######## lsu_master ########
$ cat config.mk
export PLATFORM = sky130hd
export DESIGN_NAME = lsu_master
export DESIGN_NICKNAME = d
export VERILOG_FILES = /design/src/rtl/lsu_master.sv
export SDC_FILE = /design/constraint.sdc
export NUM_CORES = 1
export LEC_CHECK = 0
export CAP_MARGIN = 20
export CORE_MARGIN = 2
export CORE_UTILIZATION = 47
export DETAILED_ROUTE_END_ITERATION = 12
export GPL_ROUTABILITY_DRIVEN = 0
export PLACE_DENSITY = 0.81
export SLEW_MARGIN = 10
export SYNTH_ARGS = -nofsm -noshare
export SYNTH_HDL_FRONTEND = slang
export SYNTH_SLANG_ARGS = --single-unit
$ cat constraint.sdc
create_clock -name clk -period 2.9 [get_ports clk]
set_input_delay 0.87 -clock clk [delete_from_list [all_inputs] [get_ports clk]]
set_output_delay 0.87 -clock clk [all_outputs]
set_load 0.1 [all_outputs]
$ cat src/rtl/lsu_master.sv
// lsu_master -- load/store initiator for the CPU M stage.
//
// Takes one memory instruction at a time from the pipeline. Each access is
// checked for alignment. An aligned access issues a registered, byte-enabled
// request on the data-memory bus and waits a variable time for bus_ack. While
// it waits, stall holds the pipeline. The unit then returns extended load data
// (ld_valid) or an exception (exc_valid) for exactly one cycle.
//
// Ports:
//   clk, reset          clock; synchronous active-high reset
//   op_valid            M stage holds a memory instruction
//   op_store            1 = store, 0 = load
//   op_size             00 word, 01 byte, 10 half, 11 word
//   op_unsigned         zero-extend loads (lbu/lhu)
//   op_addr, op_wdata   byte address, right-aligned store data
//   op_pc               PC of the instruction (reported on exceptions)
//   stall               combinational pipeline freeze
//   ld_valid, ld_data   load result (one cycle)
//   exc_valid, exc_code exception (one cycle): 01 misaligned load,
//                       10 misaligned store, 11 bus timeout
//   exc_pc              PC of the excepting instruction
//   bus_req/we/addr/be/wdata  registered request to the data memory
//   bus_ack, bus_rdata        responder completion and word read data
module lsu_master #(
  parameter int unsigned TIMEOUT = 64
) (
  input  logic        clk,
  input  logic        reset,
  input  logic        op_valid,
  input  logic        op_store,
  input  logic [1:0]  op_size,
  input  logic        op_unsigned,
  input  logic [31:0] op_addr,
  input  logic [31:0] op_wdata,
  input  logic [31:0] op_pc,
  output logic        stall,
  output logic        ld_valid,
  output logic [31:0] ld_data,
  output logic        exc_valid,
  output logic [1:0]  exc_code,
  output logic [31:0] exc_pc,
  output logic        bus_req,
  output logic        bus_we,
  output logic [31:0] bus_addr,
  output logic [3:0]  bus_be,
  output logic [31:0] bus_wdata,
  input  logic        bus_ack,
  input  logic [31:0] bus_rdata
);

  typedef enum logic [1:0] {S_IDLE, S_REQ, S_DONE} state_t;

  localparam logic [1:0] SZ_BYTE = 2'b01;
  localparam logic [1:0] SZ_HALF = 2'b10;
  // The last REQ cycle before a timeout is declared.
  localparam logic [7:0] CNT_LAST = 8'(TIMEOUT - 1);

  state_t      state_q, state_d;
  logic [7:0]  cnt_q, cnt_d;

  logic        bus_req_q, bus_req_d;
  logic        bus_we_q, bus_we_d;
  logic [31:0] bus_addr_q, bus_addr_d;
  logic [3:0]  bus_be_q, bus_be_d;
  logic [31:0] bus_wdata_q, bus_wdata_d;

  // Attributes of the in-flight op. These are kept so that the result path
  // does not depend on the op inputs once the request is out.
  logic        store_q, store_d;
  logic [1:0]  size_q, size_d;
  logic [1:0]  lane_q, lane_d;
  logic        uns_q, uns_d;
  logic [31:0] pc_q, pc_d;

  logic        ld_valid_q, ld_valid_d;
  logic [31:0] ld_data_q, ld_data_d;
  logic        exc_valid_q, exc_valid_d;
  logic [1:0]  exc_code_q, exc_code_d;
  logic [31:0] exc_pc_q, exc_pc_d;

  // Request decode from the op inputs
  logic        is_byte, is_half, is_word, misaligned;
  logic [3:0]  be_calc;
  logic [31:0] wdata_calc;

  always_comb begin
    is_byte    = (op_size == SZ_BYTE);
    is_half    = (op_size == SZ_HALF);
    is_word    = !is_byte && !is_half;
    misaligned = (is_word && (op_addr[1:0] != 2'b00)) || (is_half && op_addr[0]);
    if (is_byte) begin
      be_calc    = 4'b0001 << op_addr[1:0];
      wdata_calc = {4{op_wdata[7:0]}};
    end else if (is_half) begin
      be_calc    = op_addr[1] ? 4'b1100 : 4'b0011;
      wdata_calc = {2{op_wdata[15:0]}};
    end else begin
      be_calc    = 4'b1111;
      wdata_calc = op_wdata;
    end
  end

  // Load lane extraction from the returned word
  logic [7:0]  rd_byte;
  logic [15:0] rd_half;
  logic [31:0] ld_ext;

  always_comb begin
    case (lane_q)
      2'd0:    rd_byte = bus_rdata[7:0];
      2'd1:    rd_byte = bus_rdata[15:8];
      2'd2:    rd_byte = bus_rdata[23:16];
      default: rd_byte = bus_rdata[31:24];
    endcase
    rd_half = lane_q[1] ? bus_rdata[31:16] : bus_rdata[15:0];
    if (size_q == SZ_BYTE)
      ld_ext = uns_q ? {24'b0, rd_byte} : {{24{rd_byte[7]}}, rd_byte};
    else if (size_q == SZ_HALF)
      ld_ext = uns_q ? {16'b0, rd_half} : {{16{rd_half[15]}}, rd_half};
    else
      ld_ext = bus_rdata;
  end

  // Next-state and outputs
  always_comb begin
    state_d     = state_q;
    cnt_d       = cnt_q;
    bus_req_d   = bus_req_q;
    bus_we_d    = bus_we_q;
    bus_addr_d  = bus_addr_q;
    bus_be_d    = bus_be_q;
    bus_wdata_d = bus_wdata_q;
    store_d     = store_q;
    size_d      = size_q;
    lane_d      = lane_q;
    uns_d       = uns_q;
    pc_d        = pc_q;
    ld_valid_d  = 1'b0;
    ld_data_d   = ld_data_q;
    exc_valid_d = 1'b0;
    exc_code_d  = exc_code_q;
    exc_pc_d    = exc_pc_q;
    stall       = 1'b0;

    case (state_q)
      S_IDLE: begin
        if (op_valid) begin
          stall = 1'b1;
          if (misaligned) begin
            exc_valid_d = 1'b1;
            exc_code_d  = op_store ? 2'b10 : 2'b01;
            exc_pc_d    = op_pc;
            state_d     = S_DONE;
          end else begin
            bus_req_d   = 1'b1;
            bus_we_d    = op_store;
            bus_addr_d  = {op_addr[31:2], 2'b00};
            bus_be_d    = be_calc;
            bus_wdata_d = wdata_calc;
            store_d     = op_store;
            size_d      = op_size;
            lane_d      = op_addr[1:0];
            uns_d       = op_unsigned;
            pc_d        = op_pc;
            cnt_d       = 8'd0;
            state_d     = S_REQ;
          end
        end
      end

      S_REQ: begin
        stall = 1'b1;
        // An ack in the final counted cycle still wins over the timeout.
        if (bus_ack) begin
          bus_req_d = 1'b0;
          if (!store_q) begin
            ld_data_d  = ld_ext;
            ld_valid_d = 1'b1;
          end
          state_d = S_DONE;
        end else if (cnt_q == CNT_LAST) begin
          bus_req_d   = 1'b0;
          exc_valid_d = 1'b1;
          exc_code_d  = 2'b11;
          exc_pc_d    = pc_q;
          ld_data_d   = 32'b0;
          state_d     = S_DONE;
        end else begin
          cnt_d = cnt_q + 8'd1;
        end
      end

      // The pipeline advances on the edge that leaves DONE, so the op is
      // never issued a second time.
      S_DONE: state_d = S_IDLE;

      default: state_d = S_IDLE;
    endcase
  end

  always_ff @(posedge clk) begin
    if (reset) begin
      state_q     <= S_IDLE;
      cnt_q       <= 8'd0;
      bus_req_q   <= 1'b0;
      bus_we_q    <= 1'b0;
      bus_addr_q  <= 32'b0;
      bus_be_q    <= 4'b0;
      bus_wdata_q <= 32'b0;
      store_q     <= 1'b0;
      size_q      <= 2'b0;
      lane_q      <= 2'b0;
      uns_q       <= 1'b0;
      pc_q        <= 32'b0;
      ld_valid_q  <= 1'b0;
      ld_data_q   <= 32'b0;
      exc_valid_q <= 1'b0;
      exc_code_q  <= 2'b0;
      exc_pc_q    <= 32'b0;
    end else begin
      state_q     <= state_d;
      cnt_q       <= cnt_d;
      bus_req_q   <= bus_req_d;
      bus_we_q    <= bus_we_d;
      bus_addr_q  <= bus_addr_d;
      bus_be_q    <= bus_be_d;
      bus_wdata_q <= bus_wdata_d;
      store_q     <= store_d;
      size_q      <= size_d;
      lane_q      <= lane_d;
      uns_q       <= uns_d;
      pc_q        <= pc_d;
      ld_valid_q  <= ld_valid_d;
      ld_data_q   <= ld_data_d;
      exc_valid_q <= exc_valid_d;
      exc_code_q  <= exc_code_d;
      exc_pc_q    <= exc_pc_d;
    end
  end

  assign ld_valid  = ld_valid_q;
  assign ld_data   = ld_data_q;
  assign exc_valid = exc_valid_q;
  assign exc_code  = exc_code_q;
  assign exc_pc    = exc_pc_q;
  assign bus_req   = bus_req_q;
  assign bus_we    = bus_we_q;
  assign bus_addr  = bus_addr_q;
  assign bus_be    = bus_be_q;
  assign bus_wdata = bus_wdata_q;

endmodule

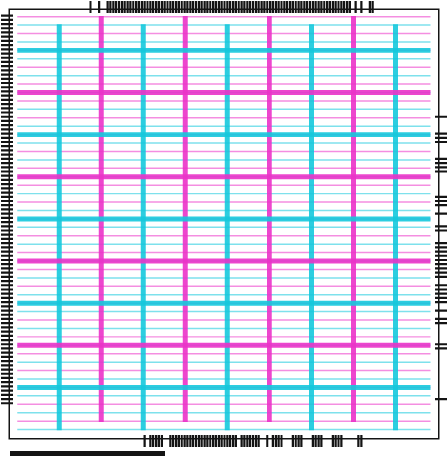
Fig. 1. Floorplan with the power grid (lsu_master).
Bar = 50 um. Pins as bars on the die edge.
- VSS: cyan
- VDD: magenta
- met4 straps: 9
- met1 rails: 50
die width: 138 um
Worst IR Drop VDD: 0.000443 V
Placeable Area: 17800 sq um
die height: 138 um

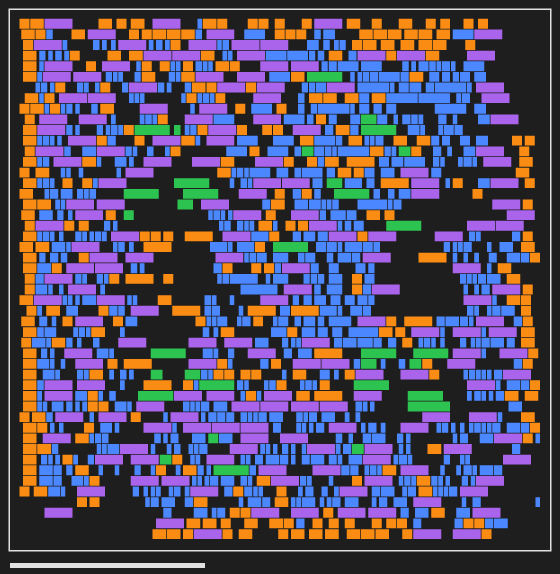
Fig. 2. Placed cells, one colour a class (lsu_master).
Bar = 50 um.
- flip-flops: purple (cells 183; share of their area 32%)
- clock drivers and dummy loads: green (cells 32; share of their area 5.1%)
- other buffers and delay cells: orange (cells 313; share of their area 25%)
- all other logic: blue (cells 742; share of their area 38%)

==> results_tabular.tex <==
% Table of physical implementation metrics
\begin{tabular}{lr}
\hline
Metric & Value \\
\hline
\multicolumn{2}{l}{\textbf{Timing}} \\
Headroom to the max-slew limit & 0.572 \\
RSZ-0062 raised after global routing & false \\
\multicolumn{2}{l}{\textbf{Routing}} \\
Via-per-instance ratio & roughly 5.4 \\
Met3 routed wirelength & roughly 1600 um \\
\multicolumn{2}{l}{\textbf{Die}} \\
Well-Tap Cells & about 230 \\
\multicolumn{2}{l}{\textbf{GRT}} \\
Vias in the first global route & 7507 \\
\multicolumn{2}{l}{\textbf{Cells and area}} \\
Most common logic cell in the routed design & sky130\_fd\_sc\_hd\_\_nand2\_1 \\
Comb area share & 0.367 \\
Dominant kind of cell & multi-input combinational cells \\
\multicolumn{2}{l}{\textbf{Power}} \\
P\_sw & 0.00294 W \\
\multicolumn{2}{l}{\textbf{CTS}} \\
Hold-fix buffers, CTS & 0 \\
Clock latency on the worst-skew pair & 0.43 ns \\
\multicolumn{2}{l}{\textbf{Synth}} \\
Area fraction in compound gates & 0.188 \\
Post-synth top flop & sky130\_fd\_sc\_hd\_\_dfxtp\_1 \\
Leading area contributor after synthesis & sky130\_fd\_sc\_hd\_\_dfxtp\_1 \\
\multicolumn{2}{l}{\textbf{Critical path}} \\
CP Max Fanout & 2 \\
Reg2Reg Capture Point & ld\_data[25] \\
\multicolumn{2}{l}{\textbf{Outcome}} \\
Run status & finished clean \\
\hline
\end{tabular}
-- state kept, by name, summed over array words and instances, names as in the netlist, 2 cells and up --
| signal | count |
|---|---|
| exc_code | 2 |
| state_q | 2 |
| pc_q | 32 |
| cnt_q | 8 |
| exc_pc | 32 |
| bus_addr | 30 |
| bus_wdata | 32 |
| ld_data | 32 |
| size_q | 2 |
| bus_be | 4 |
| lane_q | 2 |
-- metrics by stage --
step                cells  hold WS [ns]
floorplan            1011         0.437
global placement     1467         0.435
detailed placement   1467         0.443
CTS                  1499         0.454
global route         1499         0.469
finish               1499         0.453

######## multicycle_ctrl_flat ########
$ cat src/rtl/multicycle_ctrl_if.sv
// multicycle_ctrl_if -- bundles the instruction/memory inputs and every
// datapath control line between the multicycle control FSM and the datapath.
// The datapath side uses the master modport, the controller the slave modport.
interface multicycle_ctrl_if #(
    parameter int STATE_W = 4
);
    logic [5:0]         opcode;
    logic               mem_ready;
    logic               pc_write;
    logic               pc_write_cond;
    logic               i_or_d;
    logic               mem_read;
    logic               mem_write;
    logic               ir_write;
    logic               mem_to_reg;
    logic               reg_dst;
    logic               reg_write;
    logic               alu_src_a;
    logic [1:0]         alu_src_b;
    logic [1:0]         alu_op;
    logic [1:0]         pc_source;
    logic               illegal_op;
    logic [STATE_W-1:0] state;

    modport master (
        output opcode, mem_ready,
        input  pc_write, pc_write_cond, i_or_d, mem_read, mem_write, ir_write,
               mem_to_reg, reg_dst, reg_write, alu_src_a, alu_src_b, alu_op,
               pc_source, illegal_op, state
    );

    modport slave (
        input  opcode, mem_ready,
        output pc_write, pc_write_cond, i_or_d, mem_read, mem_write, ir_write,
               mem_to_reg, reg_dst, reg_write, alu_src_a, alu_src_b, alu_op,
               pc_source, illegal_op, state
    );
endinterface

$ cat src/rtl/multicycle_ctrl.sv
// multicycle_ctrl -- main control FSM of the multicycle MIPS datapath.
// Sequences fetch/decode/execute/memory/writeback from the 6-bit opcode and
// drives all datapath enables and selects as registered Moore outputs.
// Optional feature macro MEM_WAIT_EN: FETCH, MEMRD and MEMWR stall until
// mem_ready is high; without it mem_ready is ignored.
module multicycle_ctrl #(
    parameter int STATE_W = 4
) (
    input  logic             clk,
    input  logic             reset,
    multicycle_ctrl_if.slave bus
);

    typedef enum logic [STATE_W-1:0] {
        S_IDLE     = 0,
        S_FETCH    = 1,
        S_DECODE   = 2,
        S_MEMADR   = 3,
        S_MEMRD    = 4,
        S_MEMWB    = 5,
        S_MEMWR    = 6,
        S_RTYPE_EX = 7,
        S_RTYPE_WB = 8,
        S_BEQ_EX   = 9,
        S_J_EX     = 10,
        S_ADDI_EX  = 11,
        S_ADDI_WB  = 12
    } stateT;

    typedef struct packed {
        logic       pcWrite;
        logic       pcWriteCond;
        logic       iOrD;
        logic       memRead;
        logic       memWrite;
        logic       irWrite;
        logic       memToReg;
        logic       regDst;
        logic       regWrite;
        logic       aluSrcA;
        logic [1:0] aluSrcB;
        logic [1:0] aluOp;
        logic [1:0] pcSource;
    } ctrlT;

    localparam logic [5:0] OP_RTYPE = 6'b000000;
    localparam logic [5:0] OP_LW    = 6'b100011;
    localparam logic [5:0] OP_SW    = 6'b101011;
    localparam logic [5:0] OP_BEQ   = 6'b000100;
    localparam logic [5:0] OP_J     = 6'b000010;
    localparam logic [5:0] OP_ADDI  = 6'b001000;

    stateT state_q;
    stateT state_d;
    ctrlT  ctrl_q;
    logic  fetchStall;
    logic  opLegal;

    // Control word belonging to each state; anything not named stays 0,
    // which also covers IDLE and the unused encodings.
    function automatic ctrlT decodeState(stateT s);
        ctrlT c;
        c = '0;
        case (s)
            S_FETCH: begin
                c.memRead = 1'b1;
                c.irWrite = 1'b1;
                c.aluSrcB = 2'b01;
                c.pcWrite = 1'b1;
            end
            S_DECODE: begin
                c.aluSrcB = 2'b11;
            end
            S_MEMADR: begin
                c.aluSrcA = 1'b1;
                c.aluSrcB = 2'b10;
            end
            S_MEMRD: begin
                c.memRead = 1'b1;
                c.iOrD    = 1'b1;
            end
            S_MEMWB: begin
                c.regWrite = 1'b1;
                c.memToReg = 1'b1;
            end
            S_MEMWR: begin
                c.memWrite = 1'b1;
                c.iOrD     = 1'b1;
            end
            S_RTYPE_EX: begin
                c.aluSrcA = 1'b1;
                c.aluOp   = 2'b10;
            end
            S_RTYPE_WB: begin
                c.regWrite = 1'b1;
                c.regDst   = 1'b1;
            end
            S_BEQ_EX: begin
                c.aluSrcA     = 1'b1;
                c.aluOp       = 2'b01;
                c.pcWriteCond = 1'b1;
                c.pcSource    = 2'b01;
            end
            S_J_EX: begin
                c.pcWrite  = 1'b1;
                c.pcSource = 2'b10;
            end
            S_ADDI_EX: begin
                c.aluSrcA = 1'b1;
                c.aluSrcB = 2'b10;
            end
            S_ADDI_WB: begin
                c.regWrite = 1'b1;
            end
            default: ;
        endcase
        return c;
    endfunction

    // Flags opcodes the decoder knows how to dispatch.
    always_comb begin
        opLegal = 1'b0;
        case (bus.opcode)
            OP_RTYPE, OP_LW, OP_SW, OP_BEQ, OP_J, OP_ADDI: opLegal = 1'b1;
            default: opLegal = 1'b0;
        endcase
    end

    // Next-state selection; memory states may stall on mem_ready when enabled.
    always_comb begin
        state_d = S_FETCH;
        case (state_q)
            S_IDLE:   state_d = S_FETCH;
            S_FETCH:  state_d = S_DECODE;
            S_DECODE: begin
                case (bus.opcode)
                    OP_RTYPE:     state_d = S_RTYPE_EX;
                    OP_LW, OP_SW: state_d = S_MEMADR;
                    OP_BEQ:       state_d = S_BEQ_EX;
                    OP_J:         state_d = S_J_EX;
                    OP_ADDI:      state_d = S_ADDI_EX;
                    default:      state_d = S_FETCH;
                endcase
            end
            S_MEMADR:   state_d = (bus.opcode == OP_SW) ? S_MEMWR : S_MEMRD;
            S_MEMRD:    state_d = S_MEMWB;
            S_MEMWB:    state_d = S_FETCH;
            S_MEMWR:    state_d = S_FETCH;
            S_RTYPE_EX: state_d = S_RTYPE_WB;
            S_RTYPE_WB: state_d = S_FETCH;
            S_BEQ_EX:   state_d = S_FETCH;
            S_J_EX:     state_d = S_FETCH;
            S_ADDI_EX:  state_d = S_ADDI_WB;
            S_ADDI_WB:  state_d = S_FETCH;
            default:    state_d = S_FETCH;
        endcase
`ifdef MEM_WAIT_EN
        if (((state_q == S_FETCH) || (state_q == S_MEMRD) || (state_q == S_MEMWR))
            && !bus.mem_ready) begin
            state_d = state_q;
        end
`endif
    end

    // State register with the control word of the upcoming state registered
    // alongside it, so every output comes straight from a flop.
    always_ff @(posedge clk) begin
        if (reset) begin
            state_q <= S_IDLE;
            ctrl_q  <= '0;
        end else begin
            state_q <= state_d;
            ctrl_q  <= decodeState(state_d);
        end
    end

`ifdef MEM_WAIT_EN
    // A held FETCH must load PC and IR only once, in the cycle memory is ready.
    assign fetchStall = (state_q == S_FETCH) && !bus.mem_ready;
`else
    logic unusedMemReady;
    assign unusedMemReady = bus.mem_ready;
    assign fetchStall     = 1'b0;
`endif

    assign bus.pc_write      = ctrl_q.pcWrite & ~fetchStall;
    assign bus.ir_write      = ctrl_q.irWrite & ~fetchStall;
    assign bus.pc_write_cond = ctrl_q.pcWriteCond;
    assign bus.i_or_d        = ctrl_q.iOrD;
    assign bus.mem_read      = ctrl_q.memRead;
    assign bus.mem_write     = ctrl_q.memWrite;
    assign bus.mem_to_reg    = ctrl_q.memToReg;
    assign bus.reg_dst       = ctrl_q.regDst;
    assign bus.reg_write     = ctrl_q.regWrite;
    assign bus.alu_src_a     = ctrl_q.aluSrcA;
    assign bus.alu_src_b     = ctrl_q.aluSrcB;
    assign bus.alu_op        = ctrl_q.aluOp;
    assign bus.pc_source     = ctrl_q.pcSource;
    assign bus.illegal_op    = (state_q == S_DECODE) && !opLegal;
    assign bus.state         = state_q;

endmodule

$ cat src/flat_wrapper.sv
// flat-port wrapper written by rule: the top's interface ports become plain ports
module multicycle_ctrl_flat 
#(
    parameter int STATE_W = 4
)
  (clk, reset, bus_opcode, bus_mem_ready, bus_pc_write, bus_pc_write_cond, bus_i_or_d, bus_mem_read, bus_mem_write, bus_ir_write, bus_mem_to_reg, bus_reg_dst, bus_reg_write, bus_alu_src_a, bus_alu_src_b, bus_alu_op, bus_pc_source, bus_illegal_op, bus_state);
  multicycle_ctrl_if #(.STATE_W(STATE_W)) bus_i ();
  input  logic clk;
  input  logic reset;
  input wire logic [$bits(bus_i.opcode)-1:0] bus_opcode;
  input wire logic [$bits(bus_i.mem_ready)-1:0] bus_mem_ready;
  output wire logic [$bits(bus_i.pc_write)-1:0] bus_pc_write;
  output wire logic [$bits(bus_i.pc_write_cond)-1:0] bus_pc_write_cond;
  output wire logic [$bits(bus_i.i_or_d)-1:0] bus_i_or_d;
  output wire logic [$bits(bus_i.mem_read)-1:0] bus_mem_read;
  output wire logic [$bits(bus_i.mem_write)-1:0] bus_mem_write;
  output wire logic [$bits(bus_i.ir_write)-1:0] bus_ir_write;
  output wire logic [$bits(bus_i.mem_to_reg)-1:0] bus_mem_to_reg;
  output wire logic [$bits(bus_i.reg_dst)-1:0] bus_reg_dst;
  output wire logic [$bits(bus_i.reg_write)-1:0] bus_reg_write;
  output wire logic [$bits(bus_i.alu_src_a)-1:0] bus_alu_src_a;
  output wire logic [$bits(bus_i.alu_src_b)-1:0] bus_alu_src_b;
  output wire logic [$bits(bus_i.alu_op)-1:0] bus_alu_op;
  output wire logic [$bits(bus_i.pc_source)-1:0] bus_pc_source;
  output wire logic [$bits(bus_i.illegal_op)-1:0] bus_illegal_op;
  output wire logic [$bits(bus_i.state)-1:0] bus_state;
  assign bus_i.opcode = bus_opcode;
  assign bus_i.mem_ready = bus_mem_ready;
  assign bus_pc_write = bus_i.pc_write;
  assign bus_pc_write_cond = bus_i.pc_write_cond;
  assign bus_i_or_d = bus_i.i_or_d;
  assign bus_mem_read = bus_i.mem_read;
  assign bus_mem_write = bus_i.mem_write;
  assign bus_ir_write = bus_i.ir_write;
  assign bus_mem_to_reg = bus_i.mem_to_reg;
  assign bus_reg_dst = bus_i.reg_dst;
  assign bus_reg_write = bus_i.reg_write;
  assign bus_alu_src_a = bus_i.alu_src_a;
  assign bus_alu_src_b = bus_i.alu_src_b;
  assign bus_alu_op = bus_i.alu_op;
  assign bus_pc_source = bus_i.pc_source;
  assign bus_illegal_op = bus_i.illegal_op;
  assign bus_state = bus_i.state;
  multicycle_ctrl #(.STATE_W(STATE_W)) u_core (.clk(clk), .reset(reset), .bus(bus_i));
endmodule
$ cat config.mk
export PLATFORM = sky130hd
export DESIGN_NAME = multicycle_ctrl_flat
export DESIGN_NICKNAME = d
export VERILOG_FILES = /design/src/rtl/multicycle_ctrl_if.sv /design/src/rtl/multicycle_ctrl.sv /design/src/flat_wrapper.sv
export SDC_FILE = /design/constraint.sdc
export NUM_CORES = 1
export LEC_CHECK = 0
export ABC_AREA = 1
export CAP_MARGIN = 20
export CORE_UTILIZATION = 45
export CTS_CLUSTER_SIZE = 25
export DETAILED_ROUTE_END_ITERATION = 8
export GPL_TIMING_DRIVEN = 0
export HOLD_SLACK_MARGIN = 0.15
export PLACE_DENSITY = 0.87
export SETUP_SLACK_MARGIN = 0.05
export SYNTH_ARGS = -nofsm -noshare
export SYNTH_HDL_FRONTEND = slang
export SYNTH_SLANG_ARGS = --single-unit
$ cat constraint.sdc
create_clock -name clk -period 1.5 [get_ports clk]
set_clock_uncertainty 0.1 [all_clocks]
set_input_delay 0.225 -clock clk [delete_from_list [all_inputs] [get_ports clk]]
set_output_delay 0.225 -clock clk [all_outputs]
set_load 0.01 [all_outputs]
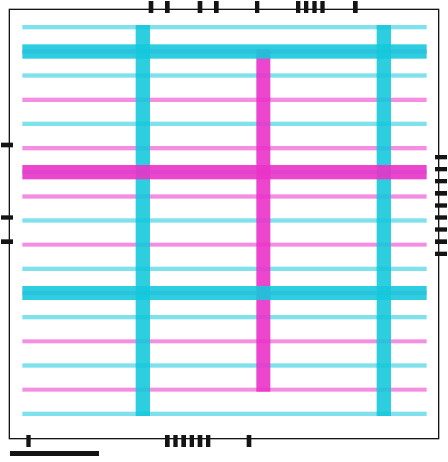
Fig. 3. Floorplan with the power grid (multicycle_ctrl_flat).
Bar = 10 um. Pins as bars on the die edge.
- VDD: magenta
- VSS: cyan
- rows: 16
- met5 straps: 3
- met4 straps: 3
- signal pins: 30
die height: 48.2 um
die width: 48.2 um
Worst IR Drop VDD: 0.000866 V
Placeable Area: 1980 sq um

==> results_tabular.tex <==
% Table of physical implementation metrics
\begin{tabular}{lr}
\hline
Metric & Value \\
\hline
\multicolumn{2}{l}{\textbf{Outcome}} \\
Run status & finished, violations left \\
Violations in the final reports & setup timing \\
\multicolumn{2}{l}{\textbf{GRT}} \\
Vias in the first global route & 856 \\
Pin count of the biggest net entering global routing & 11 \\
\multicolumn{2}{l}{\textbf{Routing}} \\
Met3 routed wirelength & 109 um \\
\multicolumn{2}{l}{\textbf{Synth}} \\
Post-Synthesis Cells & 137 \\
Post-synthesis async set-or-reset flop share & 0 \\
\multicolumn{2}{l}{\textbf{Timing}} \\
Crit path setup slack, layout & -0.114 ns \\
Final count of negative-setup-slack endpoints & 13 \\
\multicolumn{2}{l}{\textbf{Cells and area}} \\
Final cell count without fillers & around 200 \\
Final core occ & 0.699 \\
\multicolumn{2}{l}{\textbf{CTS}} \\
Cell at the root of the clock tree & sky130\_fd\_sc\_hd\_\_clkbuf\_4 \\
\multicolumn{2}{l}{\textbf{Critical path}} \\
Critical path required time & 1.17 ns \\
End point of the critical path & bus\_illegal\_op \\
\multicolumn{2}{l}{\textbf{Power}} \\
Power Sequential & 0.000619 W \\
Switching Share & 0.380 \\
\multicolumn{2}{l}{\textbf{Die}} \\
Boundary pin count & 30 \\
\hline
\end{tabular}
final cells by class:
type,count,area (sq um)
Inverter,26,103
Tap cell,27,33.8
Multi-Input combinational cell,90,532
Fill cell,143,597
Buffer,2,11.3
Clock buffer,4,26.3
Sequential cell,19,393
Timing Repair Buffer,34,287
cell families (layout without fill, tap and decap cells):
group | after synthesis | in the layout | synth area share
AND-OR/OR-AND | 5 | 5 | 0.0404
flip-flops | 19 | 19 | 0.396
buffers and inverters | 28 | 66 | 0.115
AND/OR/NAND/NOR | 85 | 85 | 0.448

######## regs_wport_arbiter ########
Fig. 4: regs_wport_arbiter, floorplan with the power grid
Bar = 20 um. Pins as bars on the die edge.
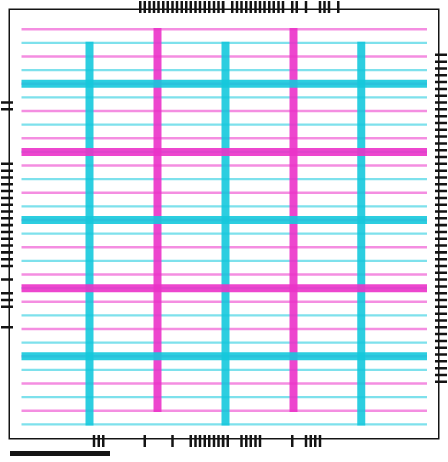
Fig. 5: regs_wport_arbiter, placed cells, one colour a class
Bar = 20 um.
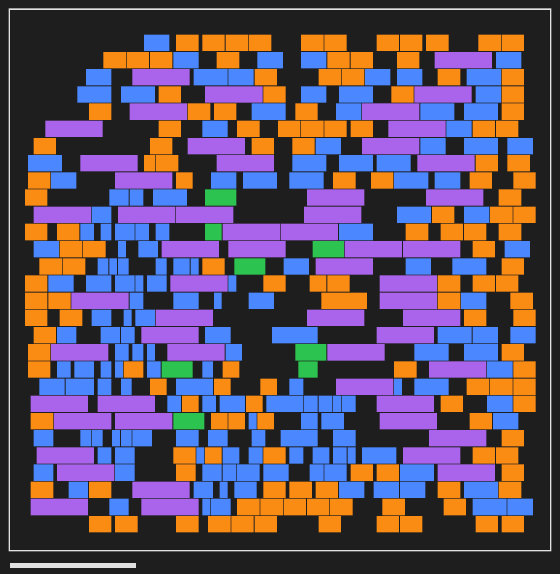
Fig. 6: regs_wport_arbiter, clock wires, drivers and flops
Bar = 20 um.
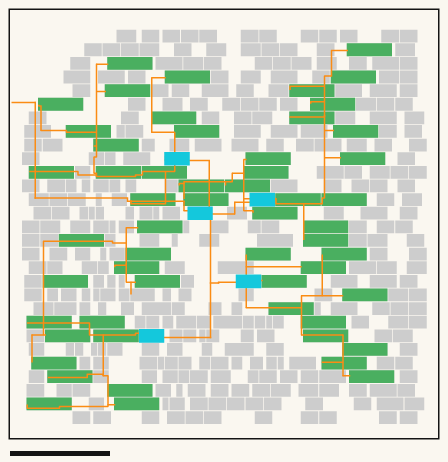
### src/rtl/regs_wport_arbiter.sv
// regs_wport_arbiter
// Two-requester round-robin arbiter in front of a single register-file write
// port. A grant is combinational from the valids and the priority register.
// The accepted request is registered and shows up as a one-cycle write on
// the next cycle. Writes to x0 are accepted but never presented.
//
// Ports
//   clk_i                  clock, rising edge
//   rst_n_i                asynchronous active-low reset
//   req{0,1}_valid_i       requester has a writeback pending
//   req{0,1}_addr_i[4:0]   destination register
//   req{0,1}_data_i[31:0]  write data
//   req{0,1}_ready_o       transfer accepted this cycle
//   write_o                register-file write enable
//   waddr_o[4:0]           register-file write address
//   wdata_o[31:0]          register-file write data
//   conflict_cnt_o[15:0]   saturating count of cycles with both valids high
module regs_wport_arbiter #(
  parameter int PRIO_INIT = 0
) (
  input  logic        clk_i,
  input  logic        rst_n_i,
  input  logic        req0_valid_i,
  input  logic [4:0]  req0_addr_i,
  input  logic [31:0] req0_data_i,
  output logic        req0_ready_o,
  input  logic        req1_valid_i,
  input  logic [4:0]  req1_addr_i,
  input  logic [31:0] req1_data_i,
  output logic        req1_ready_o,
  output logic        write_o,
  output logic [4:0]  waddr_o,
  output logic [31:0] wdata_o,
  output logic [15:0] conflict_cnt_o
);

  localparam logic PRIO_RST = (PRIO_INIT != 0) ? 1'b1 : 1'b0;

  logic        r_prio;
  logic        r_write;
  logic [4:0]  r_waddr;
  logic [31:0] r_wdata;
  logic [15:0] r_conflict_cnt;

  logic        w_grant0;
  logic        w_grant1;
  logic        w_conflict;
  logic        w_wr_en;
  logic [4:0]  w_sel_addr;
  logic [31:0] w_sel_data;

  // Readies are gated by reset so nothing is accepted while rst_n_i is low.
  always_comb begin
    w_grant0 = rst_n_i & req0_valid_i & (~req1_valid_i | ~r_prio);
    w_grant1 = rst_n_i & req1_valid_i & (~req0_valid_i |  r_prio);
  end

  assign w_conflict = req0_valid_i & req1_valid_i;

  always_comb begin
    w_sel_addr = req0_addr_i;
    w_sel_data = req0_data_i;
    if (w_grant1) begin
      w_sel_addr = req1_addr_i;
      w_sel_data = req1_data_i;
    end
  end

  // x0 is hardwired to zero, so a grant to it is consumed without a write.
  assign w_wr_en = (w_grant0 | w_grant1) & (w_sel_addr != 5'd0);

  always_ff @(posedge clk_i or negedge rst_n_i) begin
    if (!rst_n_i) begin
      r_prio <= PRIO_RST;
    end else if (w_grant0) begin
      r_prio <= 1'b1;
    end else if (w_grant1) begin
      r_prio <= 1'b0;
    end
  end

  // Address/data only load on a real write so they hold while write_o is low.
  always_ff @(posedge clk_i or negedge rst_n_i) begin
    if (!rst_n_i) begin
      r_write <= 1'b0;
      r_waddr <= 5'd0;
      r_wdata <= 32'd0;
    end else begin
      r_write <= w_wr_en;
      if (w_wr_en) begin
        r_waddr <= w_sel_addr;
        r_wdata <= w_sel_data;
      end
    end
  end

  always_ff @(posedge clk_i or negedge rst_n_i) begin
    if (!rst_n_i) begin
      r_conflict_cnt <= 16'd0;
    end else if (w_conflict && (r_conflict_cnt != 16'hFFFF)) begin
      r_conflict_cnt <= r_conflict_cnt + 16'd1;
    end
  end

  assign req0_ready_o   = w_grant0;
  assign req1_ready_o   = w_grant1;
  assign write_o        = r_write;
  assign waddr_o        = r_waddr;
  assign wdata_o        = r_wdata;
  assign conflict_cnt_o = r_conflict_cnt;

endmodule

### config.mk
export PLATFORM = sky130hd
export DESIGN_NAME = regs_wport_arbiter
export DESIGN_NICKNAME = d
export VERILOG_FILES = /design/src/rtl/regs_wport_arbiter.sv
export SDC_FILE = /design/constraint.sdc
export NUM_CORES = 1
export LEC_CHECK = 0
export ABC_CLOCK_PERIOD_IN_PS = 3400
export CAP_MARGIN = 20
export CORE_MARGIN = 2
export CORE_UTILIZATION = 45
export CTS_BUF_LIST = sky130_fd_sc_hd__clkbuf_8 sky130_fd_sc_hd__clkbuf_16
export DETAILED_ROUTE_END_ITERATION = 7
export PLACE_DENSITY = 0.86
export SYNTH_ARGS = -nofsm -noshare
export SYNTH_HDL_FRONTEND = slang
export SYNTH_SLANG_ARGS = --single-unit
### constraint.sdc
create_clock -name clk_i -period 3.4 [get_ports clk_i]
set_input_delay 1.02 -clock clk_i [delete_from_list [all_inputs] [get_ports clk_i]]
set_output_delay 1.02 -clock clk_i [all_outputs]
set_load 0.005 [all_outputs]
==> results_tabular.tex <==
% Table of physical implementation metrics
\begin{tabular}{lr}
\hline
Metric & Value \\
\hline
\multicolumn{2}{l}{\textbf{Flow run}} \\
Number of max-cap violations & 0 \\
\multicolumn{2}{l}{\textbf{Power}} \\
Sequential cell fraction of total power & 0.448 \\
Worst IR Drop VDD & 0.000405 V \\
\multicolumn{2}{l}{\textbf{GRT}} \\
Wire length of the first global-routing pass & 12200 um \\
Vias in the first global route & 2457 \\
\multicolumn{2}{l}{\textbf{Synth}} \\
Area fraction in compound gates & 0.0679 \\
Count leader, synth & sky130\_fd\_sc\_hd\_\_dfrtp\_1 \\
Distinct cell type count after synthesis & slightly above 40 \\
Multiplexer share of the synthesized area & 0.308 \\
Flip-flop and latch count after synthesis & 55 \\
Prevailing logic family in the synthesized netlist & multiplexers \\
\multicolumn{2}{l}{\textbf{Outcome}} \\
Run status & finished clean \\
\multicolumn{2}{l}{\textbf{Timing}} \\
Final worst path period share & 0.951 \\
Total Neg Setup Slack & 0 ns \\
Headroom to the max-slew limit & 0.573 \\
Minimum hold slack & $\sim$0.5 ns \\
Clock Skew & 0.0146 ns \\
\multicolumn{2}{l}{\textbf{Cells and area}} \\
Area growth, synth to finish & 52.2\% \\
Comb area share & 0.334 \\
Most used cells in the layout excluding fill and tap cells & sky130\_fd\_sc\_hd\_\_clkdlybuf4s50\_1 (130), sky130\_fd\_sc\_hd\_\_dfrtp\_1 (55), sky130\_fd\_sc\_hd\_\_mux2\_2 (40), sky130\_fd\_sc\_hd\_\_mux2\_4 (28), sky130\_fd\_sc\_hd\_\_buf\_4 (12) \\
Combinational gate area & between 1500 and 2000 sq um \\
Most common logic cell in the routed design & sky130\_fd\_sc\_hd\_\_clkdlybuf4s50\_1 \\
\multicolumn{2}{l}{\textbf{Critical path}} \\
End point of the critical path & req0\_ready\_o \\
Cell type group with the largest total delay on the critical path & buffers and inverters \\
\multicolumn{2}{l}{\textbf{Hold path}} \\
Kind of path behind the tightest hold check & reg -> reg \\
\multicolumn{2}{l}{\textbf{Routing}} \\
Pre-antenna DRT Iters & 4 \\
Total detailed-routing wirelength & 7570 um \\
\multicolumn{2}{l}{\textbf{CTS}} \\
Number of buffers created by CTS & 5 \\
Clock Pin Slew Worst Setup and Hold Paths & 0.10 ns \\
\multicolumn{2}{l}{\textbf{Placement}} \\
Post-place instance area & 4440 sq um \\
\hline
\end{tabular}
About Fig. 4:
- VDD: magenta
- VSS: cyan
- met5 straps: 5
- met1 rails: 30
die height: 85.5 um
die width: 85.5 um
Placeable Area: 6390 sq um

About Fig. 5:
- other buffers and delay cells: orange (cells 146; share of their area 32%)
- clock drivers and dummy loads: green (cells 8; share of their area 2.2%)
- all other logic: blue (cells 160; share of their area 35%)
- flip-flops: purple (cells 55; share of their area 31%)
number of rows created at floorplan: 29
final core occ: 0.712
post-layout instance area: 4540 sq um
Seq area share: 0.303

About Fig. 6:
- cells driving clock nets: cyan (count 5)
- clock wires: orange (length 585 um)
- flip-flops: green (count 55)
- routed clock nets: 6

==> layer usage <==
| metal | track usage | wire (um) | vias up | part of all wire |
|---|---|---|---|---|
| li1 | - | - | 1126 | - |
| met1 | 0.261 | 3170 | 1152 | 0.42 |
| met2 | 0.366 | 3820 | 97 | 0.50 |
| met3 | 0.0506 | 498 | 9 | 0.066 |
| met4 | 0.0476 | 82 | 0 | 0.011 |
| met5 | 0 | 0 | - | 0 |
==> flip-flops by register name, summed over array words and instances, names as in the netlist <==
register        count
wdata_o            32
conflict_cnt_o     16
waddr_o             5
r_prio              1
write_o             1

######## mem_port_arbiter ########
Fig. 7: mem_port_arbiter, floorplan with the power grid
Bar = 20 um. Pins as bars on the die edge.
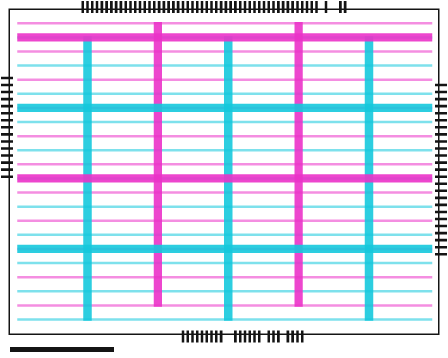
Fig. 8: mem_port_arbiter, placed cells, one colour a class
Bar = 20 um.
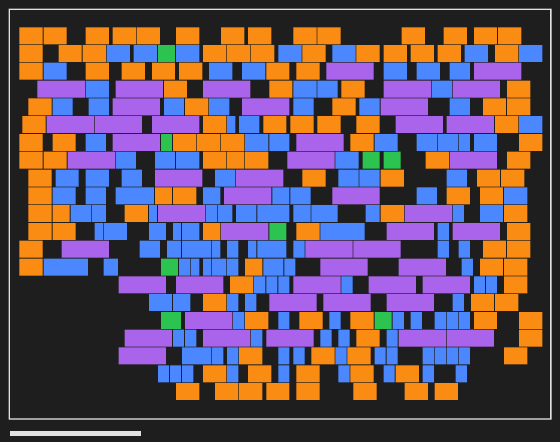
File: src/rtl/mem_port_arbiter.sv
// Two-port memory arbiter: CPU and program loader share one memory port.
// Round-robin on ties; each grant runs IDLE -> ACCESS (LAT cycles) -> DONE.
module mem_port_arbiter #(
  parameter int ADDR_W = 8,
  parameter int DATA_W = 16,
  parameter int LAT    = 2
) (
  input  logic              clk,
  input  logic              reset,
  input  logic              cpu_req,
  input  logic              cpu_we,
  input  logic [ADDR_W-1:0] cpu_addr,
  input  logic [DATA_W-1:0] cpu_wdata,
  output logic              cpu_done,
  input  logic              ld_req,
  input  logic              ld_we,
  input  logic [ADDR_W-1:0] ld_addr,
  input  logic [DATA_W-1:0] ld_wdata,
  output logic              ld_done,
  output logic [DATA_W-1:0] rdata,
  output logic              mem_en,
  output logic              mem_we,
  output logic [ADDR_W-1:0] mem_addr,
  output logic [DATA_W-1:0] mem_wdata,
  input  logic [DATA_W-1:0] mem_rdata,
  output logic              busy
);

  typedef enum logic [1:0] {IDLE, ACCESS, DONE} state_t;

  localparam logic [3:0] LAT_M1 = 4'(LAT - 1);

  state_t            state, state_nxt;
  logic [3:0]        cnt;
  logic              last_ld;
  logic              grant_ld;
  logic              we_r;
  logic [ADDR_W-1:0] addr_r;
  logic [DATA_W-1:0] wdata_r;
  logic [DATA_W-1:0] rdata_r;
  logic              pick_ld;

  // Loader wins only when alone or when the CPU had the previous grant.
  assign pick_ld = ld_req && (!cpu_req || !last_ld);

  always_ff @(posedge clk) begin
    if (reset) begin
      state    <= IDLE;
      cnt      <= '0;
      last_ld  <= 1'b1;
      grant_ld <= 1'b0;
      we_r     <= 1'b0;
      addr_r   <= '0;
      wdata_r  <= '0;
      rdata_r  <= '0;
    end else begin
      state <= state_nxt;
      case (state)
        IDLE: begin
          if (cpu_req || ld_req) begin
            grant_ld <= pick_ld;
            last_ld  <= pick_ld;
            we_r     <= pick_ld ? ld_we    : cpu_we;
            addr_r   <= pick_ld ? ld_addr  : cpu_addr;
            wdata_r  <= pick_ld ? ld_wdata : cpu_wdata;
            cnt      <= LAT_M1;
          end
        end
        ACCESS: begin
          if (cnt == 4'd0) begin
            if (!we_r) rdata_r <= mem_rdata;
          end else begin
            cnt <= cnt - 4'd1;
          end
        end
        default: ;
      endcase
    end
  end

  always_comb begin
    state_nxt = state;
    mem_en    = 1'b0;
    mem_we    = 1'b0;
    cpu_done  = 1'b0;
    ld_done   = 1'b0;
    busy      = (state != IDLE);
    case (state)
      IDLE: begin
        if (cpu_req || ld_req) state_nxt = ACCESS;
      end
      ACCESS: begin
        mem_en = 1'b1;
        mem_we = we_r;
        if (cnt == 4'd0) state_nxt = DONE;
      end
      DONE: begin
        cpu_done  = !grant_ld;
        ld_done   = grant_ld;
        state_nxt = IDLE;
      end
      default: state_nxt = IDLE;
    endcase
  end

  assign mem_addr  = addr_r;
  assign mem_wdata = wdata_r;
  assign rdata     = rdata_r;

endmodule

File: config.mk
export PLATFORM = sky130hd
export DESIGN_NAME = mem_port_arbiter
export DESIGN_NICKNAME = d
export VERILOG_FILES = /design/src/rtl/mem_port_arbiter.sv
export SDC_FILE = /design/constraint.sdc
export NUM_CORES = 1
export LEC_CHECK = 0
export CORE_ASPECT_RATIO = 0.75
export CORE_UTILIZATION = 43
export CTS_BUF_LIST = sky130_fd_sc_hd__clkbuf_4
export CTS_CLUSTER_SIZE = 40
export DETAILED_ROUTE_END_ITERATION = 10
export PLACE_DENSITY = 0.93
export SYNTH_ARGS = -nofsm -noshare
export SYNTH_HDL_FRONTEND = slang
export SYNTH_SLANG_ARGS = --single-unit
File: constraint.sdc
create_clock -name clk -period 2.9 [get_ports clk]
set_clock_uncertainty 0.2 [all_clocks]
set_input_delay 0.58 -clock clk [delete_from_list [all_inputs] [get_ports clk]]
set_output_delay 0.58 -clock clk [all_outputs]
set_load 0.02 [all_outputs]
==> results_tabular.tex <==
% Table of physical implementation metrics
\begin{tabular}{lr}
\hline
Metric & Value \\
\hline
\multicolumn{2}{l}{\textbf{Routing}} \\
Detailed Route Iter0 Violations & 94 \\
Detailed-route DRC error count & 0 \\
Met3 routed wirelength & about 320 um \\
Pre-antenna DRT Iters & 4 \\
\multicolumn{2}{l}{\textbf{CTS}} \\
Clock latency on the worst-skew pair & 0.38 ns \\
Clock Pin Slew Worst Setup and Hold Paths & 0.15 ns \\
H-tree level count & 2 \\
\multicolumn{2}{l}{\textbf{Critical path}} \\
Critical-path top delay cell & sky130\_fd\_sc\_hd\_\_clkdlybuf4s50\_1 \\
\multicolumn{2}{l}{\textbf{Synth}} \\
Cells in synth\_stat.txt & between 200 and 250 \\
Adders+Majority by Area & 0.0120 \\
Basic Gates by Area & 0.112 \\
Prevailing logic family in the synthesized netlist & AND-OR/OR-AND gates \\
\multicolumn{2}{l}{\textbf{GRT}} \\
Pin count of the biggest net entering global routing & 27 \\
\multicolumn{2}{l}{\textbf{Outcome}} \\
Run status & finished clean \\
\multicolumn{2}{l}{\textbf{Power}} \\
Sequential cell fraction of total power & 0.468 \\
Worst IR Drop VDD & 0.000267 V \\
Switching Share & 0.328 \\
\multicolumn{2}{l}{\textbf{Die}} \\
Die width & 82.5 um \\
Die Size & 5150 sq um \\
\multicolumn{2}{l}{\textbf{Flow run}} \\
Number of max-cap violations & 0 \\
\multicolumn{2}{l}{\textbf{Cells and area}} \\
Fraction of area in clock buffers and inverters & 0.0177 \\
Combinational gate area & 1010 sq um \\
\hline
\end{tabular}
## Picture notes: Fig. 7
- VSS: cyan
- VDD: magenta
- met4 straps: 5
- rows: 21
- signal pins: 115
- met5 straps: 4
- met1 rails: 22

## Picture notes: Fig. 8
- all other logic: blue (cells 139; share of their area 32%)
- clock drivers and dummy loads: green (cells 8; share of their area 1.8%)
- flip-flops: purple (cells 49; share of their area 30%)
- other buffers and delay cells: orange (cells 119; share of their area 36%)
post-layout instance area: 3320 sq um
Seq area share: 0.296
number of rows created at floorplan: 21
final core occ: 0.726

-- through the flow --
stage	cells	cell area, sq um	power [W]	worst slack (ns)
6_report	372	3320	0.00169	0.179
5_1_grt	372	3320	0.00177	0.114
4_1_cts	372	3320	0.00169	0.187
3_5_place_dp	364	3260	0.00137	0.424
3_3_place_gp	364	3260	0.00135	0.481
2_1_floorplan	205	2090	0.00110	1.12
-- metal layers --
metal	vias up	global-route usage
met3	11	0.0394
met4	0	0.0948
met2	75	0.373
met1	938	0.297
li1	977	-
met5	-	0

######## gh_game_ctrl_flat ########
Fig. 9: gh_game_ctrl_flat, floorplan with the power grid
Bar = 20 um. Pins as bars on the die edge.
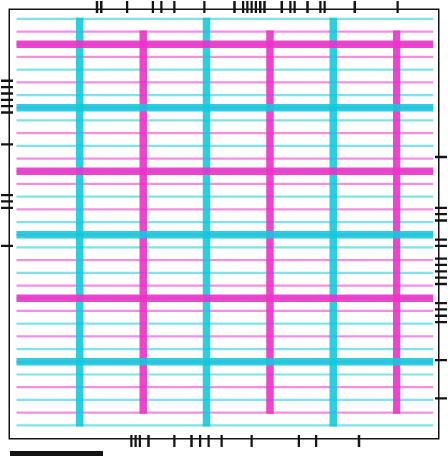
File: config.mk
export PLATFORM = sky130hd
export DESIGN_NAME = gh_game_ctrl_flat
export DESIGN_NICKNAME = d
export VERILOG_FILES = /design/src/rtl/gh_pkg.sv /design/src/rtl/gh_game_ctrl_if.sv /design/src/rtl/gh_score_accum.sv /design/src/rtl/gh_game_ctrl.sv /design/src/flat_wrapper.sv
export SDC_FILE = /design/constraint.sdc
export NUM_CORES = 1
export LEC_CHECK = 0
export CAP_MARGIN = 20
export CORE_UTILIZATION = 40
export CTS_CLUSTER_DIAMETER = 80
export DETAILED_ROUTE_END_ITERATION = 10
export GPL_ROUTABILITY_DRIVEN = 0
export GPL_TIMING_DRIVEN = 0
export HOLD_SLACK_MARGIN = 0.12
export PLACE_DENSITY = 0.64
export REMOVE_ABC_BUFFERS = 1
export SLEW_MARGIN = 20
export SYNTH_ARGS = -nofsm -noshare
export SYNTH_HDL_FRONTEND = slang
export SYNTH_SLANG_ARGS = --single-unit
File: constraint.sdc
create_clock -name clk -period 21.9 [get_ports clk]
set_clock_uncertainty 0.1 [all_clocks]
set_input_delay 6.57 -clock clk [delete_from_list [all_inputs] [get_ports clk]]
set_output_delay 6.57 -clock clk [all_outputs]
set_load 0.005 [all_outputs]
File: src/rtl/gh_pkg.sv
// Shared types and default sizing for the Guitar Hero game-flow controller.
// The game state encoding is visible on the state output port.
package gh_pkg;

   typedef enum logic [1:0] {
      IDLE  = 2'b00,
      PLAY  = 2'b01,
      PAUSE = 2'b10,
      OVER  = 2'b11
   } game_state_t;

   localparam int DEF_N_LANES     = 4;
   localparam int DEF_SCORE_W     = 16;
   localparam int DEF_STREAK_W    = 8;
   localparam int DEF_STREAK_STEP = 4;
   localparam int DEF_MAX_MULT    = 4;

endpackage

File: src/rtl/gh_game_ctrl_if.sv
// Game-input bundle: control requests plus per-lane button and note-window
// signals, driven by the debouncers/note scroller into the controller.
interface gh_game_ctrl_if
   import gh_pkg::*;
#(
   parameter int N_LANES = DEF_N_LANES
);

   logic               beg;
   logic               pause;
   logic               song_done;
   logic [N_LANES-1:0] hit;
   logic [N_LANES-1:0] note_win;
   logic [N_LANES-1:0] note_exp;

   modport master (
      output beg, pause, song_done, hit, note_win, note_exp
   );

   modport slave (
      input beg, pause, song_done, hit, note_win, note_exp
   );

endinterface

File: src/rtl/gh_score_accum.sv
// Score, streak and multiplier registers with saturation. score_next exposes
// the candidate score so the top can capture the final score on game end.
module gh_score_accum
   import gh_pkg::*;
#(
   parameter  int N_LANES     = DEF_N_LANES,
   parameter  int SCORE_W     = DEF_SCORE_W,
   parameter  int STREAK_W    = DEF_STREAK_W,
   parameter  int STREAK_STEP = DEF_STREAK_STEP,
   parameter  int MAX_MULT    = DEF_MAX_MULT,
   localparam int G_W         = $clog2(N_LANES + 1),
   localparam int MULT_W      = $clog2(MAX_MULT + 1)
) (
   input  logic                clk,
   input  logic                rst,
   input  logic                enable,
   input  logic                clear,
   input  logic [G_W-1:0]      g,
   input  logic                miss,
   output logic                point,
   output logic [SCORE_W-1:0]  score,
   output logic [SCORE_W-1:0]  score_next,
   output logic [STREAK_W-1:0] streak,
   output logic [MULT_W-1:0]   mult
);

   localparam int SUM_W = SCORE_W + G_W + MULT_W + 1;
   localparam logic [SCORE_W-1:0] SCORE_MAX = '1;

   logic [SUM_W-1:0]    sum_wide;
   logic [STREAK_W:0]   streak_wide;
   logic [STREAK_W-1:0] streak_next;
   logic [STREAK_W-1:0] level;
   logic [MULT_W-1:0]   mult_next;

   // NOTE: every always_comb output gets a default first so no path leaves it unassigned (no latch).
   always_comb begin
      sum_wide    = SUM_W'(score) + SUM_W'(g) * SUM_W'(mult);
      score_next  = sum_wide[SCORE_W-1:0];
      if (sum_wide > SUM_W'(SCORE_MAX))
         score_next = SCORE_MAX;

      streak_wide = (STREAK_W + 1)'(streak) + (STREAK_W + 1)'(g);
      streak_next = streak_wide[STREAK_W-1:0];
      if (miss)
         streak_next = '0;
      else if (streak_wide[STREAK_W])
         streak_next = '1;

      // Multiplier follows the streak after this cycle's update.
      level     = streak_next / STREAK_W'(STREAK_STEP);
      mult_next = MULT_W'(level) + MULT_W'(1);
      if (level >= STREAK_W'(MAX_MULT - 1))
         mult_next = MULT_W'(MAX_MULT);
   end

   // NOTE: sequential state uses non-blocking assignments so all registers update from pre-edge values.
   always_ff @(posedge clk) begin
      if (rst || clear) begin
         score  <= '0;
         streak <= '0;
         mult   <= MULT_W'(1);
         point  <= 1'b0;
      end else if (enable) begin
         score  <= score_next;
         streak <= streak_next;
         mult   <= mult_next;
         point  <= (g != '0);
      end else begin
         point  <= 1'b0;
      end
   end

endmodule

File: src/rtl/gh_game_ctrl.sv
// Guitar Hero game-flow controller: IDLE/PLAY/PAUSE/OVER state machine,
// per-lane hit judging and session high score; scoring lives in gh_score_accum.
module gh_game_ctrl
   import gh_pkg::*;
#(
   parameter  int N_LANES     = DEF_N_LANES,
   parameter  int SCORE_W     = DEF_SCORE_W,
   parameter  int STREAK_W    = DEF_STREAK_W,
   parameter  int STREAK_STEP = DEF_STREAK_STEP,
   parameter  int MAX_MULT    = DEF_MAX_MULT,
   localparam int MULT_W      = $clog2(MAX_MULT + 1)
) (
   input  logic                clk,
   input  logic                rst,
   gh_game_ctrl_if.slave       bus,
   output logic [1:0]          state,
   output logic                point,
   output logic [SCORE_W-1:0]  score,
   output logic [STREAK_W-1:0] streak,
   output logic [MULT_W-1:0]   mult,
   output logic [SCORE_W-1:0]  high_score
);

   localparam int G_W = $clog2(N_LANES + 1);

   game_state_t        cur_state;
   game_state_t        nxt_state;
   logic               score_en;
   logic               score_clr;
   logic               hs_load;
   logic [N_LANES-1:0] good;
   logic [G_W-1:0]     g;
   logic               miss;
   logic [SCORE_W-1:0] score_next;

   always_ff @(posedge clk) begin
      if (rst)
         cur_state <= IDLE;
      else
         cur_state <= nxt_state;
   end

   always_comb begin
      nxt_state = cur_state;
      unique case (cur_state)
         IDLE:  if (bus.beg) nxt_state = PLAY;
         PLAY: begin
            if (bus.song_done)
               nxt_state = OVER;
            else if (bus.pause)
               nxt_state = PAUSE;
         end
         PAUSE: if (!bus.pause) nxt_state = PLAY;
         OVER:  if (bus.beg) nxt_state = PLAY;
         default: nxt_state = IDLE;
      endcase
   end

   // Scoring runs for every PLAY cycle, including the one leaving PLAY.
   always_comb begin
      score_en  = (cur_state == PLAY);
      score_clr = ((cur_state == IDLE) || (cur_state == OVER)) && bus.beg;
      hs_load   = (cur_state == PLAY) && bus.song_done;
   end

   always_comb begin
      good = bus.hit & bus.note_win;
      miss = (|(bus.hit & ~bus.note_win)) | (|bus.note_exp);
      g    = '0;
      for (int i = 0; i < N_LANES; i++)
         g = g + G_W'(good[i]);
   end

   gh_score_accum #(
      .N_LANES     (N_LANES),
      .SCORE_W     (SCORE_W),
      .STREAK_W    (STREAK_W),
      .STREAK_STEP (STREAK_STEP),
      .MAX_MULT    (MAX_MULT)
   ) u_accum (
      .clk        (clk),
      .rst        (rst),
      .enable     (score_en),
      .clear      (score_clr),
      .g          (g),
      .miss       (miss),
      .point      (point),
      .score      (score),
      .score_next (score_next),
      .streak     (streak),
      .mult       (mult)
   );

   // Capture the final score on the same edge the state enters OVER.
   always_ff @(posedge clk) begin
      if (rst)
         high_score <= '0;
      else if (hs_load && (score_next > high_score))
         high_score <= score_next;
   end

   assign state = cur_state;

endmodule
File: src/flat_wrapper.sv
// flat-port wrapper written by rule: the top's interface ports become plain ports
module gh_game_ctrl_flat import gh_pkg::*;
#(
   parameter  int N_LANES     = DEF_N_LANES,
   parameter  int SCORE_W     = DEF_SCORE_W,
   parameter  int STREAK_W    = DEF_STREAK_W,
   parameter  int STREAK_STEP = DEF_STREAK_STEP,
   parameter  int MAX_MULT    = DEF_MAX_MULT,
   localparam int MULT_W      = $clog2(MAX_MULT + 1)
)
  (clk, rst, state, point, score, streak, mult, high_score, bus_beg, bus_pause, bus_song_done, bus_hit, bus_note_win, bus_note_exp);
  gh_game_ctrl_if #(.N_LANES(N_LANES)) bus_i ();
  input  logic clk;
  input  logic rst;
  output logic [1:0] state;
  output logic point;
  output logic [SCORE_W-1:0] score;
  output logic [STREAK_W-1:0] streak;
  output logic [MULT_W-1:0] mult;
  output logic [SCORE_W-1:0] high_score;
  input wire logic [$bits(bus_i.beg)-1:0] bus_beg;
  input wire logic [$bits(bus_i.pause)-1:0] bus_pause;
  input wire logic [$bits(bus_i.song_done)-1:0] bus_song_done;
  input wire logic [$bits(bus_i.hit)-1:0] bus_hit;
  input wire logic [$bits(bus_i.note_win)-1:0] bus_note_win;
  input wire logic [$bits(bus_i.note_exp)-1:0] bus_note_exp;
  assign bus_i.beg = bus_beg;
  assign bus_i.pause = bus_pause;
  assign bus_i.song_done = bus_song_done;
  assign bus_i.hit = bus_hit;
  assign bus_i.note_win = bus_note_win;
  assign bus_i.note_exp = bus_note_exp;
  gh_game_ctrl #(.N_LANES(N_LANES), .SCORE_W(SCORE_W), .STREAK_W(STREAK_W), .STREAK_STEP(STREAK_STEP), .MAX_MULT(MAX_MULT)) u_core (.clk(clk), .rst(rst), .bus(bus_i), .state(state), .point(point), .score(score), .streak(streak), .mult(mult), .high_score(high_score));
endmodule
==> results_tabular.tex <==
% Table of physical implementation metrics
\begin{tabular}{lr}
\hline
Metric & Value \\
\hline
\multicolumn{2}{l}{\textbf{Power}} \\
Cell-internal power & 0.000190 W \\
\multicolumn{2}{l}{\textbf{Outcome}} \\
Run status & finished clean \\
\multicolumn{2}{l}{\textbf{CTS}} \\
Clock Path Buffers & 2 \\
Clock tree from TritonCTS & built \\
Cell at the root of the clock tree & sky130\_fd\_sc\_hd\_\_clkbuf\_8 \\
\multicolumn{2}{l}{\textbf{GRT}} \\
Antenna violations before repair & 0 \\
Vias in the first global route & 2633 \\
\multicolumn{2}{l}{\textbf{Cells and area}} \\
Number of non-clock inverters in the layout & 33 \\
Most used cells in the layout excluding fill and tap cells & sky130\_fd\_sc\_hd\_\_clkdlybuf4s50\_1 (62), sky130\_fd\_sc\_hd\_\_dfxtp\_1 (46), sky130\_fd\_sc\_hd\_\_a21oi\_1 (39), sky130\_fd\_sc\_hd\_\_inv\_1 (33), sky130\_fd\_sc\_hd\_\_ha\_1 (32) \\
Seq area share & 0.229 \\
Area growth, synth to finish & 24.9\% \\
\multicolumn{2}{l}{\textbf{Critical path}} \\
Crit path depth & 22 \\
\multicolumn{2}{l}{\textbf{Synth}} \\
Count leader, synth & sky130\_fd\_sc\_hd\_\_dfxtp\_1 \\
Chip area estimate from yosys synthesis & 3220 sq um \\
Flip-flop and latch count after synthesis & 46 \\
Post-Synthesis Cells & $\sim$390 \\
\multicolumn{2}{l}{\textbf{Die}} \\
Boundary pin count & between 60 and 70 \\
Die height & 91.7 um \\
\multicolumn{2}{l}{\textbf{Timing}} \\
Crit path setup slack, layout & $\sim$9 ns \\
\multicolumn{2}{l}{\textbf{Hold path}} \\
Cells on Worst Hold Path & 2 \\
\hline
\end{tabular}
## Picture notes: Fig. 9
- VDD: magenta
- VSS: cyan
- signal pins: 63
- met4 straps: 6
- met1 rails: 33

## metal layers
layer / vias to the layer above / global-route usage
li1: 1501 / -
met1: 1368 / 0.271
met2: 62 / 0.303
met3: 8 / 0.0307
met4: 0 / 0.0542
met5: - / 0
## cells by family after synthesis
logic type,count (synthesis)
mux,12
simple gates,131
flops,46
buf+inv,49
compound gates,102
xor+xnor,8
fa+ha+maj,40
## registers in the layout (all words and copies together), names as in the netlist
register and flops:
u_core.state 2, u_core.high_score 16, u_core.u_accum.point 1, u_core.u_accum.mult 3, u_core.u_accum.streak 8, u_core.u_accum.score 16

######## pilot_draw_con ########
**src/rtl/pilot_draw_con.sv**
```systemverilog
// pilot_draw_con: pixel colour generator with a button-steered pilot block, moved once per frame
module pilot_draw_con #(
    parameter int H_ACTIVE = 1440,
    parameter int V_ACTIVE = 900,
    parameter int BLK_SIZE = 32,
    parameter int BORDER   = 10,
    parameter int STEP     = 4,
    parameter int START_X  = 704,
    parameter int START_Y  = 434
) (
    input  logic        clk,
    input  logic        rst_n,
    input  logic        btn_u,
    input  logic        btn_d,
    input  logic        btn_l,
    input  logic        btn_r,
    input  logic        btn_c,
    input  logic        vsync,
    input  logic [10:0] curr_x,
    input  logic [9:0]  curr_y,
    output logic [3:0]  red,
    output logic [3:0]  green,
    output logic [3:0]  blue,
    output logic [10:0] blk_x,
    output logic [9:0]  blk_y
);
    localparam logic signed [11:0] H_S   = 12'(H_ACTIVE);
    localparam logic signed [11:0] V_S   = 12'(V_ACTIVE);
    localparam logic signed [11:0] BLK_S = 12'(BLK_SIZE);
    localparam logic signed [11:0] BRD_S = 12'(BORDER);
    localparam logic signed [11:0] STP_S = 12'(STEP);
    localparam logic signed [11:0] X_MAX = 12'(H_ACTIVE - BORDER - BLK_SIZE);
    localparam logic signed [11:0] Y_MAX = 12'(V_ACTIVE - BORDER - BLK_SIZE);

    // synchroniser bit order: {c, u, d, l, r}
    logic [4:0]  sync1_q, sync2_q;
    logic        vsync_q;
    logic [10:0] blk_x_q, blk_x_d;
    logic [9:0]  blk_y_q, blk_y_d;
    logic [11:0] rgb_q, rgb_d;
    logic        frame_tick, s_c, s_u, s_d, s_l, s_r, blank, in_blk, border;
    logic signed [11:0] x_s, y_s, x_up, x_dn, y_up, y_dn, x_nx, y_nx, cx, cy;

    always_comb begin
        {s_c, s_u, s_d, s_l, s_r} = sync2_q;
        frame_tick = vsync_q & ~vsync;
        x_s  = {1'b0, blk_x_q};
        y_s  = {2'b0, blk_y_q};
        x_up = x_s + STP_S;
        x_dn = x_s - STP_S;
        y_up = y_s + STP_S;
        y_dn = y_s - STP_S;
        x_nx = (s_r & ~s_l) ? (x_up > X_MAX ? X_MAX : x_up) :
               (s_l & ~s_r) ? (x_dn < BRD_S ? BRD_S : x_dn) : x_s;
        y_nx = (s_d & ~s_u) ? (y_up > Y_MAX ? Y_MAX : y_up) :
               (s_u & ~s_d) ? (y_dn < BRD_S ? BRD_S : y_dn) : y_s;
        blk_x_d = !frame_tick ? blk_x_q : s_c ? 11'(START_X) : x_nx[10:0];
        blk_y_d = !frame_tick ? blk_y_q : s_c ? 10'(START_Y) : y_nx[9:0];
        cx = {1'b0, curr_x};
        cy = {2'b0, curr_y};
        blank  = (cx >= H_S) || (cy >= V_S);
        in_blk = (cx >= x_s) && (cx < x_s + BLK_S) && (cy >= y_s) && (cy < y_s + BLK_S);
        border = (cx < BRD_S) || (cx >= H_S - BRD_S) || (cy < BRD_S) || (cy >= V_S - BRD_S);
        rgb_d = blank ? 12'h000 : in_blk ? 12'hF00 : border ? 12'hFFF : 12'h004;
    end

    always_ff @(posedge clk or negedge rst_n) begin
        if (!rst_n) begin
            sync1_q <= '0;
            sync2_q <= '0;
            vsync_q <= 1'b1;
            blk_x_q <= 11'(START_X);
            blk_y_q <= 10'(START_Y);
            rgb_q   <= '0;
        end else begin
            sync1_q <= {btn_c, btn_u, btn_d, btn_l, btn_r};
            sync2_q <= sync1_q;
            vsync_q <= vsync;
            blk_x_q <= blk_x_d;
            blk_y_q <= blk_y_d;
            rgb_q   <= rgb_d;
        end
    end

    assign {red, green, blue} = rgb_q;
    assign blk_x = blk_x_q;
    assign blk_y = blk_y_q;
endmodule

```
**config.mk**
```make
export PLATFORM = sky130hd
export DESIGN_NAME = pilot_draw_con
export DESIGN_NICKNAME = d
export VERILOG_FILES = /design/src/rtl/pilot_draw_con.sv
export SDC_FILE = /design/constraint.sdc
export NUM_CORES = 1
export LEC_CHECK = 0
export CORE_MARGIN = 2
export CORE_UTILIZATION = 47
export DETAILED_ROUTE_END_ITERATION = 6
export DONT_BUFFER_PORTS = 1
export PLACE_DENSITY = 0.6
export SLEW_MARGIN = 20
export SYNTH_ARGS = -nofsm -noshare
export SYNTH_HDL_FRONTEND = slang
export SYNTH_SLANG_ARGS = --single-unit
```
**constraint.sdc**
```tcl
create_clock -name clk -period 3.3 [get_ports clk]
set_input_delay 0.66 -clock clk [delete_from_list [all_inputs] [get_ports clk]]
set_output_delay 0.66 -clock clk [all_outputs]
set_load 0.005 [all_outputs]
```
==> results_tabular.tex <==
% Table of physical implementation metrics
\begin{tabular}{lr}
\hline
Metric & Value \\
\hline
\multicolumn{2}{l}{\textbf{Timing}} \\
RSZ-0062 raised after global routing & false \\
Pins Over Slew Limit & 0 \\
Fin. Hold Viols & 0 \\
\multicolumn{2}{l}{\textbf{Flow run}} \\
Number of max-cap violations & 0 \\
\multicolumn{2}{l}{\textbf{Placement}} \\
Post-place instance area & 3340 sq um \\
Routability-driven placement congestion ratio & 0.910 \\
Number of cells after detailed placement & roughly 480 \\
\multicolumn{2}{l}{\textbf{CTS}} \\
CTS resizes & 0 \\
Clock Path Buffers & 2 \\
Clock tree from TritonCTS & built \\
\multicolumn{2}{l}{\textbf{Synth}} \\
XOR/XNOR share of the synthesized area & 0.0597 \\
Prevailing logic family in the synthesized netlist & AND-OR/OR-AND gates \\
Post-synth top flop & sky130\_fd\_sc\_hd\_\_dfrtp\_1 \\
Area of the mapped netlist & 3370 sq um \\
\multicolumn{2}{l}{\textbf{Routing}} \\
Detailed-route DRC error count & 0 \\
Top sig layer & met4 \\
\multicolumn{2}{l}{\textbf{Cells and area}} \\
Post-layout instance area & 3450 sq um \\
Comb area share & 0.658 \\
Final cell count without fillers & 483 \\
Final layout net count & 457 \\
Number of non-clock inverters in the layout & 23 \\
\multicolumn{2}{l}{\textbf{Critical path}} \\
Flop2flop setup slack & 0.53 ns \\
End point of the critical path & rgb\_q[10] \\
Critical Path AT & 3.00 ns \\
Startpoint of the worst-slack reg-to-reg timing path & blk\_x[5] \\
Crit path depth & 11 \\
\multicolumn{2}{l}{\textbf{GRT}} \\
Vias in the first global route & between 2000 and 3000 \\
\multicolumn{2}{l}{\textbf{Outcome}} \\
Run status & finished clean \\
\multicolumn{2}{l}{\textbf{Die}} \\
Die width & 88.7 um \\
\hline
\end{tabular}
==> metal layers <==
layer,vias up,track usage
li1,1432,-
met1,1413,0.302
met2,80,0.365
met3,16,0.0494
met4,0,0.0634
met5,-,0
==> cells by family (layout without fill, tap and decap cells) <==
family                     after synthesis  in the layout
AOI/OAI and AO/OA                      124            124
xor gates and xnor gates                23             23
adders and majority gates               42             42
buffers and inverters                   54             34
DFF                                     33             33
muxes                                    1              1
other                                    1              2
and+or+nand+nor                        128            128
==> report_power, final <==
group	switching, W	internal, W
combinational	0.000417	0.000333
sequential	0.000175	0.000484
clock	0.000180	0.000226
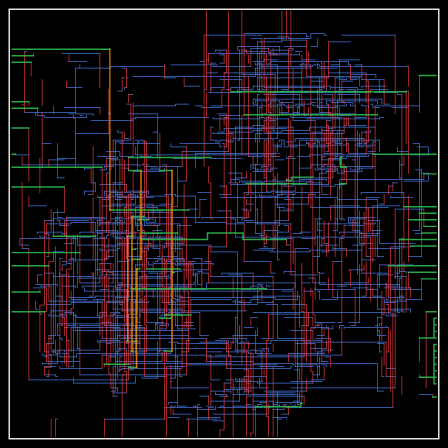
Fig. 10. Routed metal, one colour a layer (pilot_draw_con).
- met2: red (wire length 3920 um)
- met1: blue (wire length 3970 um)
- met3: green (wire length 450 um)
- met4: orange (wire length 159 um)
Avg WL per Cell: 17.6 um
total detailed-routing wirelength: 8500 um
count of vias placed by the detailed router: 2941
Total Routing Usage GR: 0.225

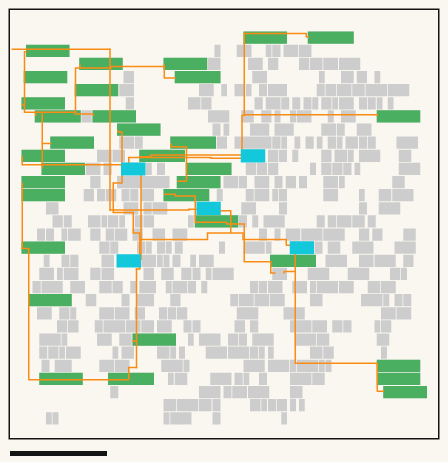
Fig. 11. Clock wires, drivers and flops (pilot_draw_con).
Bar = 20 um.
- clock wires: orange (length 597 um)
- cells driving clock nets: cyan (count 5)
- flip-flops: green (count 33)
- flops lie: spread over the die


######## mips_prog_loader ########
Fig. 12: mips_prog_loader, placed cells, one colour a class
Bar = 20 um.
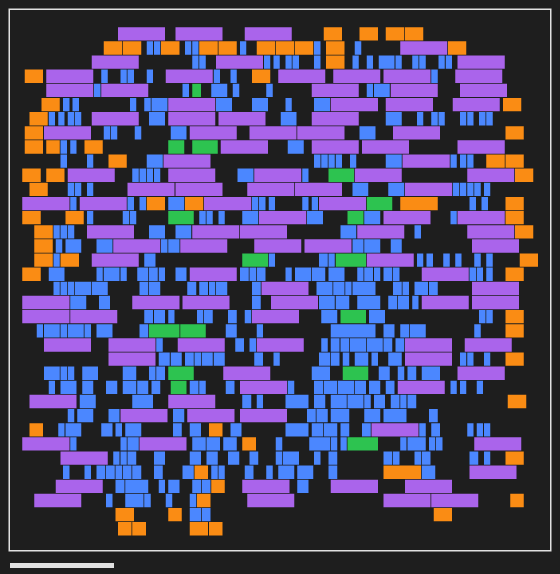
### src/rtl/mips_prog_loader.sv
// Framed byte-stream loader for the MIPS32 core: assembles big-endian words,
// writes them from address 0, verifies an XOR checksum and releases the core.
module mips_prog_loader #(
    parameter int ADDR_W    = 10,
    parameter int MEM_WORDS = 1024
) (
    input  logic              clk1,
    input  logic              rst_n,
    input  logic              in_valid,
    input  logic [7:0]        in_data,
    output logic              in_ready,
    input  logic              restart,
    output logic              mem_we,
    output logic [ADDR_W-1:0] mem_addr,
    output logic [31:0]       mem_wdata,
    output logic              busy,
    output logic              done,
    output logic              err,
    output logic              cpu_run
);

    typedef enum logic [2:0] {
        S_IDLE,
        S_HDR,
        S_DATA,
        S_CSUM,
        S_DONE,
        S_ERR
    } state_t;

    localparam logic [16:0] MAX_N = 17'(MEM_WORDS);

    state_t              state_q, state_d;
    logic [7:0]          nhi_q, nhi_d;
    logic [ADDR_W:0]     n_q, n_d;
    logic [ADDR_W:0]     widx_q, widx_d;
    logic [1:0]          bcnt_q, bcnt_d;
    logic [23:0]         asm_q, asm_d;
    logic [7:0]          xsum_q, xsum_d;
    logic                mem_we_q, mem_we_d;
    logic [ADDR_W-1:0]   mem_addr_q, mem_addr_d;
    logic [31:0]         mem_wdata_q, mem_wdata_d;

    logic                accept;
    logic [15:0]         n16;
    logic [ADDR_W:0]     widx_inc;

    assign in_ready = (state_q != S_DONE) && (state_q != S_ERR);
    assign busy     = (state_q == S_HDR) || (state_q == S_DATA) || (state_q == S_CSUM);
    assign done     = (state_q == S_DONE);
    assign err      = (state_q == S_ERR);
    assign cpu_run  = done;

    assign mem_we    = mem_we_q;
    assign mem_addr  = mem_addr_q;
    assign mem_wdata = mem_wdata_q;

    assign accept   = in_valid && in_ready;
    assign n16      = {nhi_q, in_data};
    assign widx_inc = widx_q + (ADDR_W+1)'(1);

    always_ff @(posedge clk1 or negedge rst_n) begin
        if (!rst_n) begin
            state_q     <= S_IDLE;
            nhi_q       <= '0;
            n_q         <= '0;
            widx_q      <= '0;
            bcnt_q      <= '0;
            asm_q       <= '0;
            xsum_q      <= '0;
            mem_we_q    <= 1'b0;
            mem_addr_q  <= '0;
            mem_wdata_q <= '0;
        end else begin
            state_q     <= state_d;
            nhi_q       <= nhi_d;
            n_q         <= n_d;
            widx_q      <= widx_d;
            bcnt_q      <= bcnt_d;
            asm_q       <= asm_d;
            xsum_q      <= xsum_d;
            mem_we_q    <= mem_we_d;
            mem_addr_q  <= mem_addr_d;
            mem_wdata_q <= mem_wdata_d;
        end
    end

    always_comb begin
        state_d     = state_q;
        nhi_d       = nhi_q;
        n_d         = n_q;
        widx_d      = widx_q;
        bcnt_d      = bcnt_q;
        asm_d       = asm_q;
        xsum_d      = xsum_q;
        mem_we_d    = 1'b0;
        mem_addr_d  = mem_addr_q;
        mem_wdata_d = mem_wdata_q;

        // restart wins over a byte offered in the same cycle
        if (restart) begin
            state_d = S_IDLE;
            nhi_d   = '0;
            n_d     = '0;
            widx_d  = '0;
            bcnt_d  = '0;
            asm_d   = '0;
            xsum_d  = '0;
        end else if (accept) begin
            xsum_d = xsum_q ^ in_data;
            case (state_q)
                S_IDLE: begin
                    nhi_d   = in_data;
                    state_d = S_HDR;
                end
                S_HDR: begin
                    n_d    = (ADDR_W+1)'(n16);
                    widx_d = '0;
                    bcnt_d = '0;
                    if ({1'b0, n16} > MAX_N) begin
                        state_d = S_ERR;
                    end else if (n16 == 16'd0) begin
                        state_d = S_CSUM;
                    end else begin
                        state_d = S_DATA;
                    end
                end
                S_DATA: begin
                    asm_d  = {asm_q[15:0], in_data};
                    bcnt_d = bcnt_q + 2'd1;
                    if (bcnt_q == 2'd3) begin
                        mem_we_d    = 1'b1;
                        mem_addr_d  = widx_q[ADDR_W-1:0];
                        mem_wdata_d = {asm_q, in_data};
                        widx_d      = widx_inc;
                        if (widx_inc == n_q) begin
                            state_d = S_CSUM;
                        end
                    end
                end
                S_CSUM: begin
                    // running XOR already covers every earlier frame byte
                    state_d = (xsum_q == in_data) ? S_DONE : S_ERR;
                end
                default: begin
                end
            endcase
        end
    end

endmodule

### config.mk
export PLATFORM = sky130hd
export DESIGN_NAME = mips_prog_loader
export DESIGN_NICKNAME = d
export VERILOG_FILES = /design/src/rtl/mips_prog_loader.sv
export SDC_FILE = /design/constraint.sdc
export NUM_CORES = 1
export LEC_CHECK = 0
export CAP_MARGIN = 0
export CORE_MARGIN = 2
export CORE_UTILIZATION = 50
export DETAILED_ROUTE_END_ITERATION = 12
export PLACE_DENSITY = 0.7
export SETUP_SLACK_MARGIN = 0.2
export SLEW_MARGIN = 20
export SYNTH_ARGS = -nofsm -noshare
export SYNTH_HDL_FRONTEND = slang
export SYNTH_SLANG_ARGS = --single-unit
### constraint.sdc
create_clock -name clk1 -period 3.77 [get_ports clk1]
set_input_delay 0.754 -clock clk1 [delete_from_list [all_inputs] [get_ports clk1]]
set_output_delay 0.754 -clock clk1 [all_outputs]
set_load 0.1 [all_outputs]
==> results_tabular.tex <==
% Table of physical implementation metrics
\begin{tabular}{lr}
\hline
Metric & Value \\
\hline
\multicolumn{2}{l}{\textbf{Outcome}} \\
Run status & finished clean \\
\multicolumn{2}{l}{\textbf{Synth}} \\
Post-Synthesis Cells & 528 \\
Average cell area after synthesis & 9.45 sq um \\
Distinct cell type count after synthesis & 49 \\
\multicolumn{2}{l}{\textbf{Timing}} \\
Slew at the pin with the worst max-slew slack & 1.01 ns \\
\multicolumn{2}{l}{\textbf{Cells and area}} \\
Final layout net count & $\sim$580 \\
Antenna cell count & 0 \\
\multicolumn{2}{l}{\textbf{Critical path}} \\
Reg2Reg Capture Point & state\_q[0] \\
Critical path required time & 4.04 ns \\
Element type at the critical path end & register \\
\multicolumn{2}{l}{\textbf{GRT}} \\
Global-route met1 utilization & 0.308 \\
Wire length of the first global-routing pass & 18600 um \\
Met2 track demand over resource in global routing & 0.319 \\
\multicolumn{2}{l}{\textbf{CTS}} \\
Clock Pin Slew Worst Setup and Hold Paths & 0.11 ns \\
H-tree level count & 3 \\
\multicolumn{2}{l}{\textbf{Flow run}} \\
Number of max-cap violations & 0 \\
\multicolumn{2}{l}{\textbf{Routing}} \\
Top sig layer & met4 \\
\hline
\end{tabular}
## Picture notes: Fig. 12
- all other logic: blue (cells 382; share of their area 37%)
- other buffers and delay cells: orange (cells 67; share of their area 12%)
- flip-flops: purple (cells 110; share of their area 48%)
- clock drivers and dummy loads: green (cells 16; share of their area 3.6%)
final core occ: 0.603
number of rows created at floorplan: 36
post-layout instance area: 5860 sq um
Placeable Area: 9730 sq um

## cells by family (layout without fill, tap and decap cells)
logic type,after synthesis,count (layout),synth area share
simple gates,247,247,0.220
flops,110,110,0.552
compound gates,99,99,0.132
buf+inv,41,88,0.0364
fa+ha+maj,2,2,0.00502
xor+xnor,27,27,0.0504
mux,2,2,0.00452
## power breakdown
part | switching [W] | total (W) | leakage (nW) | internal [W]
logic | 0.000212 | 0.000310 | 1.16 | 0.0000988
clock network | 0.000443 | 0.000707 | 0.103 | 0.000264
registers | 0.0000459 | 0.00126 | 1.51 | 0.00122
total | 0.000701 | 0.00228 | 2.78 | 0.00158

######## channel_serializer_flat ########
Fig. 13: channel_serializer_flat, floorplan with the power grid
Bar = 20 um. Pins as bars on the die edge.
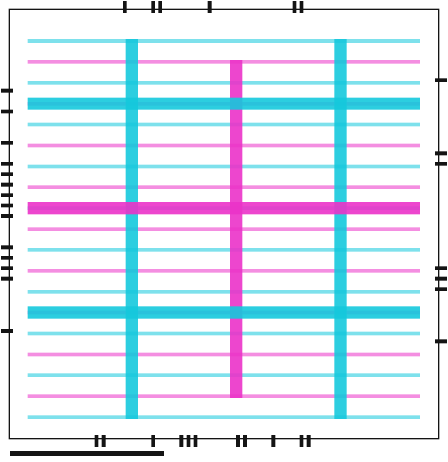
Fig. 14: channel_serializer_flat, placed cells, one colour a class
Bar = 20 um.
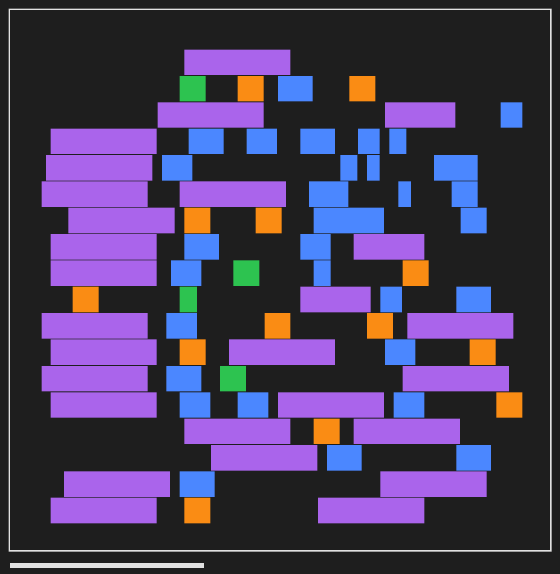
[src/rtl/stream_pkg.sv]
// stream_pkg: defaults and counter-width helper shared by the pixel stream blocks.
package stream_pkg;
   localparam int DEFAULT_CHANNELS = 3;
   localparam int DEFAULT_ACTIVATION_WIDTH = 8;
   function automatic int clog2_min1(input int n);
      return (n > 1) ? $clog2(n) : 1;
   endfunction
endpackage

[src/rtl/channel_serializer_if.sv]
// channel_serializer_if: valid/ready stream; the last flag exists only with CHANNEL_SERIALIZER_LAST_EN.
interface channel_serializer_if #(parameter int WIDTH = 8);
   logic valid;
   logic ready;
   logic [WIDTH-1:0] data;
`ifdef CHANNEL_SERIALIZER_LAST_EN
   logic last;
   modport master (output valid, data, last, input ready);
   modport slave (input valid, data, last, output ready);
`else
   modport master (output valid, data, input ready);
   modport slave (input valid, data, output ready);
`endif
endinterface

[src/rtl/wrap_counter.sv]
// wrap_counter: counts enable pulses 0..MAX-1 then wraps; synchronous active-low reset.
module wrap_counter
   import stream_pkg::*;
#(
   parameter int MAX = 2
) (
   input  logic clock_i,
   input  logic reset_i,
   input  logic enable_i,
   output logic [clog2_min1(MAX)-1:0] count_o,
   output logic at_max_o
);
   localparam int W = clog2_min1(MAX);
   assign at_max_o = count_o == W'(MAX - 1);
   always_ff @(posedge clock_i)
      if (!reset_i) count_o <= '0;
      else if (enable_i) count_o <= at_max_o ? '0 : count_o + W'(1);
endmodule

[src/rtl/channel_serializer.sv]
// channel_serializer: emits each packed pixel one activation per beat, channel 0 first.
// Define CHANNEL_SERIALIZER_LAST_EN to add the end-of-line last flag and its pixel counter.
module channel_serializer
   import stream_pkg::*;
#(
   parameter int CHANNELS = DEFAULT_CHANNELS,
   parameter int ACTIVATION_WIDTH = DEFAULT_ACTIVATION_WIDTH,
   parameter int LINE_PIXELS = 640
) (
   input logic clock_i,
   input logic reset_i,
   channel_serializer_if.slave pixel,
   channel_serializer_if.master beat
);
   localparam int CW = clog2_min1(CHANNELS);
   // Ascending outer range puts channel 0 in the most-significant slice.
   typedef logic [0:CHANNELS-1][ACTIVATION_WIDTH-1:0] pixel_t;
   pixel_t hold;
   logic loaded, chan_max, take, send, done;
   logic [CW-1:0] chan;
   assign beat.valid = reset_i && loaded;
   assign beat.data = hold[chan];
   assign pixel.ready = reset_i && (!loaded || (chan_max && beat.ready));
   assign take = pixel.valid && pixel.ready;
   assign send = beat.valid && beat.ready;
   assign done = send && chan_max;
   // chan is always 0 when a pixel is taken, so the counter never needs a load.
   wrap_counter #(.MAX(CHANNELS)) u_chan (
      .clock_i, .reset_i, .enable_i(send), .count_o(chan), .at_max_o(chan_max)
   );
   always_ff @(posedge clock_i)
      if (!reset_i) loaded <= 1'b0;
      else if (take) loaded <= 1'b1;
      else if (done) loaded <= 1'b0;
   always_ff @(posedge clock_i)
      if (take) hold <= pixel_t'(pixel.data);
`ifdef CHANNEL_SERIALIZER_LAST_EN
   logic [clog2_min1(LINE_PIXELS)-1:0] unused_pixel_count;
   logic line_end;
   wrap_counter #(.MAX(LINE_PIXELS)) u_pixel (
      .clock_i, .reset_i, .enable_i(done), .count_o(unused_pixel_count), .at_max_o(line_end)
   );
   assign beat.last = beat.valid && chan_max && line_end;
`endif
endmodule

[src/flat_wrapper.sv]
// flat-port wrapper written by rule: the top's interface ports become plain ports
module channel_serializer_flat import stream_pkg::*;
#(
   parameter int CHANNELS = DEFAULT_CHANNELS,
   parameter int ACTIVATION_WIDTH = DEFAULT_ACTIVATION_WIDTH,
   parameter int LINE_PIXELS = 640
)
  (clock_i, reset_i, pixel_valid, pixel_data, pixel_ready, beat_valid, beat_data, beat_ready);
  channel_serializer_if #(.WIDTH(24)) pixel_i ();
  channel_serializer_if #(.WIDTH(8)) beat_i ();
  input logic clock_i;
  input logic reset_i;
  input wire logic [$bits(pixel_i.valid)-1:0] pixel_valid;
  input wire logic [$bits(pixel_i.data)-1:0] pixel_data;
  output wire logic [$bits(pixel_i.ready)-1:0] pixel_ready;
  output wire logic [$bits(beat_i.valid)-1:0] beat_valid;
  output wire logic [$bits(beat_i.data)-1:0] beat_data;
  input wire logic [$bits(beat_i.ready)-1:0] beat_ready;
  assign pixel_i.valid = pixel_valid;
  assign pixel_i.data = pixel_data;
  assign pixel_ready = pixel_i.ready;
  assign beat_valid = beat_i.valid;
  assign beat_data = beat_i.data;
  assign beat_i.ready = beat_ready;
  channel_serializer #(.CHANNELS(CHANNELS), .ACTIVATION_WIDTH(ACTIVATION_WIDTH), .LINE_PIXELS(LINE_PIXELS)) u_core (.clock_i(clock_i), .reset_i(reset_i), .pixel(pixel_i), .beat(beat_i));
endmodule
[config.mk]
export PLATFORM = sky130hd
export DESIGN_NAME = channel_serializer_flat
export DESIGN_NICKNAME = d
export VERILOG_FILES = /design/src/rtl/stream_pkg.sv /design/src/rtl/channel_serializer_if.sv /design/src/rtl/wrap_counter.sv /design/src/rtl/channel_serializer.sv /design/src/flat_wrapper.sv
export SDC_FILE = /design/constraint.sdc
export NUM_CORES = 1
export LEC_CHECK = 0
export CELL_PAD_IN_SITES_DETAIL_PLACEMENT = 1
export CELL_PAD_IN_SITES_GLOBAL_PLACEMENT = 2
export CORE_MARGIN = 2
export CORE_UTILIZATION = 40
export DETAILED_ROUTE_END_ITERATION = 10
export DONT_BUFFER_PORTS = 1
export PLACE_DENSITY_LB_ADDON = 0.1
export SLEW_MARGIN = 20
export SYNTH_ARGS = -nofsm -noshare
export SYNTH_HDL_FRONTEND = slang
export SYNTH_SLANG_ARGS = --single-unit
[constraint.sdc]
create_clock -name clock_i -period 2.74 [get_ports clock_i]
set_clock_uncertainty 0.1 [all_clocks]
set_input_delay 0.548 -clock clock_i [delete_from_list [all_inputs] [get_ports clock_i]]
set_output_delay 0.548 -clock clock_i [all_outputs]
set_load 0.05 [all_outputs]
==> results_tabular.tex <==
% Table of physical implementation metrics
\begin{tabular}{lr}
\hline
Metric & Value \\
\hline
\multicolumn{2}{l}{\textbf{Timing}} \\
Fin. Hold Viols & 0 \\
Crit path setup slack, layout & 0.471 ns \\
Minimum hold slack & 0.209 ns \\
\multicolumn{2}{l}{\textbf{Placement}} \\
Final HPWL DP & 1230 um \\
\multicolumn{2}{l}{\textbf{Critical path}} \\
Slowest stage delay, CP & 0.55 ns \\
Critical Path AT & 1.62 ns \\
\multicolumn{2}{l}{\textbf{Cells and area}} \\
Leading registers by flop count & u\_core.hold (24), u\_core.u\_chan.count\_o (2), u\_core.loaded (1) \\
Clock buffer instance count of the final layout & 3 \\
Dominant kind of cell & flip-flops and latches \\
\multicolumn{2}{l}{\textbf{Hold path}} \\
Hold Path Origin & beat\_ready \\
\multicolumn{2}{l}{\textbf{Synth}} \\
Post-Synthesis Cells & a little over 60 \\
Count leader, synth & sky130\_fd\_sc\_hd\_\_edfxtp\_1 \\
Count of library flops with an enable pin & 24 \\
Share of Yosys cell area claimed by the top area cell type & 0.674 \\
Leading area contributor after synthesis & sky130\_fd\_sc\_hd\_\_edfxtp\_1 \\
\multicolumn{2}{l}{\textbf{Routing}} \\
Detailed-route DRC error count & 0 \\
Wire length on met2 & 870 um \\
\multicolumn{2}{l}{\textbf{Outcome}} \\
Run status & finished clean \\
\hline
\end{tabular}
## Picture notes: Fig. 13
- VDD: magenta
- VSS: cyan
- met5 straps: 3
- rows: 18
- met1 rails: 19
- met4 straps: 3

## Picture notes: Fig. 14
- other buffers and delay cells: orange (cells 13; share of their area 8.3%)
- flip-flops: purple (cells 27; share of their area 66%)
- all other logic: blue (cells 31; share of their area 23%)
- clock drivers and dummy loads: green (cells 4; share of their area 2.3%)

## report_power, final
part / internal [W] / switching (W)
Combinational: 0.0000296 / 0.0000633
Clock: 0.0000547 / 0.000112
Sequential: 0.000466 / 0.00000596
## critical path, delay by kind of cell, from the launching register on
kind                   cells  cell delay, ns
buffers and inverters      1            0.22
flip-flops                 1            0.34
AND/OR/NAND/NOR            1            0.55
AND-OR/OR-AND              1            0.19

######## alu_acc ########
Fig. 15: alu_acc, floorplan with the power grid
Bar = 20 um. Pins as bars on the die edge.
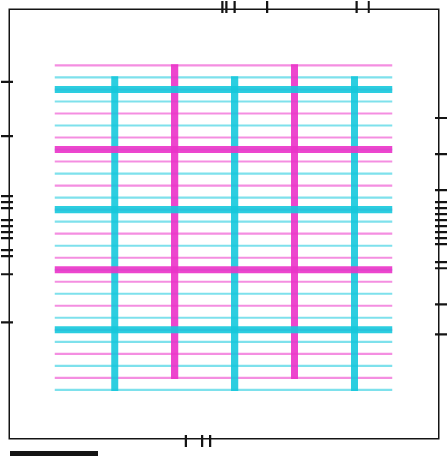
Fig. 16: alu_acc, placed cells, one colour a class
Bar = 20 um.
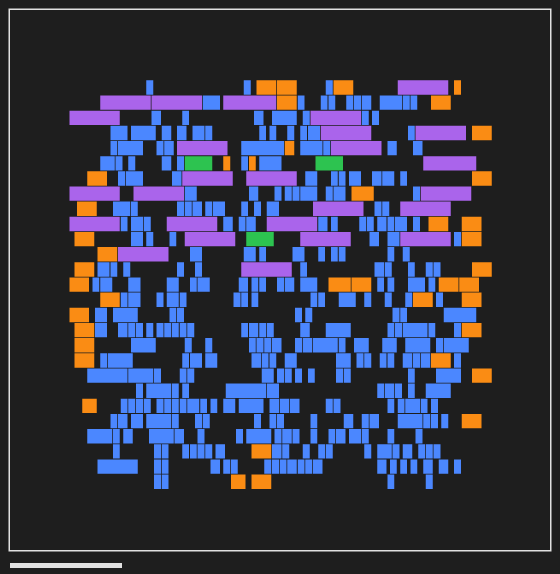
<file path="src/rtl/alu_acc.sv">
// alu_acc: small accumulator ALU with a valid/ready request side and a held
// result side. Bitwise ops, ADD and ONES finish on the accept edge. ROTL
// rotates one bit per EXEC cycle. The result register doubles as the
// accumulator operand.
// Optional build macro ALU_ACC_MUL_EN: op 6 becomes an iterative shift-add
// multiply. Without it, op 6 returns zero in one cycle.
module alu_acc #(
   parameter int WIDTH = 8
) (
   input  logic             clk,
   input  logic             rst_n,
   input  logic             in_valid,
   output logic             in_ready,
   input  logic [WIDTH-1:0] a,
   input  logic [WIDTH-1:0] b,
   input  logic             cin,
   input  logic [2:0]       op,
   input  logic             acc_sel,
   output logic             out_valid,
   input  logic             out_ready,
   output logic [WIDTH-1:0] result,
   output logic             cout,
   output logic             zero
);

   // The counter must hold WIDTH itself, which is the multiply step count.
   localparam int CW = $clog2(WIDTH + 1);

   typedef enum logic [1:0] {IDLE, EXEC, DONE} state_t;

   state_t           state;
   logic [CW-1:0]    cnt;
   logic [WIDTH-1:0] wa;       // rotation working copy

   logic [WIDTH-1:0] opa;
   logic [WIDTH:0]   sum;
   logic [WIDTH-1:0] sc_res;
   logic             sc_cout;
   logic [CW-1:0]    rk;
   logic [WIDTH-1:0] rot_nxt;

`ifdef ALU_ACC_MUL_EN
   logic                 mul_q;
   logic [2*WIDTH-1:0]   mc;       // multiplicand, shifted left each step
   logic [2*WIDTH-1:0]   prod;
   logic [2*WIDTH-1:0]   prod_nxt;
   logic [WIDTH-1:0]     wb;       // multiplier, consumed LSB first

   // One shift-add step: add the shifted multiplicand when the current multiplier bit is set.
   always_comb prod_nxt = wb[0] ? (prod + mc) : prod;
`endif

   // Operand select, single-cycle results, and the ROTL step count.
   always_comb begin
      opa     = acc_sel ? result : a;
      sum     = {1'b0, opa} + {1'b0, b} + {{WIDTH{1'b0}}, cin};
      sc_cout = 1'b0;
      case (op)
         3'd0:    sc_res = ~opa;
         3'd1:    begin sc_res = sum[WIDTH-1:0]; sc_cout = sum[WIDTH]; end
         3'd2:    sc_res = opa & b;
         3'd3:    sc_res = opa | b;
         3'd4:    sc_res = opa ^ b;
         3'd5:    sc_res = opa;          // ROTL by zero
         3'd7:    sc_res = '1;
         default: sc_res = '0;           // op 6 when the multiplier is absent
      endcase
      rk      = CW'(32'(b) % WIDTH);
      rot_nxt = {wa[WIDTH-2:0], wa[WIDTH-1]};
   end

   // Control FSM with registered handshake outputs and the result/flag registers.
   always_ff @(posedge clk or negedge rst_n) begin
      if (!rst_n) begin
         state     <= IDLE;
         cnt       <= '0;
         wa        <= '0;
         result    <= '0;
         cout      <= 1'b0;
         zero      <= 1'b1;
         out_valid <= 1'b0;
         in_ready  <= 1'b1;
`ifdef ALU_ACC_MUL_EN
         mul_q     <= 1'b0;
         mc        <= '0;
         prod      <= '0;
         wb        <= '0;
`endif
      end else begin
         case (state)
            IDLE: begin
               if (in_valid && in_ready) begin
                  in_ready <= 1'b0;
                  if (op == 3'd5 && rk != '0) begin
                     wa    <= opa;
                     cnt   <= rk;
                     state <= EXEC;
`ifdef ALU_ACC_MUL_EN
                     mul_q <= 1'b0;
`endif
                  end
`ifdef ALU_ACC_MUL_EN
                  else if (op == 3'd6) begin
                     mc    <= {{WIDTH{1'b0}}, opa};
                     wb    <= b;
                     prod  <= '0;
                     cnt   <= CW'(WIDTH);
                     mul_q <= 1'b1;
                     state <= EXEC;
                  end
`endif
                  else begin
                     result    <= sc_res;
                     cout      <= sc_cout;
                     zero      <= (sc_res == '0);
                     out_valid <= 1'b1;
                     state     <= DONE;
                  end
               end
            end
            EXEC: begin
               cnt <= cnt - CW'(1);
`ifdef ALU_ACC_MUL_EN
               if (mul_q) begin
                  prod <= prod_nxt;
                  mc   <= mc << 1;
                  wb   <= wb >> 1;
                  if (cnt == CW'(1)) begin
                     result    <= prod_nxt[WIDTH-1:0];
                     cout      <= |prod_nxt[2*WIDTH-1:WIDTH];
                     zero      <= (prod_nxt[WIDTH-1:0] == '0);
                     out_valid <= 1'b1;
                     state     <= DONE;
                  end
               end else
`endif
               begin
                  wa <= rot_nxt;
                  if (cnt == CW'(1)) begin
                     result    <= rot_nxt;
                     cout      <= 1'b0;
                     zero      <= (rot_nxt == '0);
                     out_valid <= 1'b1;
                     state     <= DONE;
                  end
               end
            end
            DONE: begin
               // The exit edge never accepts; in_ready is seen one cycle later.
               if (out_ready) begin
                  out_valid <= 1'b0;
                  in_ready  <= 1'b1;
                  state     <= IDLE;
               end
            end
            default: state <= IDLE;
         endcase
      end
   end

endmodule

</file>
<file path="config.mk">
export PLATFORM = sky130hd
export DESIGN_NAME = alu_acc
export DESIGN_NICKNAME = d
export VERILOG_FILES = /design/src/rtl/alu_acc.sv
export SDC_FILE = /design/constraint.sdc
export NUM_CORES = 1
export LEC_CHECK = 0
export ABC_AREA = 1
export CELL_PAD_IN_SITES_DETAIL_PLACEMENT = 0
export CELL_PAD_IN_SITES_GLOBAL_PLACEMENT = 1
export CORE_MARGIN = 10
export CORE_UTILIZATION = 42
export CTS_CLUSTER_DIAMETER = 80
export DETAILED_ROUTE_END_ITERATION = 7
export GPL_TIMING_DRIVEN = 0
export PLACE_DENSITY_LB_ADDON = 0.1
export RECOVER_POWER = 25
export SLEW_MARGIN = 20
export SYNTH_ARGS = -nofsm -noshare
export SYNTH_HDL_FRONTEND = slang
export SYNTH_SLANG_ARGS = --single-unit
</file>
<file path="constraint.sdc">
create_clock -name clk -period 5.67 [get_ports clk]
set_input_delay 1.134 -clock clk [delete_from_list [all_inputs] [get_ports clk]]
set_output_delay 1.134 -clock clk [all_outputs]
set_load 0.02 [all_outputs]
</file>
==> results_tabular.tex <==
% Table of physical implementation metrics
\begin{tabular}{lr}
\hline
Metric & Value \\
\hline
\multicolumn{2}{l}{\textbf{Outcome}} \\
Run status & finished clean \\
\multicolumn{2}{l}{\textbf{Cells and area}} \\
Total area of sequential cells & 653 sq um \\
Leading registers by flop count & result (8), wa (8), cnt (4) \\
\multicolumn{2}{l}{\textbf{Synth}} \\
Average cell area after synthesis & 6.62 sq um \\
Post-synth top flop & sky130\_fd\_sc\_hd\_\_dfrtp\_1 \\
Area of the mapped netlist & roughly 2500 sq um \\
\multicolumn{2}{l}{\textbf{Power}} \\
Cell-internal power & 0.000587 W \\
Switching Share & 0.472 \\
\multicolumn{2}{l}{\textbf{GRT}} \\
Antenna violations before repair & 0 \\
\multicolumn{2}{l}{\textbf{Flow run}} \\
Number of max-cap violations & 0 \\
OpenROAD warning count & 36 \\
\multicolumn{2}{l}{\textbf{Timing}} \\
Fin. Hold Viols & 0 \\
\multicolumn{2}{l}{\textbf{Critical path}} \\
Element type at the critical path end & register \\
CP Buf/Inv Count & 5 \\
End point of the critical path & zero \\
\multicolumn{2}{l}{\textbf{CTS}} \\
Clock tree from TritonCTS & built \\
H-tree level count & 1 \\
\hline
\end{tabular}
About Fig. 15:
- VDD: magenta
- VSS: cyan
- rows: 27
- signal pins: 37
Placeable Area: 5610 sq um
die height: 96.9 um
Worst IR Drop VDD: 0.000233 V
die width: 96.9 um

About Fig. 16:
- other buffers and delay cells: orange (cells 41; share of their area 13%)
- all other logic: blue (cells 342; share of their area 62%)
- cells driving clock nets: green (cells 3; share of their area 1.4%)
- flip-flops: purple (cells 26; share of their area 23%)
final core occ: 0.525
number of rows created at floorplan: 27
post-layout instance area: 2950 sq um

power groups by stage:
stage	clock network, W	registers (W)	logic (W)
2_1_floorplan	0	0.000381	0.000404
3_3_place_gp	0	0.000342	0.000662
3_5_place_dp	0	0.000344	0.000668
4_1_cts	0.000107	0.000342	0.000672
5_1_grt	0.000115	0.000353	0.000744
6_report	0.000103	0.000341	0.000666
routing by layer:
layer / part of all wire / global-route usage / vias to the layer above
met2: 0.43 / 0.212 / 57
met5: 0 / 0 / -
met1: 0.51 / 0.208 / 1106
met3: 0.056 / 0.0334 / 4
met4: 0.0044 / 0.0180 / 0
li1: - / - / 1276

######## matrix_operand_loader ########
Fig. 17: matrix_operand_loader, floorplan with the power grid
Bar = 20 um. Pins as bars on the die edge.
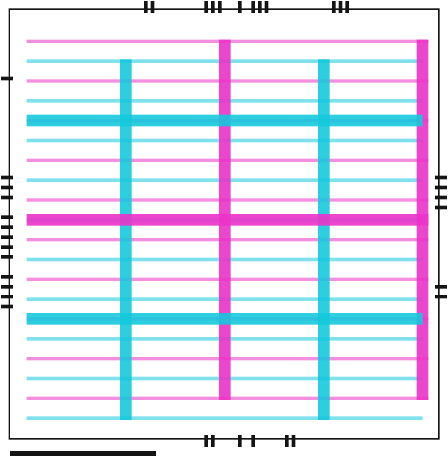
$ cat config.mk
export PLATFORM = sky130hd
export DESIGN_NAME = matrix_operand_loader
export DESIGN_NICKNAME = d
export VERILOG_FILES = /design/src/rtl/matrix_pkg.sv /design/src/rtl/operand_reg_bank.sv /design/src/rtl/matrix_operand_loader.sv
export SDC_FILE = /design/constraint.sdc
export NUM_CORES = 1
export LEC_CHECK = 0
export ABC_CLOCK_PERIOD_IN_PS = 1300
export CORE_MARGIN = 2
export CORE_UTILIZATION = 41
export DETAILED_ROUTE_END_ITERATION = 8
export GPL_TIMING_DRIVEN = 0
export PLACE_DENSITY = 0.74
export SYNTH_ARGS = -nofsm -noshare
export SYNTH_HDL_FRONTEND = slang
export SYNTH_SLANG_ARGS = --single-unit
export TNS_END_PERCENT = 100
$ cat constraint.sdc
create_clock -name clk -period 1.3 [get_ports clk]
set_input_delay 0.26 -clock clk [delete_from_list [all_inputs] [get_ports clk]]
set_output_delay 0.26 -clock clk [all_outputs]
set_load 0.01 [all_outputs]
$ cat src/rtl/matrix_pkg.sv
// Shared definitions for the 2x2 matrix adder datapath.
//   ELEM_W / N_ELEM : operand element width and elements per operand pair
//   SUM_W           : adder result width (one carry bit above ELEM_W)
//   IDX_*           : serial arrival index of each element (A row-major, then B)
//   loader_state_t  : operand loader FSM states
package matrix_pkg;

    localparam int ELEM_W = 3;
    localparam int N_ELEM = 8;
    localparam int SUM_W  = ELEM_W + 1;
    localparam int CNT_W  = $clog2(N_ELEM);

    localparam int IDX_A11 = 0;
    localparam int IDX_A12 = 1;
    localparam int IDX_A21 = 2;
    localparam int IDX_A22 = 3;
    localparam int IDX_B11 = 4;
    localparam int IDX_B12 = 5;
    localparam int IDX_B21 = 6;
    localparam int IDX_B22 = 7;

    typedef enum logic {
        LOAD = 1'b0,
        FULL = 1'b1
    } loader_state_t;

endpackage

$ cat src/rtl/operand_reg_bank.sv
// Eight element registers with a single indexed write port.
//   clk, rst : clock and synchronous active-high reset (clears all elements)
//   wr_en    : write strobe
//   wr_idx   : element index to write
//   wr_data  : element value
//   elems    : all element registers in parallel, elems[i] is index i
module operand_reg_bank #(
    parameter int ELEM_W = matrix_pkg::ELEM_W,
    parameter int N_ELEM = matrix_pkg::N_ELEM,
    parameter int IDX_W  = $clog2(N_ELEM)
) (
    input  logic                           clk,
    input  logic                           rst,
    input  logic                           wr_en,
    input  logic [IDX_W-1:0]               wr_idx,
    input  logic [ELEM_W-1:0]              wr_data,
    output logic [N_ELEM-1:0][ELEM_W-1:0]  elems
);

    logic [N_ELEM-1:0]              sel;
    logic [N_ELEM-1:0][ELEM_W-1:0]  elem_reg;

    // One-hot decode of the write index.
    generate
        for (genvar gi = 0; gi < N_ELEM; gi++) begin : g_sel
            assign sel[gi] = wr_en && (wr_idx == IDX_W'(gi));
        end
    endgenerate

    always_ff @(posedge clk) begin
        if (rst) begin
            elem_reg <= '0;
        end else begin
            for (int i = 0; i < N_ELEM; i++) begin
                if (sel[i]) begin
                    elem_reg[i] <= wr_data;
                end
            end
        end
    end

    assign elems = elem_reg;

endmodule

$ cat src/rtl/matrix_operand_loader.sv
// Serial-to-parallel operand loader for the 2x2 matrix adder.
// Collects eight elements (a11,a12,a21,a22,b11,b12,b21,b22) over a
// valid/ready stream and presents them in parallel with a valid/ready
// handshake. The pair is held stable until accepted or dropped by clear/rst.
//   clk, rst            : clock, synchronous active-high reset
//   clear               : synchronous abort of a partial load or held pair
//   in_valid/in_data    : element stream input
//   in_ready            : high while loading (decoded from state only)
//   out_valid/out_ready : operand pair handshake
//   a11..b22            : operand elements
//   load_count          : elements captured so far in the current load
module matrix_operand_loader #(
    parameter int ELEM_W = matrix_pkg::ELEM_W,
    parameter int N_ELEM = matrix_pkg::N_ELEM
) (
    input  logic                        clk,
    input  logic                        rst,
    input  logic                        clear,
    input  logic                        in_valid,
    input  logic [ELEM_W-1:0]           in_data,
    output logic                        in_ready,
    output logic                        out_valid,
    input  logic                        out_ready,
    output logic [ELEM_W-1:0]           a11,
    output logic [ELEM_W-1:0]           a12,
    output logic [ELEM_W-1:0]           a21,
    output logic [ELEM_W-1:0]           a22,
    output logic [ELEM_W-1:0]           b11,
    output logic [ELEM_W-1:0]           b12,
    output logic [ELEM_W-1:0]           b21,
    output logic [ELEM_W-1:0]           b22,
    output logic [$clog2(N_ELEM)-1:0]   load_count
);

    import matrix_pkg::*;

    localparam int IDX_W = $clog2(N_ELEM);
    localparam logic [IDX_W-1:0] LAST_IDX = IDX_W'(N_ELEM - 1);

    loader_state_t                  state_reg, state_next;
    logic [IDX_W-1:0]               count_reg, count_next;
    logic                           accept;
    logic [N_ELEM-1:0][ELEM_W-1:0]  elems;

    // Handshake outputs come from state alone, so no input-to-output path.
    assign in_ready   = (state_reg == LOAD);
    assign out_valid  = (state_reg == FULL);
    assign load_count = count_reg;

    // clear beats an element offered in the same cycle.
    assign accept = in_valid && (state_reg == LOAD) && !clear;

    always_ff @(posedge clk) begin
        if (rst) begin
            state_reg <= LOAD;
            count_reg <= '0;
        end else begin
            state_reg <= state_next;
            count_reg <= count_next;
        end
    end

    always_comb begin
        state_next = state_reg;
        count_next = count_reg;
        if (clear) begin
            // Drops a partial load or a held pair, even if out_ready is high.
            state_next = LOAD;
            count_next = '0;
        end else begin
            case (state_reg)
                LOAD: begin
                    if (in_valid) begin
                        if (count_reg == LAST_IDX) begin
                            state_next = FULL;
                            count_next = '0;
                        end else begin
                            count_next = count_reg + 1'b1;
                        end
                    end
                end
                FULL: begin
                    if (out_ready) begin
                        state_next = LOAD;
                    end
                end
                default: begin
                    state_next = LOAD;
                    count_next = '0;
                end
            endcase
        end
    end

    operand_reg_bank #(
        .ELEM_W (ELEM_W),
        .N_ELEM (N_ELEM),
        .IDX_W  (IDX_W)
    ) u_bank (
        .clk     (clk),
        .rst     (rst),
        .wr_en   (accept),
        .wr_idx  (count_reg),
        .wr_data (in_data),
        .elems   (elems)
    );

    assign a11 = elems[IDX_A11];
    assign a12 = elems[IDX_A12];
    assign a21 = elems[IDX_A21];
    assign a22 = elems[IDX_A22];
    assign b11 = elems[IDX_B11];
    assign b12 = elems[IDX_B12];
    assign b21 = elems[IDX_B21];
    assign b22 = elems[IDX_B22];

endmodule

==> results_tabular.tex <==
% Table of physical implementation metrics
\begin{tabular}{lr}
\hline
Metric & Value \\
\hline
\multicolumn{2}{l}{\textbf{Outcome}} \\
Run status & finished, violations left \\
Violations in the final reports & DRC, setup timing \\
\multicolumn{2}{l}{\textbf{Flow run}} \\
OpenROAD warning count & 33 \\
\multicolumn{2}{l}{\textbf{Routing}} \\
Count of vias placed by the detailed router & 987 \\
Detailed-route DRC error count & 1 \\
Pre-antenna DRT Iters & 6 \\
\multicolumn{2}{l}{\textbf{GRT}} \\
Global-route met1 utilization & 0.211 \\
Vias in the first global route & 1011 \\
Most Used Layer, Global Route & met2 \\
Global routing met3 resource utilization & 0.0308 \\
\multicolumn{2}{l}{\textbf{Cells and area}} \\
Share of cells above drive strength 1 & 0.236 \\
Fraction of area in clock buffers and inverters & 0.0262 \\
Final cell count without fillers & 192 \\
Comb area share & 0.396 \\
\multicolumn{2}{l}{\textbf{Die}} \\
Die height & 58.7 um \\
\multicolumn{2}{l}{\textbf{Timing}} \\
Final count of negative-setup-slack endpoints & 14 \\
Total Neg Setup Slack & -0.832 ns \\
Crit path setup slack, layout & -0.0845 ns \\
RSZ-0062 raised after global routing & true \\
\multicolumn{2}{l}{\textbf{Critical path}} \\
Reg2Reg Capture Point & u\_bank.elems[22] \\
Startpoint of the worst-slack reg-to-reg timing path & load\_count[1] \\
\multicolumn{2}{l}{\textbf{Synth}} \\
Leading area contributor after synthesis & sky130\_fd\_sc\_hd\_\_dfxtp\_1 \\
Seq/Total Area, Yosys & 0.457 \\
Count of library flops with an enable pin & 0 \\
Count of synthesis-stage warnings from yosys & 0 \\
\multicolumn{2}{l}{\textbf{CTS}} \\
Clock latency on the worst-skew pair & about 0.33 ns \\
\multicolumn{2}{l}{\textbf{Power}} \\
Sequential cell fraction of total power & 0.575 \\
\hline
\end{tabular}
Notes on Fig. 17 above:
- VDD: magenta
- VSS: cyan
- signal pins: 37
- rows: 19

==> worst max-delay path: cells and delay by family (launching register included) <==
kind / cells / cell delay [ns]
DFF: 1 / 0.42
and+or+nand+nor: 2 / 0.35
adders and majority gates: 2 / 0.30
muxes: 1 / 0.20
==> layout by cell type (no fill, tap or decap), drive strengths merged, types with 3 or more instances in the layout <==
master         count
dfxtp             28
mux2i             26
dlygate4sd2       24
nand2b            21
clkbuf             9
nor2               8
buf                7
clkdlybuf4s50      6
ha                 6
inv                4
nand2              3
nor3               3
clkdlybuf4s15      3
nor2b              3

######## lut_cfg_loader ########
$ cat src/rtl/lut_cfg_loader.sv
// lut_cfg_loader: serial MSB-first config shifter with single-cycle commit to the LUT16to1 array.
// Optional trailing even-parity bit check when LUT_CFG_PARITY_EN is defined.
`timescale 1ns/1ps
module lut_cfg_loader #(
  parameter int LUT_COUNT = 4
) (
  input  logic                      clk,
  input  logic                      rst_n,
  input  logic                      cfg_start,
  input  logic                      cfg_valid,
  input  logic                      cfg_bit,
  output logic                      cfg_ready,
  output logic                      cfg_busy,
  output logic                      cfg_done,
  output logic                      cfg_err,
  output logic [16*LUT_COUNT-1:0]   lut_cfg
);
  localparam int N = 16*LUT_COUNT;
  localparam int CNT_W = $clog2(N);
  typedef enum logic [1:0] {IDLE, SHIFT, PARITY, COMMIT} state_t;
`ifdef LUT_CFG_PARITY_EN
  localparam state_t AFTER_LAST = PARITY;
`else
  localparam state_t AFTER_LAST = COMMIT;
`endif
  state_t state, state_n;
  logic [N-1:0] shadow, shadow_n;
  logic [CNT_W-1:0] cnt, cnt_n;
  logic take, last, restart;
  assign take = cfg_valid && cfg_ready;
  assign last = cnt == CNT_W'(N-1);
  assign restart = cfg_start && state != COMMIT;
  always_comb begin
    state_n = state;
    shadow_n = shadow;
    cnt_n = cnt;
    if (restart) begin
      state_n = SHIFT;
      shadow_n = '0;
      cnt_n = '0;
    end else if (take && state == SHIFT) begin
      shadow_n = {shadow[N-2:0], cfg_bit};
      cnt_n = last ? cnt : cnt + 1'b1;
      state_n = last ? AFTER_LAST : SHIFT;
    end else if (take && state == PARITY) begin
      state_n = (cfg_bit == ^shadow) ? COMMIT : IDLE;
    end else if (state == COMMIT) begin
      state_n = IDLE;
    end
  end
  always_ff @(posedge clk or negedge rst_n) begin
    if (!rst_n) begin
      state <= IDLE;
      shadow <= '0;
      cnt <= '0;
      lut_cfg <= '0;
      cfg_ready <= 1'b0;
      cfg_busy <= 1'b0;
      cfg_done <= 1'b0;
    end else begin
      state <= state_n;
      shadow <= shadow_n;
      cnt <= cnt_n;
      cfg_ready <= state_n == SHIFT || state_n == PARITY;
      cfg_busy <= state_n != IDLE;
      cfg_done <= state == COMMIT;
      if (state == COMMIT) lut_cfg <= shadow;
    end
  end
`ifdef LUT_CFG_PARITY_EN
  logic err_set;
  assign err_set = take && state == PARITY && !cfg_start && cfg_bit != ^shadow;
  always_ff @(posedge clk or negedge rst_n) begin
    if (!rst_n) cfg_err <= 1'b0;
    else if (restart) cfg_err <= 1'b0;
    else if (err_set) cfg_err <= 1'b1;
  end
`else
  assign cfg_err = 1'b0;
`endif
endmodule

$ cat config.mk
export PLATFORM = sky130hd
export DESIGN_NAME = lut_cfg_loader
export DESIGN_NICKNAME = d
export VERILOG_FILES = /design/src/rtl/lut_cfg_loader.sv
export SDC_FILE = /design/constraint.sdc
export NUM_CORES = 1
export LEC_CHECK = 0
export CAP_MARGIN = 20
export CORE_ASPECT_RATIO = 1.2
export CORE_MARGIN = 5
export CORE_UTILIZATION = 50
export CTS_BUF_LIST = sky130_fd_sc_hd__clkbuf_4 sky130_fd_sc_hd__clkbuf_8 sky130_fd_sc_hd__clkbuf_16
export CTS_CLUSTER_DIAMETER = 60
export DETAILED_ROUTE_END_ITERATION = 16
export GPL_TIMING_DRIVEN = 0
export PLACE_DENSITY = 0.73
export SYNTH_ARGS = -nofsm -noshare
export SYNTH_HDL_FRONTEND = slang
export SYNTH_SLANG_ARGS = --single-unit
export TNS_END_PERCENT = 50
$ cat constraint.sdc
create_clock -name clk -period 5.25 [get_ports clk]
set_input_delay 1.05 -clock clk [delete_from_list [all_inputs] [get_ports clk]]
set_output_delay 1.05 -clock clk [all_outputs]
set_load 0.01 [all_outputs]
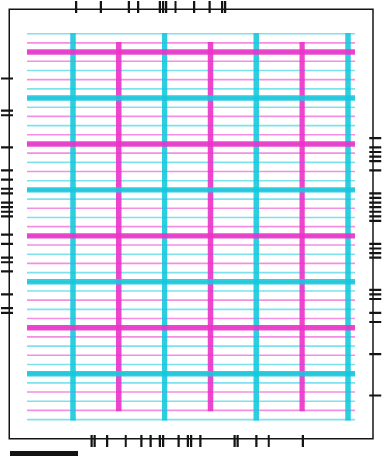
Fig. 18. Floorplan with the power grid (lut_cfg_loader).
Bar = 20 um. Pins as bars on the die edge.
- VSS: cyan
- VDD: magenta
- signal pins: 73
- met1 rails: 43
- met5 straps: 8
- rows: 42
Worst IR Drop VDD: 0.000210 V
Placeable Area: 11100 sq um
die height: 127 um
die width: 107 um

==> results_tabular.tex <==
% Table of physical implementation metrics
\begin{tabular}{lr}
\hline
Metric & Value \\
\hline
\multicolumn{2}{l}{\textbf{Critical path}} \\
Crit-path most repeated cell & sky130\_fd\_sc\_hd\_\_clkbuf\_1 \\
Startpoint of the worst-slack reg-to-reg timing path & shadow[17] \\
End point of the critical path & shadow[35] \\
Cells along the critical path & clkdlybuf4s50\_1 > and3\_1 > nand2b\_1 > clkbuf\_1 > nor2\_1 > clkbuf\_1 > a22o\_1 \\
Critical-path top delay cell & sky130\_fd\_sc\_hd\_\_nor2\_1 \\
\multicolumn{2}{l}{\textbf{Synth}} \\
Post-synthesis async set-or-reset flop share & 1.00 \\
Syn Nets & 401 \\
XOR/XNOR share of the synthesized area & 0.106 \\
Count leader, synth & sky130\_fd\_sc\_hd\_\_dfrtp\_1 \\
\multicolumn{2}{l}{\textbf{Routing}} \\
Avg WL per Cell & 16.8 um \\
Detailed Route Iter0 Violations & around 170 \\
\multicolumn{2}{l}{\textbf{Cells and area}} \\
Area growth, synth to finish & 27.8\% \\
\multicolumn{2}{l}{\textbf{Timing}} \\
Pins Over Slew Limit & 0 \\
Crit path setup slack, layout & 2.45 ns \\
Final worst path period share & 0.534 \\
\multicolumn{2}{l}{\textbf{CTS}} \\
Clock latency on the worst-skew pair & between 0.4 and 0.5 ns \\
\multicolumn{2}{l}{\textbf{Die}} \\
Number of rows created at floorplan & 42 \\
Boundary pin count & 73 \\
Die Size & around 14000 sq um \\
Core utilization at floorplan & 0.512 \\
\multicolumn{2}{l}{\textbf{Outcome}} \\
Run status & finished clean \\
\multicolumn{2}{l}{\textbf{Power}} \\
Relative contribution of the clock network to total power & 0.529 \\
\multicolumn{2}{l}{\textbf{Placement}} \\
Routability-driven placement congestion ratio & 0.739 \\
Buffers added on ports & about 71 \\
\multicolumn{2}{l}{\textbf{Hold path}} \\
Hold Path Origin & lut\_cfg[38] \\
\multicolumn{2}{l}{\textbf{Flow run}} \\
OpenROAD warning count & 26 \\
\multicolumn{2}{l}{\textbf{GRT}} \\
Global-route met1 utilization & 0.230 \\
\hline
\end{tabular}
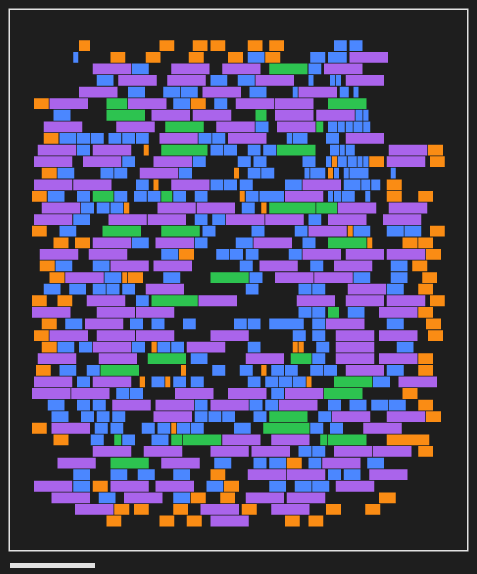
Fig. 19. Placed cells, one colour a class (lut_cfg_loader).
Bar = 20 um.
- all other logic: blue (cells 234; share of their area 30%)
- other buffers and delay cells: orange (cells 93; share of their area 12%)
- flip-flops: purple (cells 139; share of their area 49%)
- clock drivers and dummy loads: green (cells 32; share of their area 9.1%)

-- final cells by class --
class / count / area (sq um) / area share
sequential: 139 / 3480 / 0.480
multi-input combinational: 230 / 2100 / 0.289
timing repair buffer: 72 / 739 / 0.102
clock buffer: 21 / 480 / 0.0663
tap: 154 / 193 / 0.0266
clock inverter: 11 / 165 / 0.0228
buffer: 21 / 82.6 / 0.0114
inverter: 4 / 15.0 / 0.00207
-- registers in the layout, indices dropped and copies added, names as in the netlist --
register and cells:
lut_cfg 64, shadow 64, cnt 6, state 2, cfg_busy 1, cfg_done 1, cfg_ready 1

######## rgb_to_gray_seq ########
Fig. 20: rgb_to_gray_seq, floorplan with the power grid
Bar = 20 um. Pins as bars on the die edge.
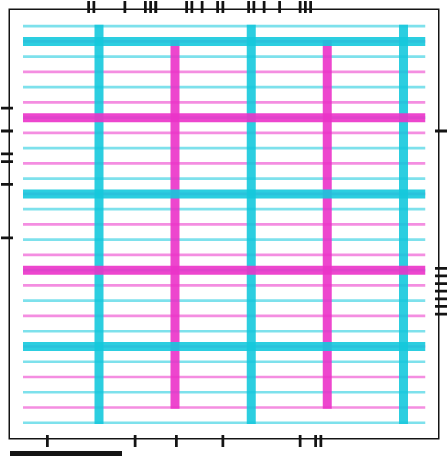
Fig. 21: rgb_to_gray_seq, placed cells, one colour a class
Bar = 20 um.
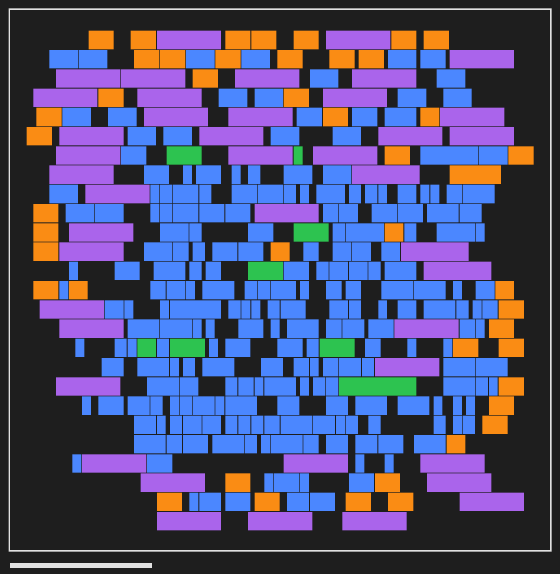
File: src/rtl/rgb_to_gray_seq.sv
// rtl/rgb_to_gray_seq.sv - sequential shift-add RGB to luma converter, one term per clock
// Optional round-half-up with saturation: define RGB_TO_GRAY_SEQ_ROUND_EN
module rgb_to_gray_seq #(
  parameter int n        = 8,
  parameter int m        = 8,
  parameter int fidelity = 2
) (
  input  logic         clk,
  input  logic         rst,
  input  logic [n-1:0] r,
  input  logic [n-1:0] g,
  input  logic [n-1:0] b,
  input  logic         in_valid,
  output logic         in_ready,
  output logic [m-1:0] y,
  output logic         out_valid,
  input  logic         out_ready,
  output logic         busy
);

  localparam int S  = (fidelity == 1) ? 4 : (fidelity == 2) ? 5 : 7;
  localparam int W  = n + S;
  localparam int F  = (fidelity == 1) ? 5 : (fidelity == 2) ? 8 : 10;
  localparam int SW = $clog2(F);
  localparam logic [SW-1:0] LAST = SW'(F - 1);

  if (fidelity < 1 || fidelity > 3) begin : g_bad_fidelity
    $error("rgb_to_gray_seq: fidelity must be 1, 2 or 3");
  end
  if (m < 1 || m > n + 4) begin : g_bad_width
    $error("rgb_to_gray_seq: m must be in 1..n+4");
  end

  typedef enum logic [1:0] {IDLE, ACC, DONE} state_t;
  typedef enum logic [1:0] {CH_R, CH_G, CH_B} ch_t;

  state_t        state, state_nx;
  logic [n-1:0]  r_q, g_q, b_q;
  logic [W-1:0]  acc, acc_add, term;
  logic [SW-1:0] step;
  logic [n-1:0]  sel;
  ch_t           ch;
  logic [2:0]    sh;
  logic          load, add;

  // Term table: which latched channel and how far it is shifted at each step
  always_comb begin
    ch = CH_R;
    sh = 3'd0;
    case (fidelity)
      1: case (int'(step))
        0: ch = CH_B;
        1: ch = CH_R;
        2: begin ch = CH_R; sh = 3'd1; end
        3: begin ch = CH_G; sh = 3'd2; end
        4: begin ch = CH_G; sh = 3'd3; end
        default: ;
      endcase
      2: case (int'(step))
        0: ch = CH_R;
        1: ch = CH_G;
        2: begin ch = CH_R; sh = 3'd1; end
        3: begin ch = CH_G; sh = 3'd1; end
        4: begin ch = CH_B; sh = 3'd1; end
        5: begin ch = CH_R; sh = 3'd2; end
        6: begin ch = CH_G; sh = 3'd2; end
        7: begin ch = CH_G; sh = 3'd4; end
        default: ;
      endcase
      default: case (int'(step))
        0: ch = CH_R;
        1: ch = CH_B;
        2: begin ch = CH_R; sh = 3'd1; end
        3: begin ch = CH_G; sh = 3'd2; end
        4: begin ch = CH_R; sh = 3'd3; end
        5: begin ch = CH_G; sh = 3'd3; end
        6: begin ch = CH_B; sh = 3'd3; end
        7: begin ch = CH_R; sh = 3'd4; end
        8: begin ch = CH_G; sh = 3'd4; end
        9: begin ch = CH_G; sh = 3'd6; end
        default: ;
      endcase
    endcase
  end

  assign sel  = (ch == CH_R) ? r_q : (ch == CH_G) ? g_q : b_q;
  assign term = W'(sel) << sh;

`ifdef RGB_TO_GRAY_SEQ_ROUND_EN
  localparam logic [W-1:0] ACC_INIT = (W > m) ? (W'(1) << ((W > m) ? (W - m - 1) : 0)) : '0;
  logic [W:0] sum;
  assign sum     = {1'b0, acc} + {1'b0, term};
  assign acc_add = sum[W] ? '1 : sum[W-1:0];
`else
  localparam logic [W-1:0] ACC_INIT = '0;
  assign acc_add = acc + term;
`endif

  always_comb begin
    state_nx  = state;
    load      = 1'b0;
    add       = 1'b0;
    in_ready  = 1'b0;
    out_valid = 1'b0;
    busy      = 1'b0;
    case (state)
      IDLE: begin
        in_ready = 1'b1;
        if (in_valid) begin
          load     = 1'b1;
          state_nx = ACC;
        end
      end
      ACC: begin
        busy = 1'b1;
        add  = 1'b1;
        if (step == LAST) state_nx = DONE;
      end
      DONE: begin
        busy      = 1'b1;
        out_valid = 1'b1;
        in_ready  = out_ready;
        // Output and input handshakes may complete together: reload without idling
        if (out_ready) begin
          if (in_valid) begin
            load     = 1'b1;
            state_nx = ACC;
          end else begin
            state_nx = IDLE;
          end
        end
      end
      default: state_nx = IDLE;
    endcase
  end

  always_ff @(posedge clk or posedge rst) begin
    if (rst) begin
      state <= IDLE;
      acc   <= '0;
      step  <= '0;
      r_q   <= '0;
      g_q   <= '0;
      b_q   <= '0;
    end else begin
      state <= state_nx;
      if (load) begin
        r_q  <= r;
        g_q  <= g;
        b_q  <= b;
        acc  <= ACC_INIT;
        step <= '0;
      end else if (add) begin
        acc  <= acc_add;
        step <= step + 1'b1;
      end
    end
  end

  assign y = acc[W-1:W-m];

endmodule

File: config.mk
export PLATFORM = sky130hd
export DESIGN_NAME = rgb_to_gray_seq
export DESIGN_NICKNAME = d
export VERILOG_FILES = /design/src/rtl/rgb_to_gray_seq.sv
export SDC_FILE = /design/constraint.sdc
export NUM_CORES = 1
export LEC_CHECK = 0
export CAP_MARGIN = 10
export CORE_MARGIN = 2
export CORE_UTILIZATION = 56
export CTS_CLUSTER_SIZE = 24
export DETAILED_ROUTE_END_ITERATION = 12
export PLACE_DENSITY = 0.81
export SYNTH_ARGS = -nofsm -noshare
export SYNTH_HDL_FRONTEND = slang
export SYNTH_SLANG_ARGS = --single-unit
File: constraint.sdc
create_clock -name clk -period 3.91 [get_ports clk]
set_input_delay 0.782 -clock clk [delete_from_list [all_inputs] [get_ports clk]]
set_output_delay 0.782 -clock clk [all_outputs]
set_load 0.02 [all_outputs]
==> results_tabular.tex <==
% Table of physical implementation metrics
\begin{tabular}{lr}
\hline
Metric & Value \\
\hline
\multicolumn{2}{l}{\textbf{Hold path}} \\
Kind of path behind the tightest hold check & reg -> reg \\
Hold Path Origin & b\_q[4] \\
\multicolumn{2}{l}{\textbf{Critical path}} \\
Element type at the critical path end & register \\
Sort of element at the start of the critical path & register \\
Critical Path AT & roughly 3.9 ns \\
Crit path depth & 15 \\
Startpoint of the worst-slack reg-to-reg timing path & step[0] \\
\multicolumn{2}{l}{\textbf{Power}} \\
Relative contribution of the clock network to total power & 0.100 \\
Sequential cell fraction of total power & 0.227 \\
Sum of internal, switching and leakage power & roughly 0.0035 W \\
Cell-internal power & approximately 0.0019 W \\
\multicolumn{2}{l}{\textbf{Die}} \\
Die width & between 70 and 80 um \\
Well-Tap Cells & 70 \\
\multicolumn{2}{l}{\textbf{Timing}} \\
Headroom to the max-slew limit & 0.641 \\
\multicolumn{2}{l}{\textbf{Routing}} \\
Count of vias placed by the detailed router & 2152 \\
\multicolumn{2}{l}{\textbf{Synth}} \\
Count of library flops with an enable pin & 0 \\
Leading area contributor after synthesis & sky130\_fd\_sc\_hd\_\_dfrtp\_1 \\
Chip area estimate from yosys synthesis & 2930 sq um \\
\multicolumn{2}{l}{\textbf{CTS}} \\
Number of buffers created by CTS & 5 \\
\multicolumn{2}{l}{\textbf{GRT}} \\
Total overflow reported by the global router & 0 \\
\multicolumn{2}{l}{\textbf{Outcome}} \\
Run status & finished clean \\
\multicolumn{2}{l}{\textbf{Cells and area}} \\
Most used cells in the layout excluding fill and tap cells & sky130\_fd\_sc\_hd\_\_dfrtp\_1 (39), sky130\_fd\_sc\_hd\_\_clkdlybuf4s50\_1 (38), sky130\_fd\_sc\_hd\_\_mux2i\_1 (33), sky130\_fd\_sc\_hd\_\_nor2\_1 (28), sky130\_fd\_sc\_hd\_\_ha\_1 (26) \\
Dominant kind of cell & multi-input combinational cells \\
\multicolumn{2}{l}{\textbf{Placement}} \\
Number of cells after detailed placement & 383 \\
\multicolumn{2}{l}{\textbf{Flow run}} \\
Number of max-cap violations & 0 \\
\hline
\end{tabular}
## Picture notes: Fig. 20
- VDD: magenta
- VSS: cyan
- met1 rails: 27
- met4 straps: 5
- signal pins: 39
- met5 straps: 5
- rows: 26
Worst IR Drop VDD: 0.000461 V
die height: 76.3 um
Placeable Area: 5070 sq um

## Picture notes: Fig. 21
- other buffers and delay cells: orange (cells 45; share of their area 13%)
- clock drivers and dummy loads: green (cells 8; share of their area 3.2%)
- flip-flops: purple (cells 42; share of their area 31%)
- all other logic: blue (cells 228; share of their area 52%)

-- power by group through the flow --
stage	clock, W	combinational, W	sequential [W]
final	0.000346	0.00233	0.000785
after global routing	0.000375	0.00259	0.000812
after floorplan	0	0.00185	0.000733
after detailed placement	0	0.00224	0.000793
after CTS	0.000354	0.00227	0.000785
after global placement	0	0.00220	0.000781
-- state kept, by name, summed over array words and instances (netlist names) --
name and cells:
step 3, acc 13, r_q 8, state 2
b_q 8, g_q 8
-- per-layer routing --
metal | GRT usage | wire length (um)
met3 | 0.0391 | 189
met5 | 0 | 0
met2 | 0.337 | 2840
met4 | 0.0691 | 97
met1 | 0.266 | 2600


==> gallery <==
Routed metal, one colour a layer.
Plate I
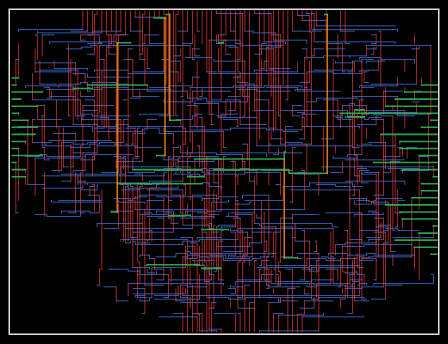
Plate II
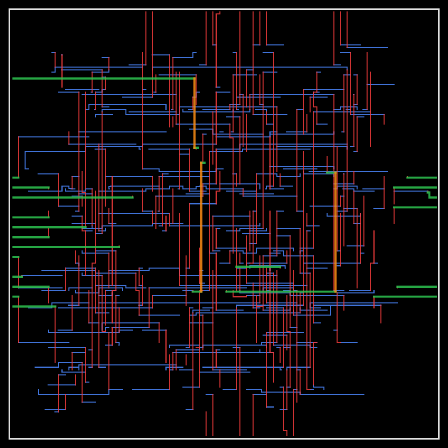
Plate III
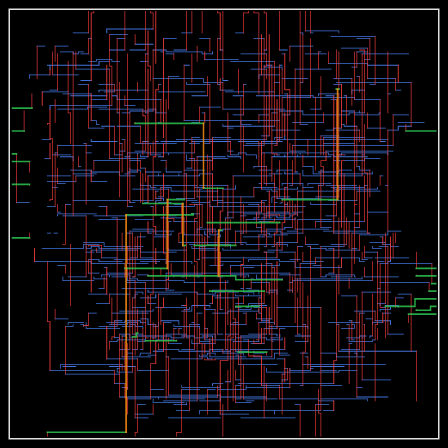
Plate IV
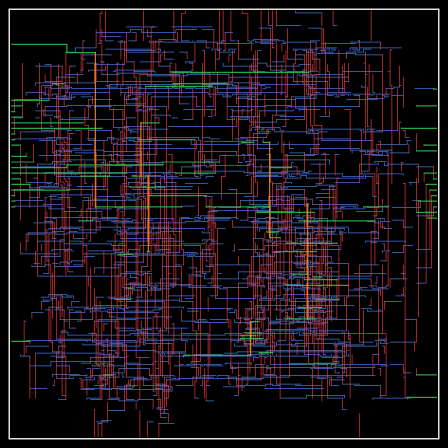
Plate V
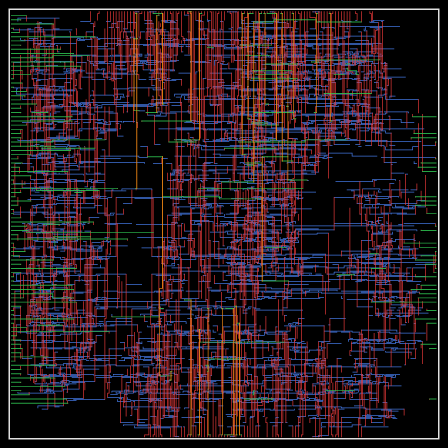
Plate VI
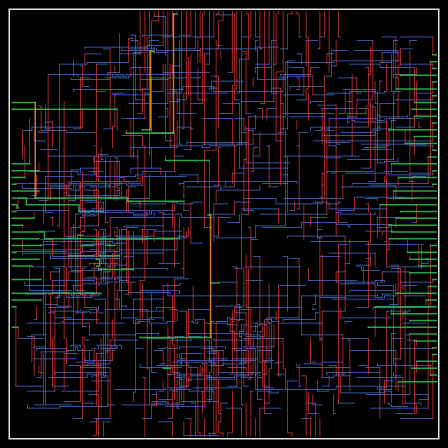
regs_wport_arbiter: Plate VI
lsu_master: Plate V
matrix_operand_loader: Plate II
rgb_to_gray_seq: Plate III
mips_prog_loader: Plate IV
mem_port_arbiter: Plate I

Key to Plate I:
- met3: green (wire length 324 um)
- met4: orange (wire length 129 um)
- met2: red (wire length 2790 um)
- met1: blue (wire length 2590 um)


## Gallery

Routed metal, one colour a layer.
(a)
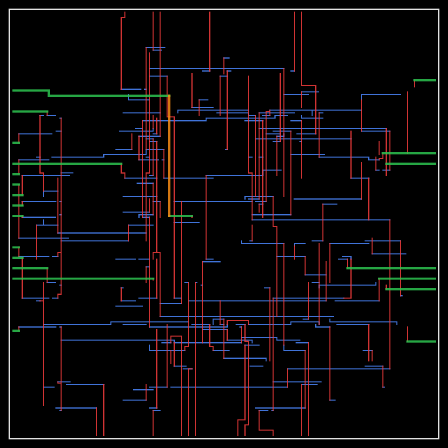
(b)
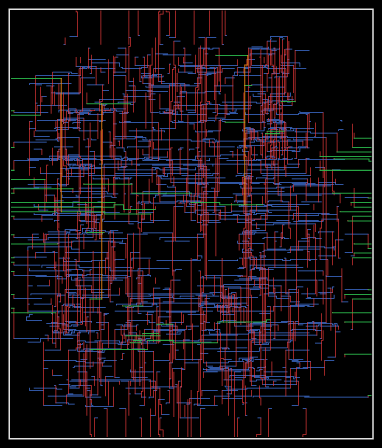
(c)
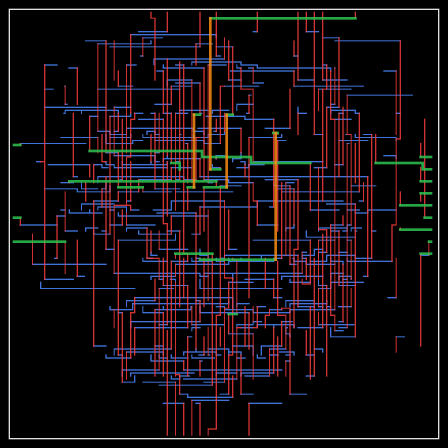
(d)
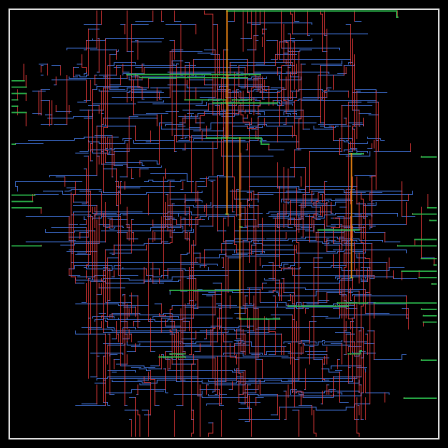
(e)
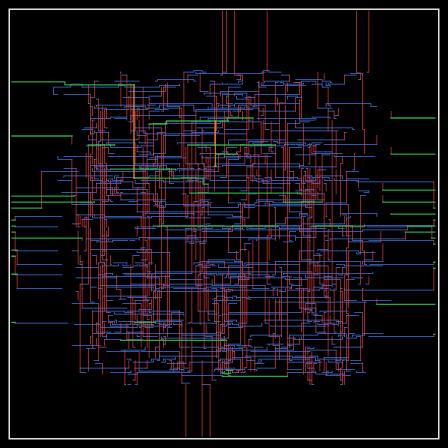
channel_serializer_flat -> (a)
alu_acc -> (e)
gh_game_ctrl_flat -> (d)
multicycle_ctrl_flat -> (c)
lut_cfg_loader -> (b)

Power figures rest on the tool's default switching activity, not on a simulated workload.
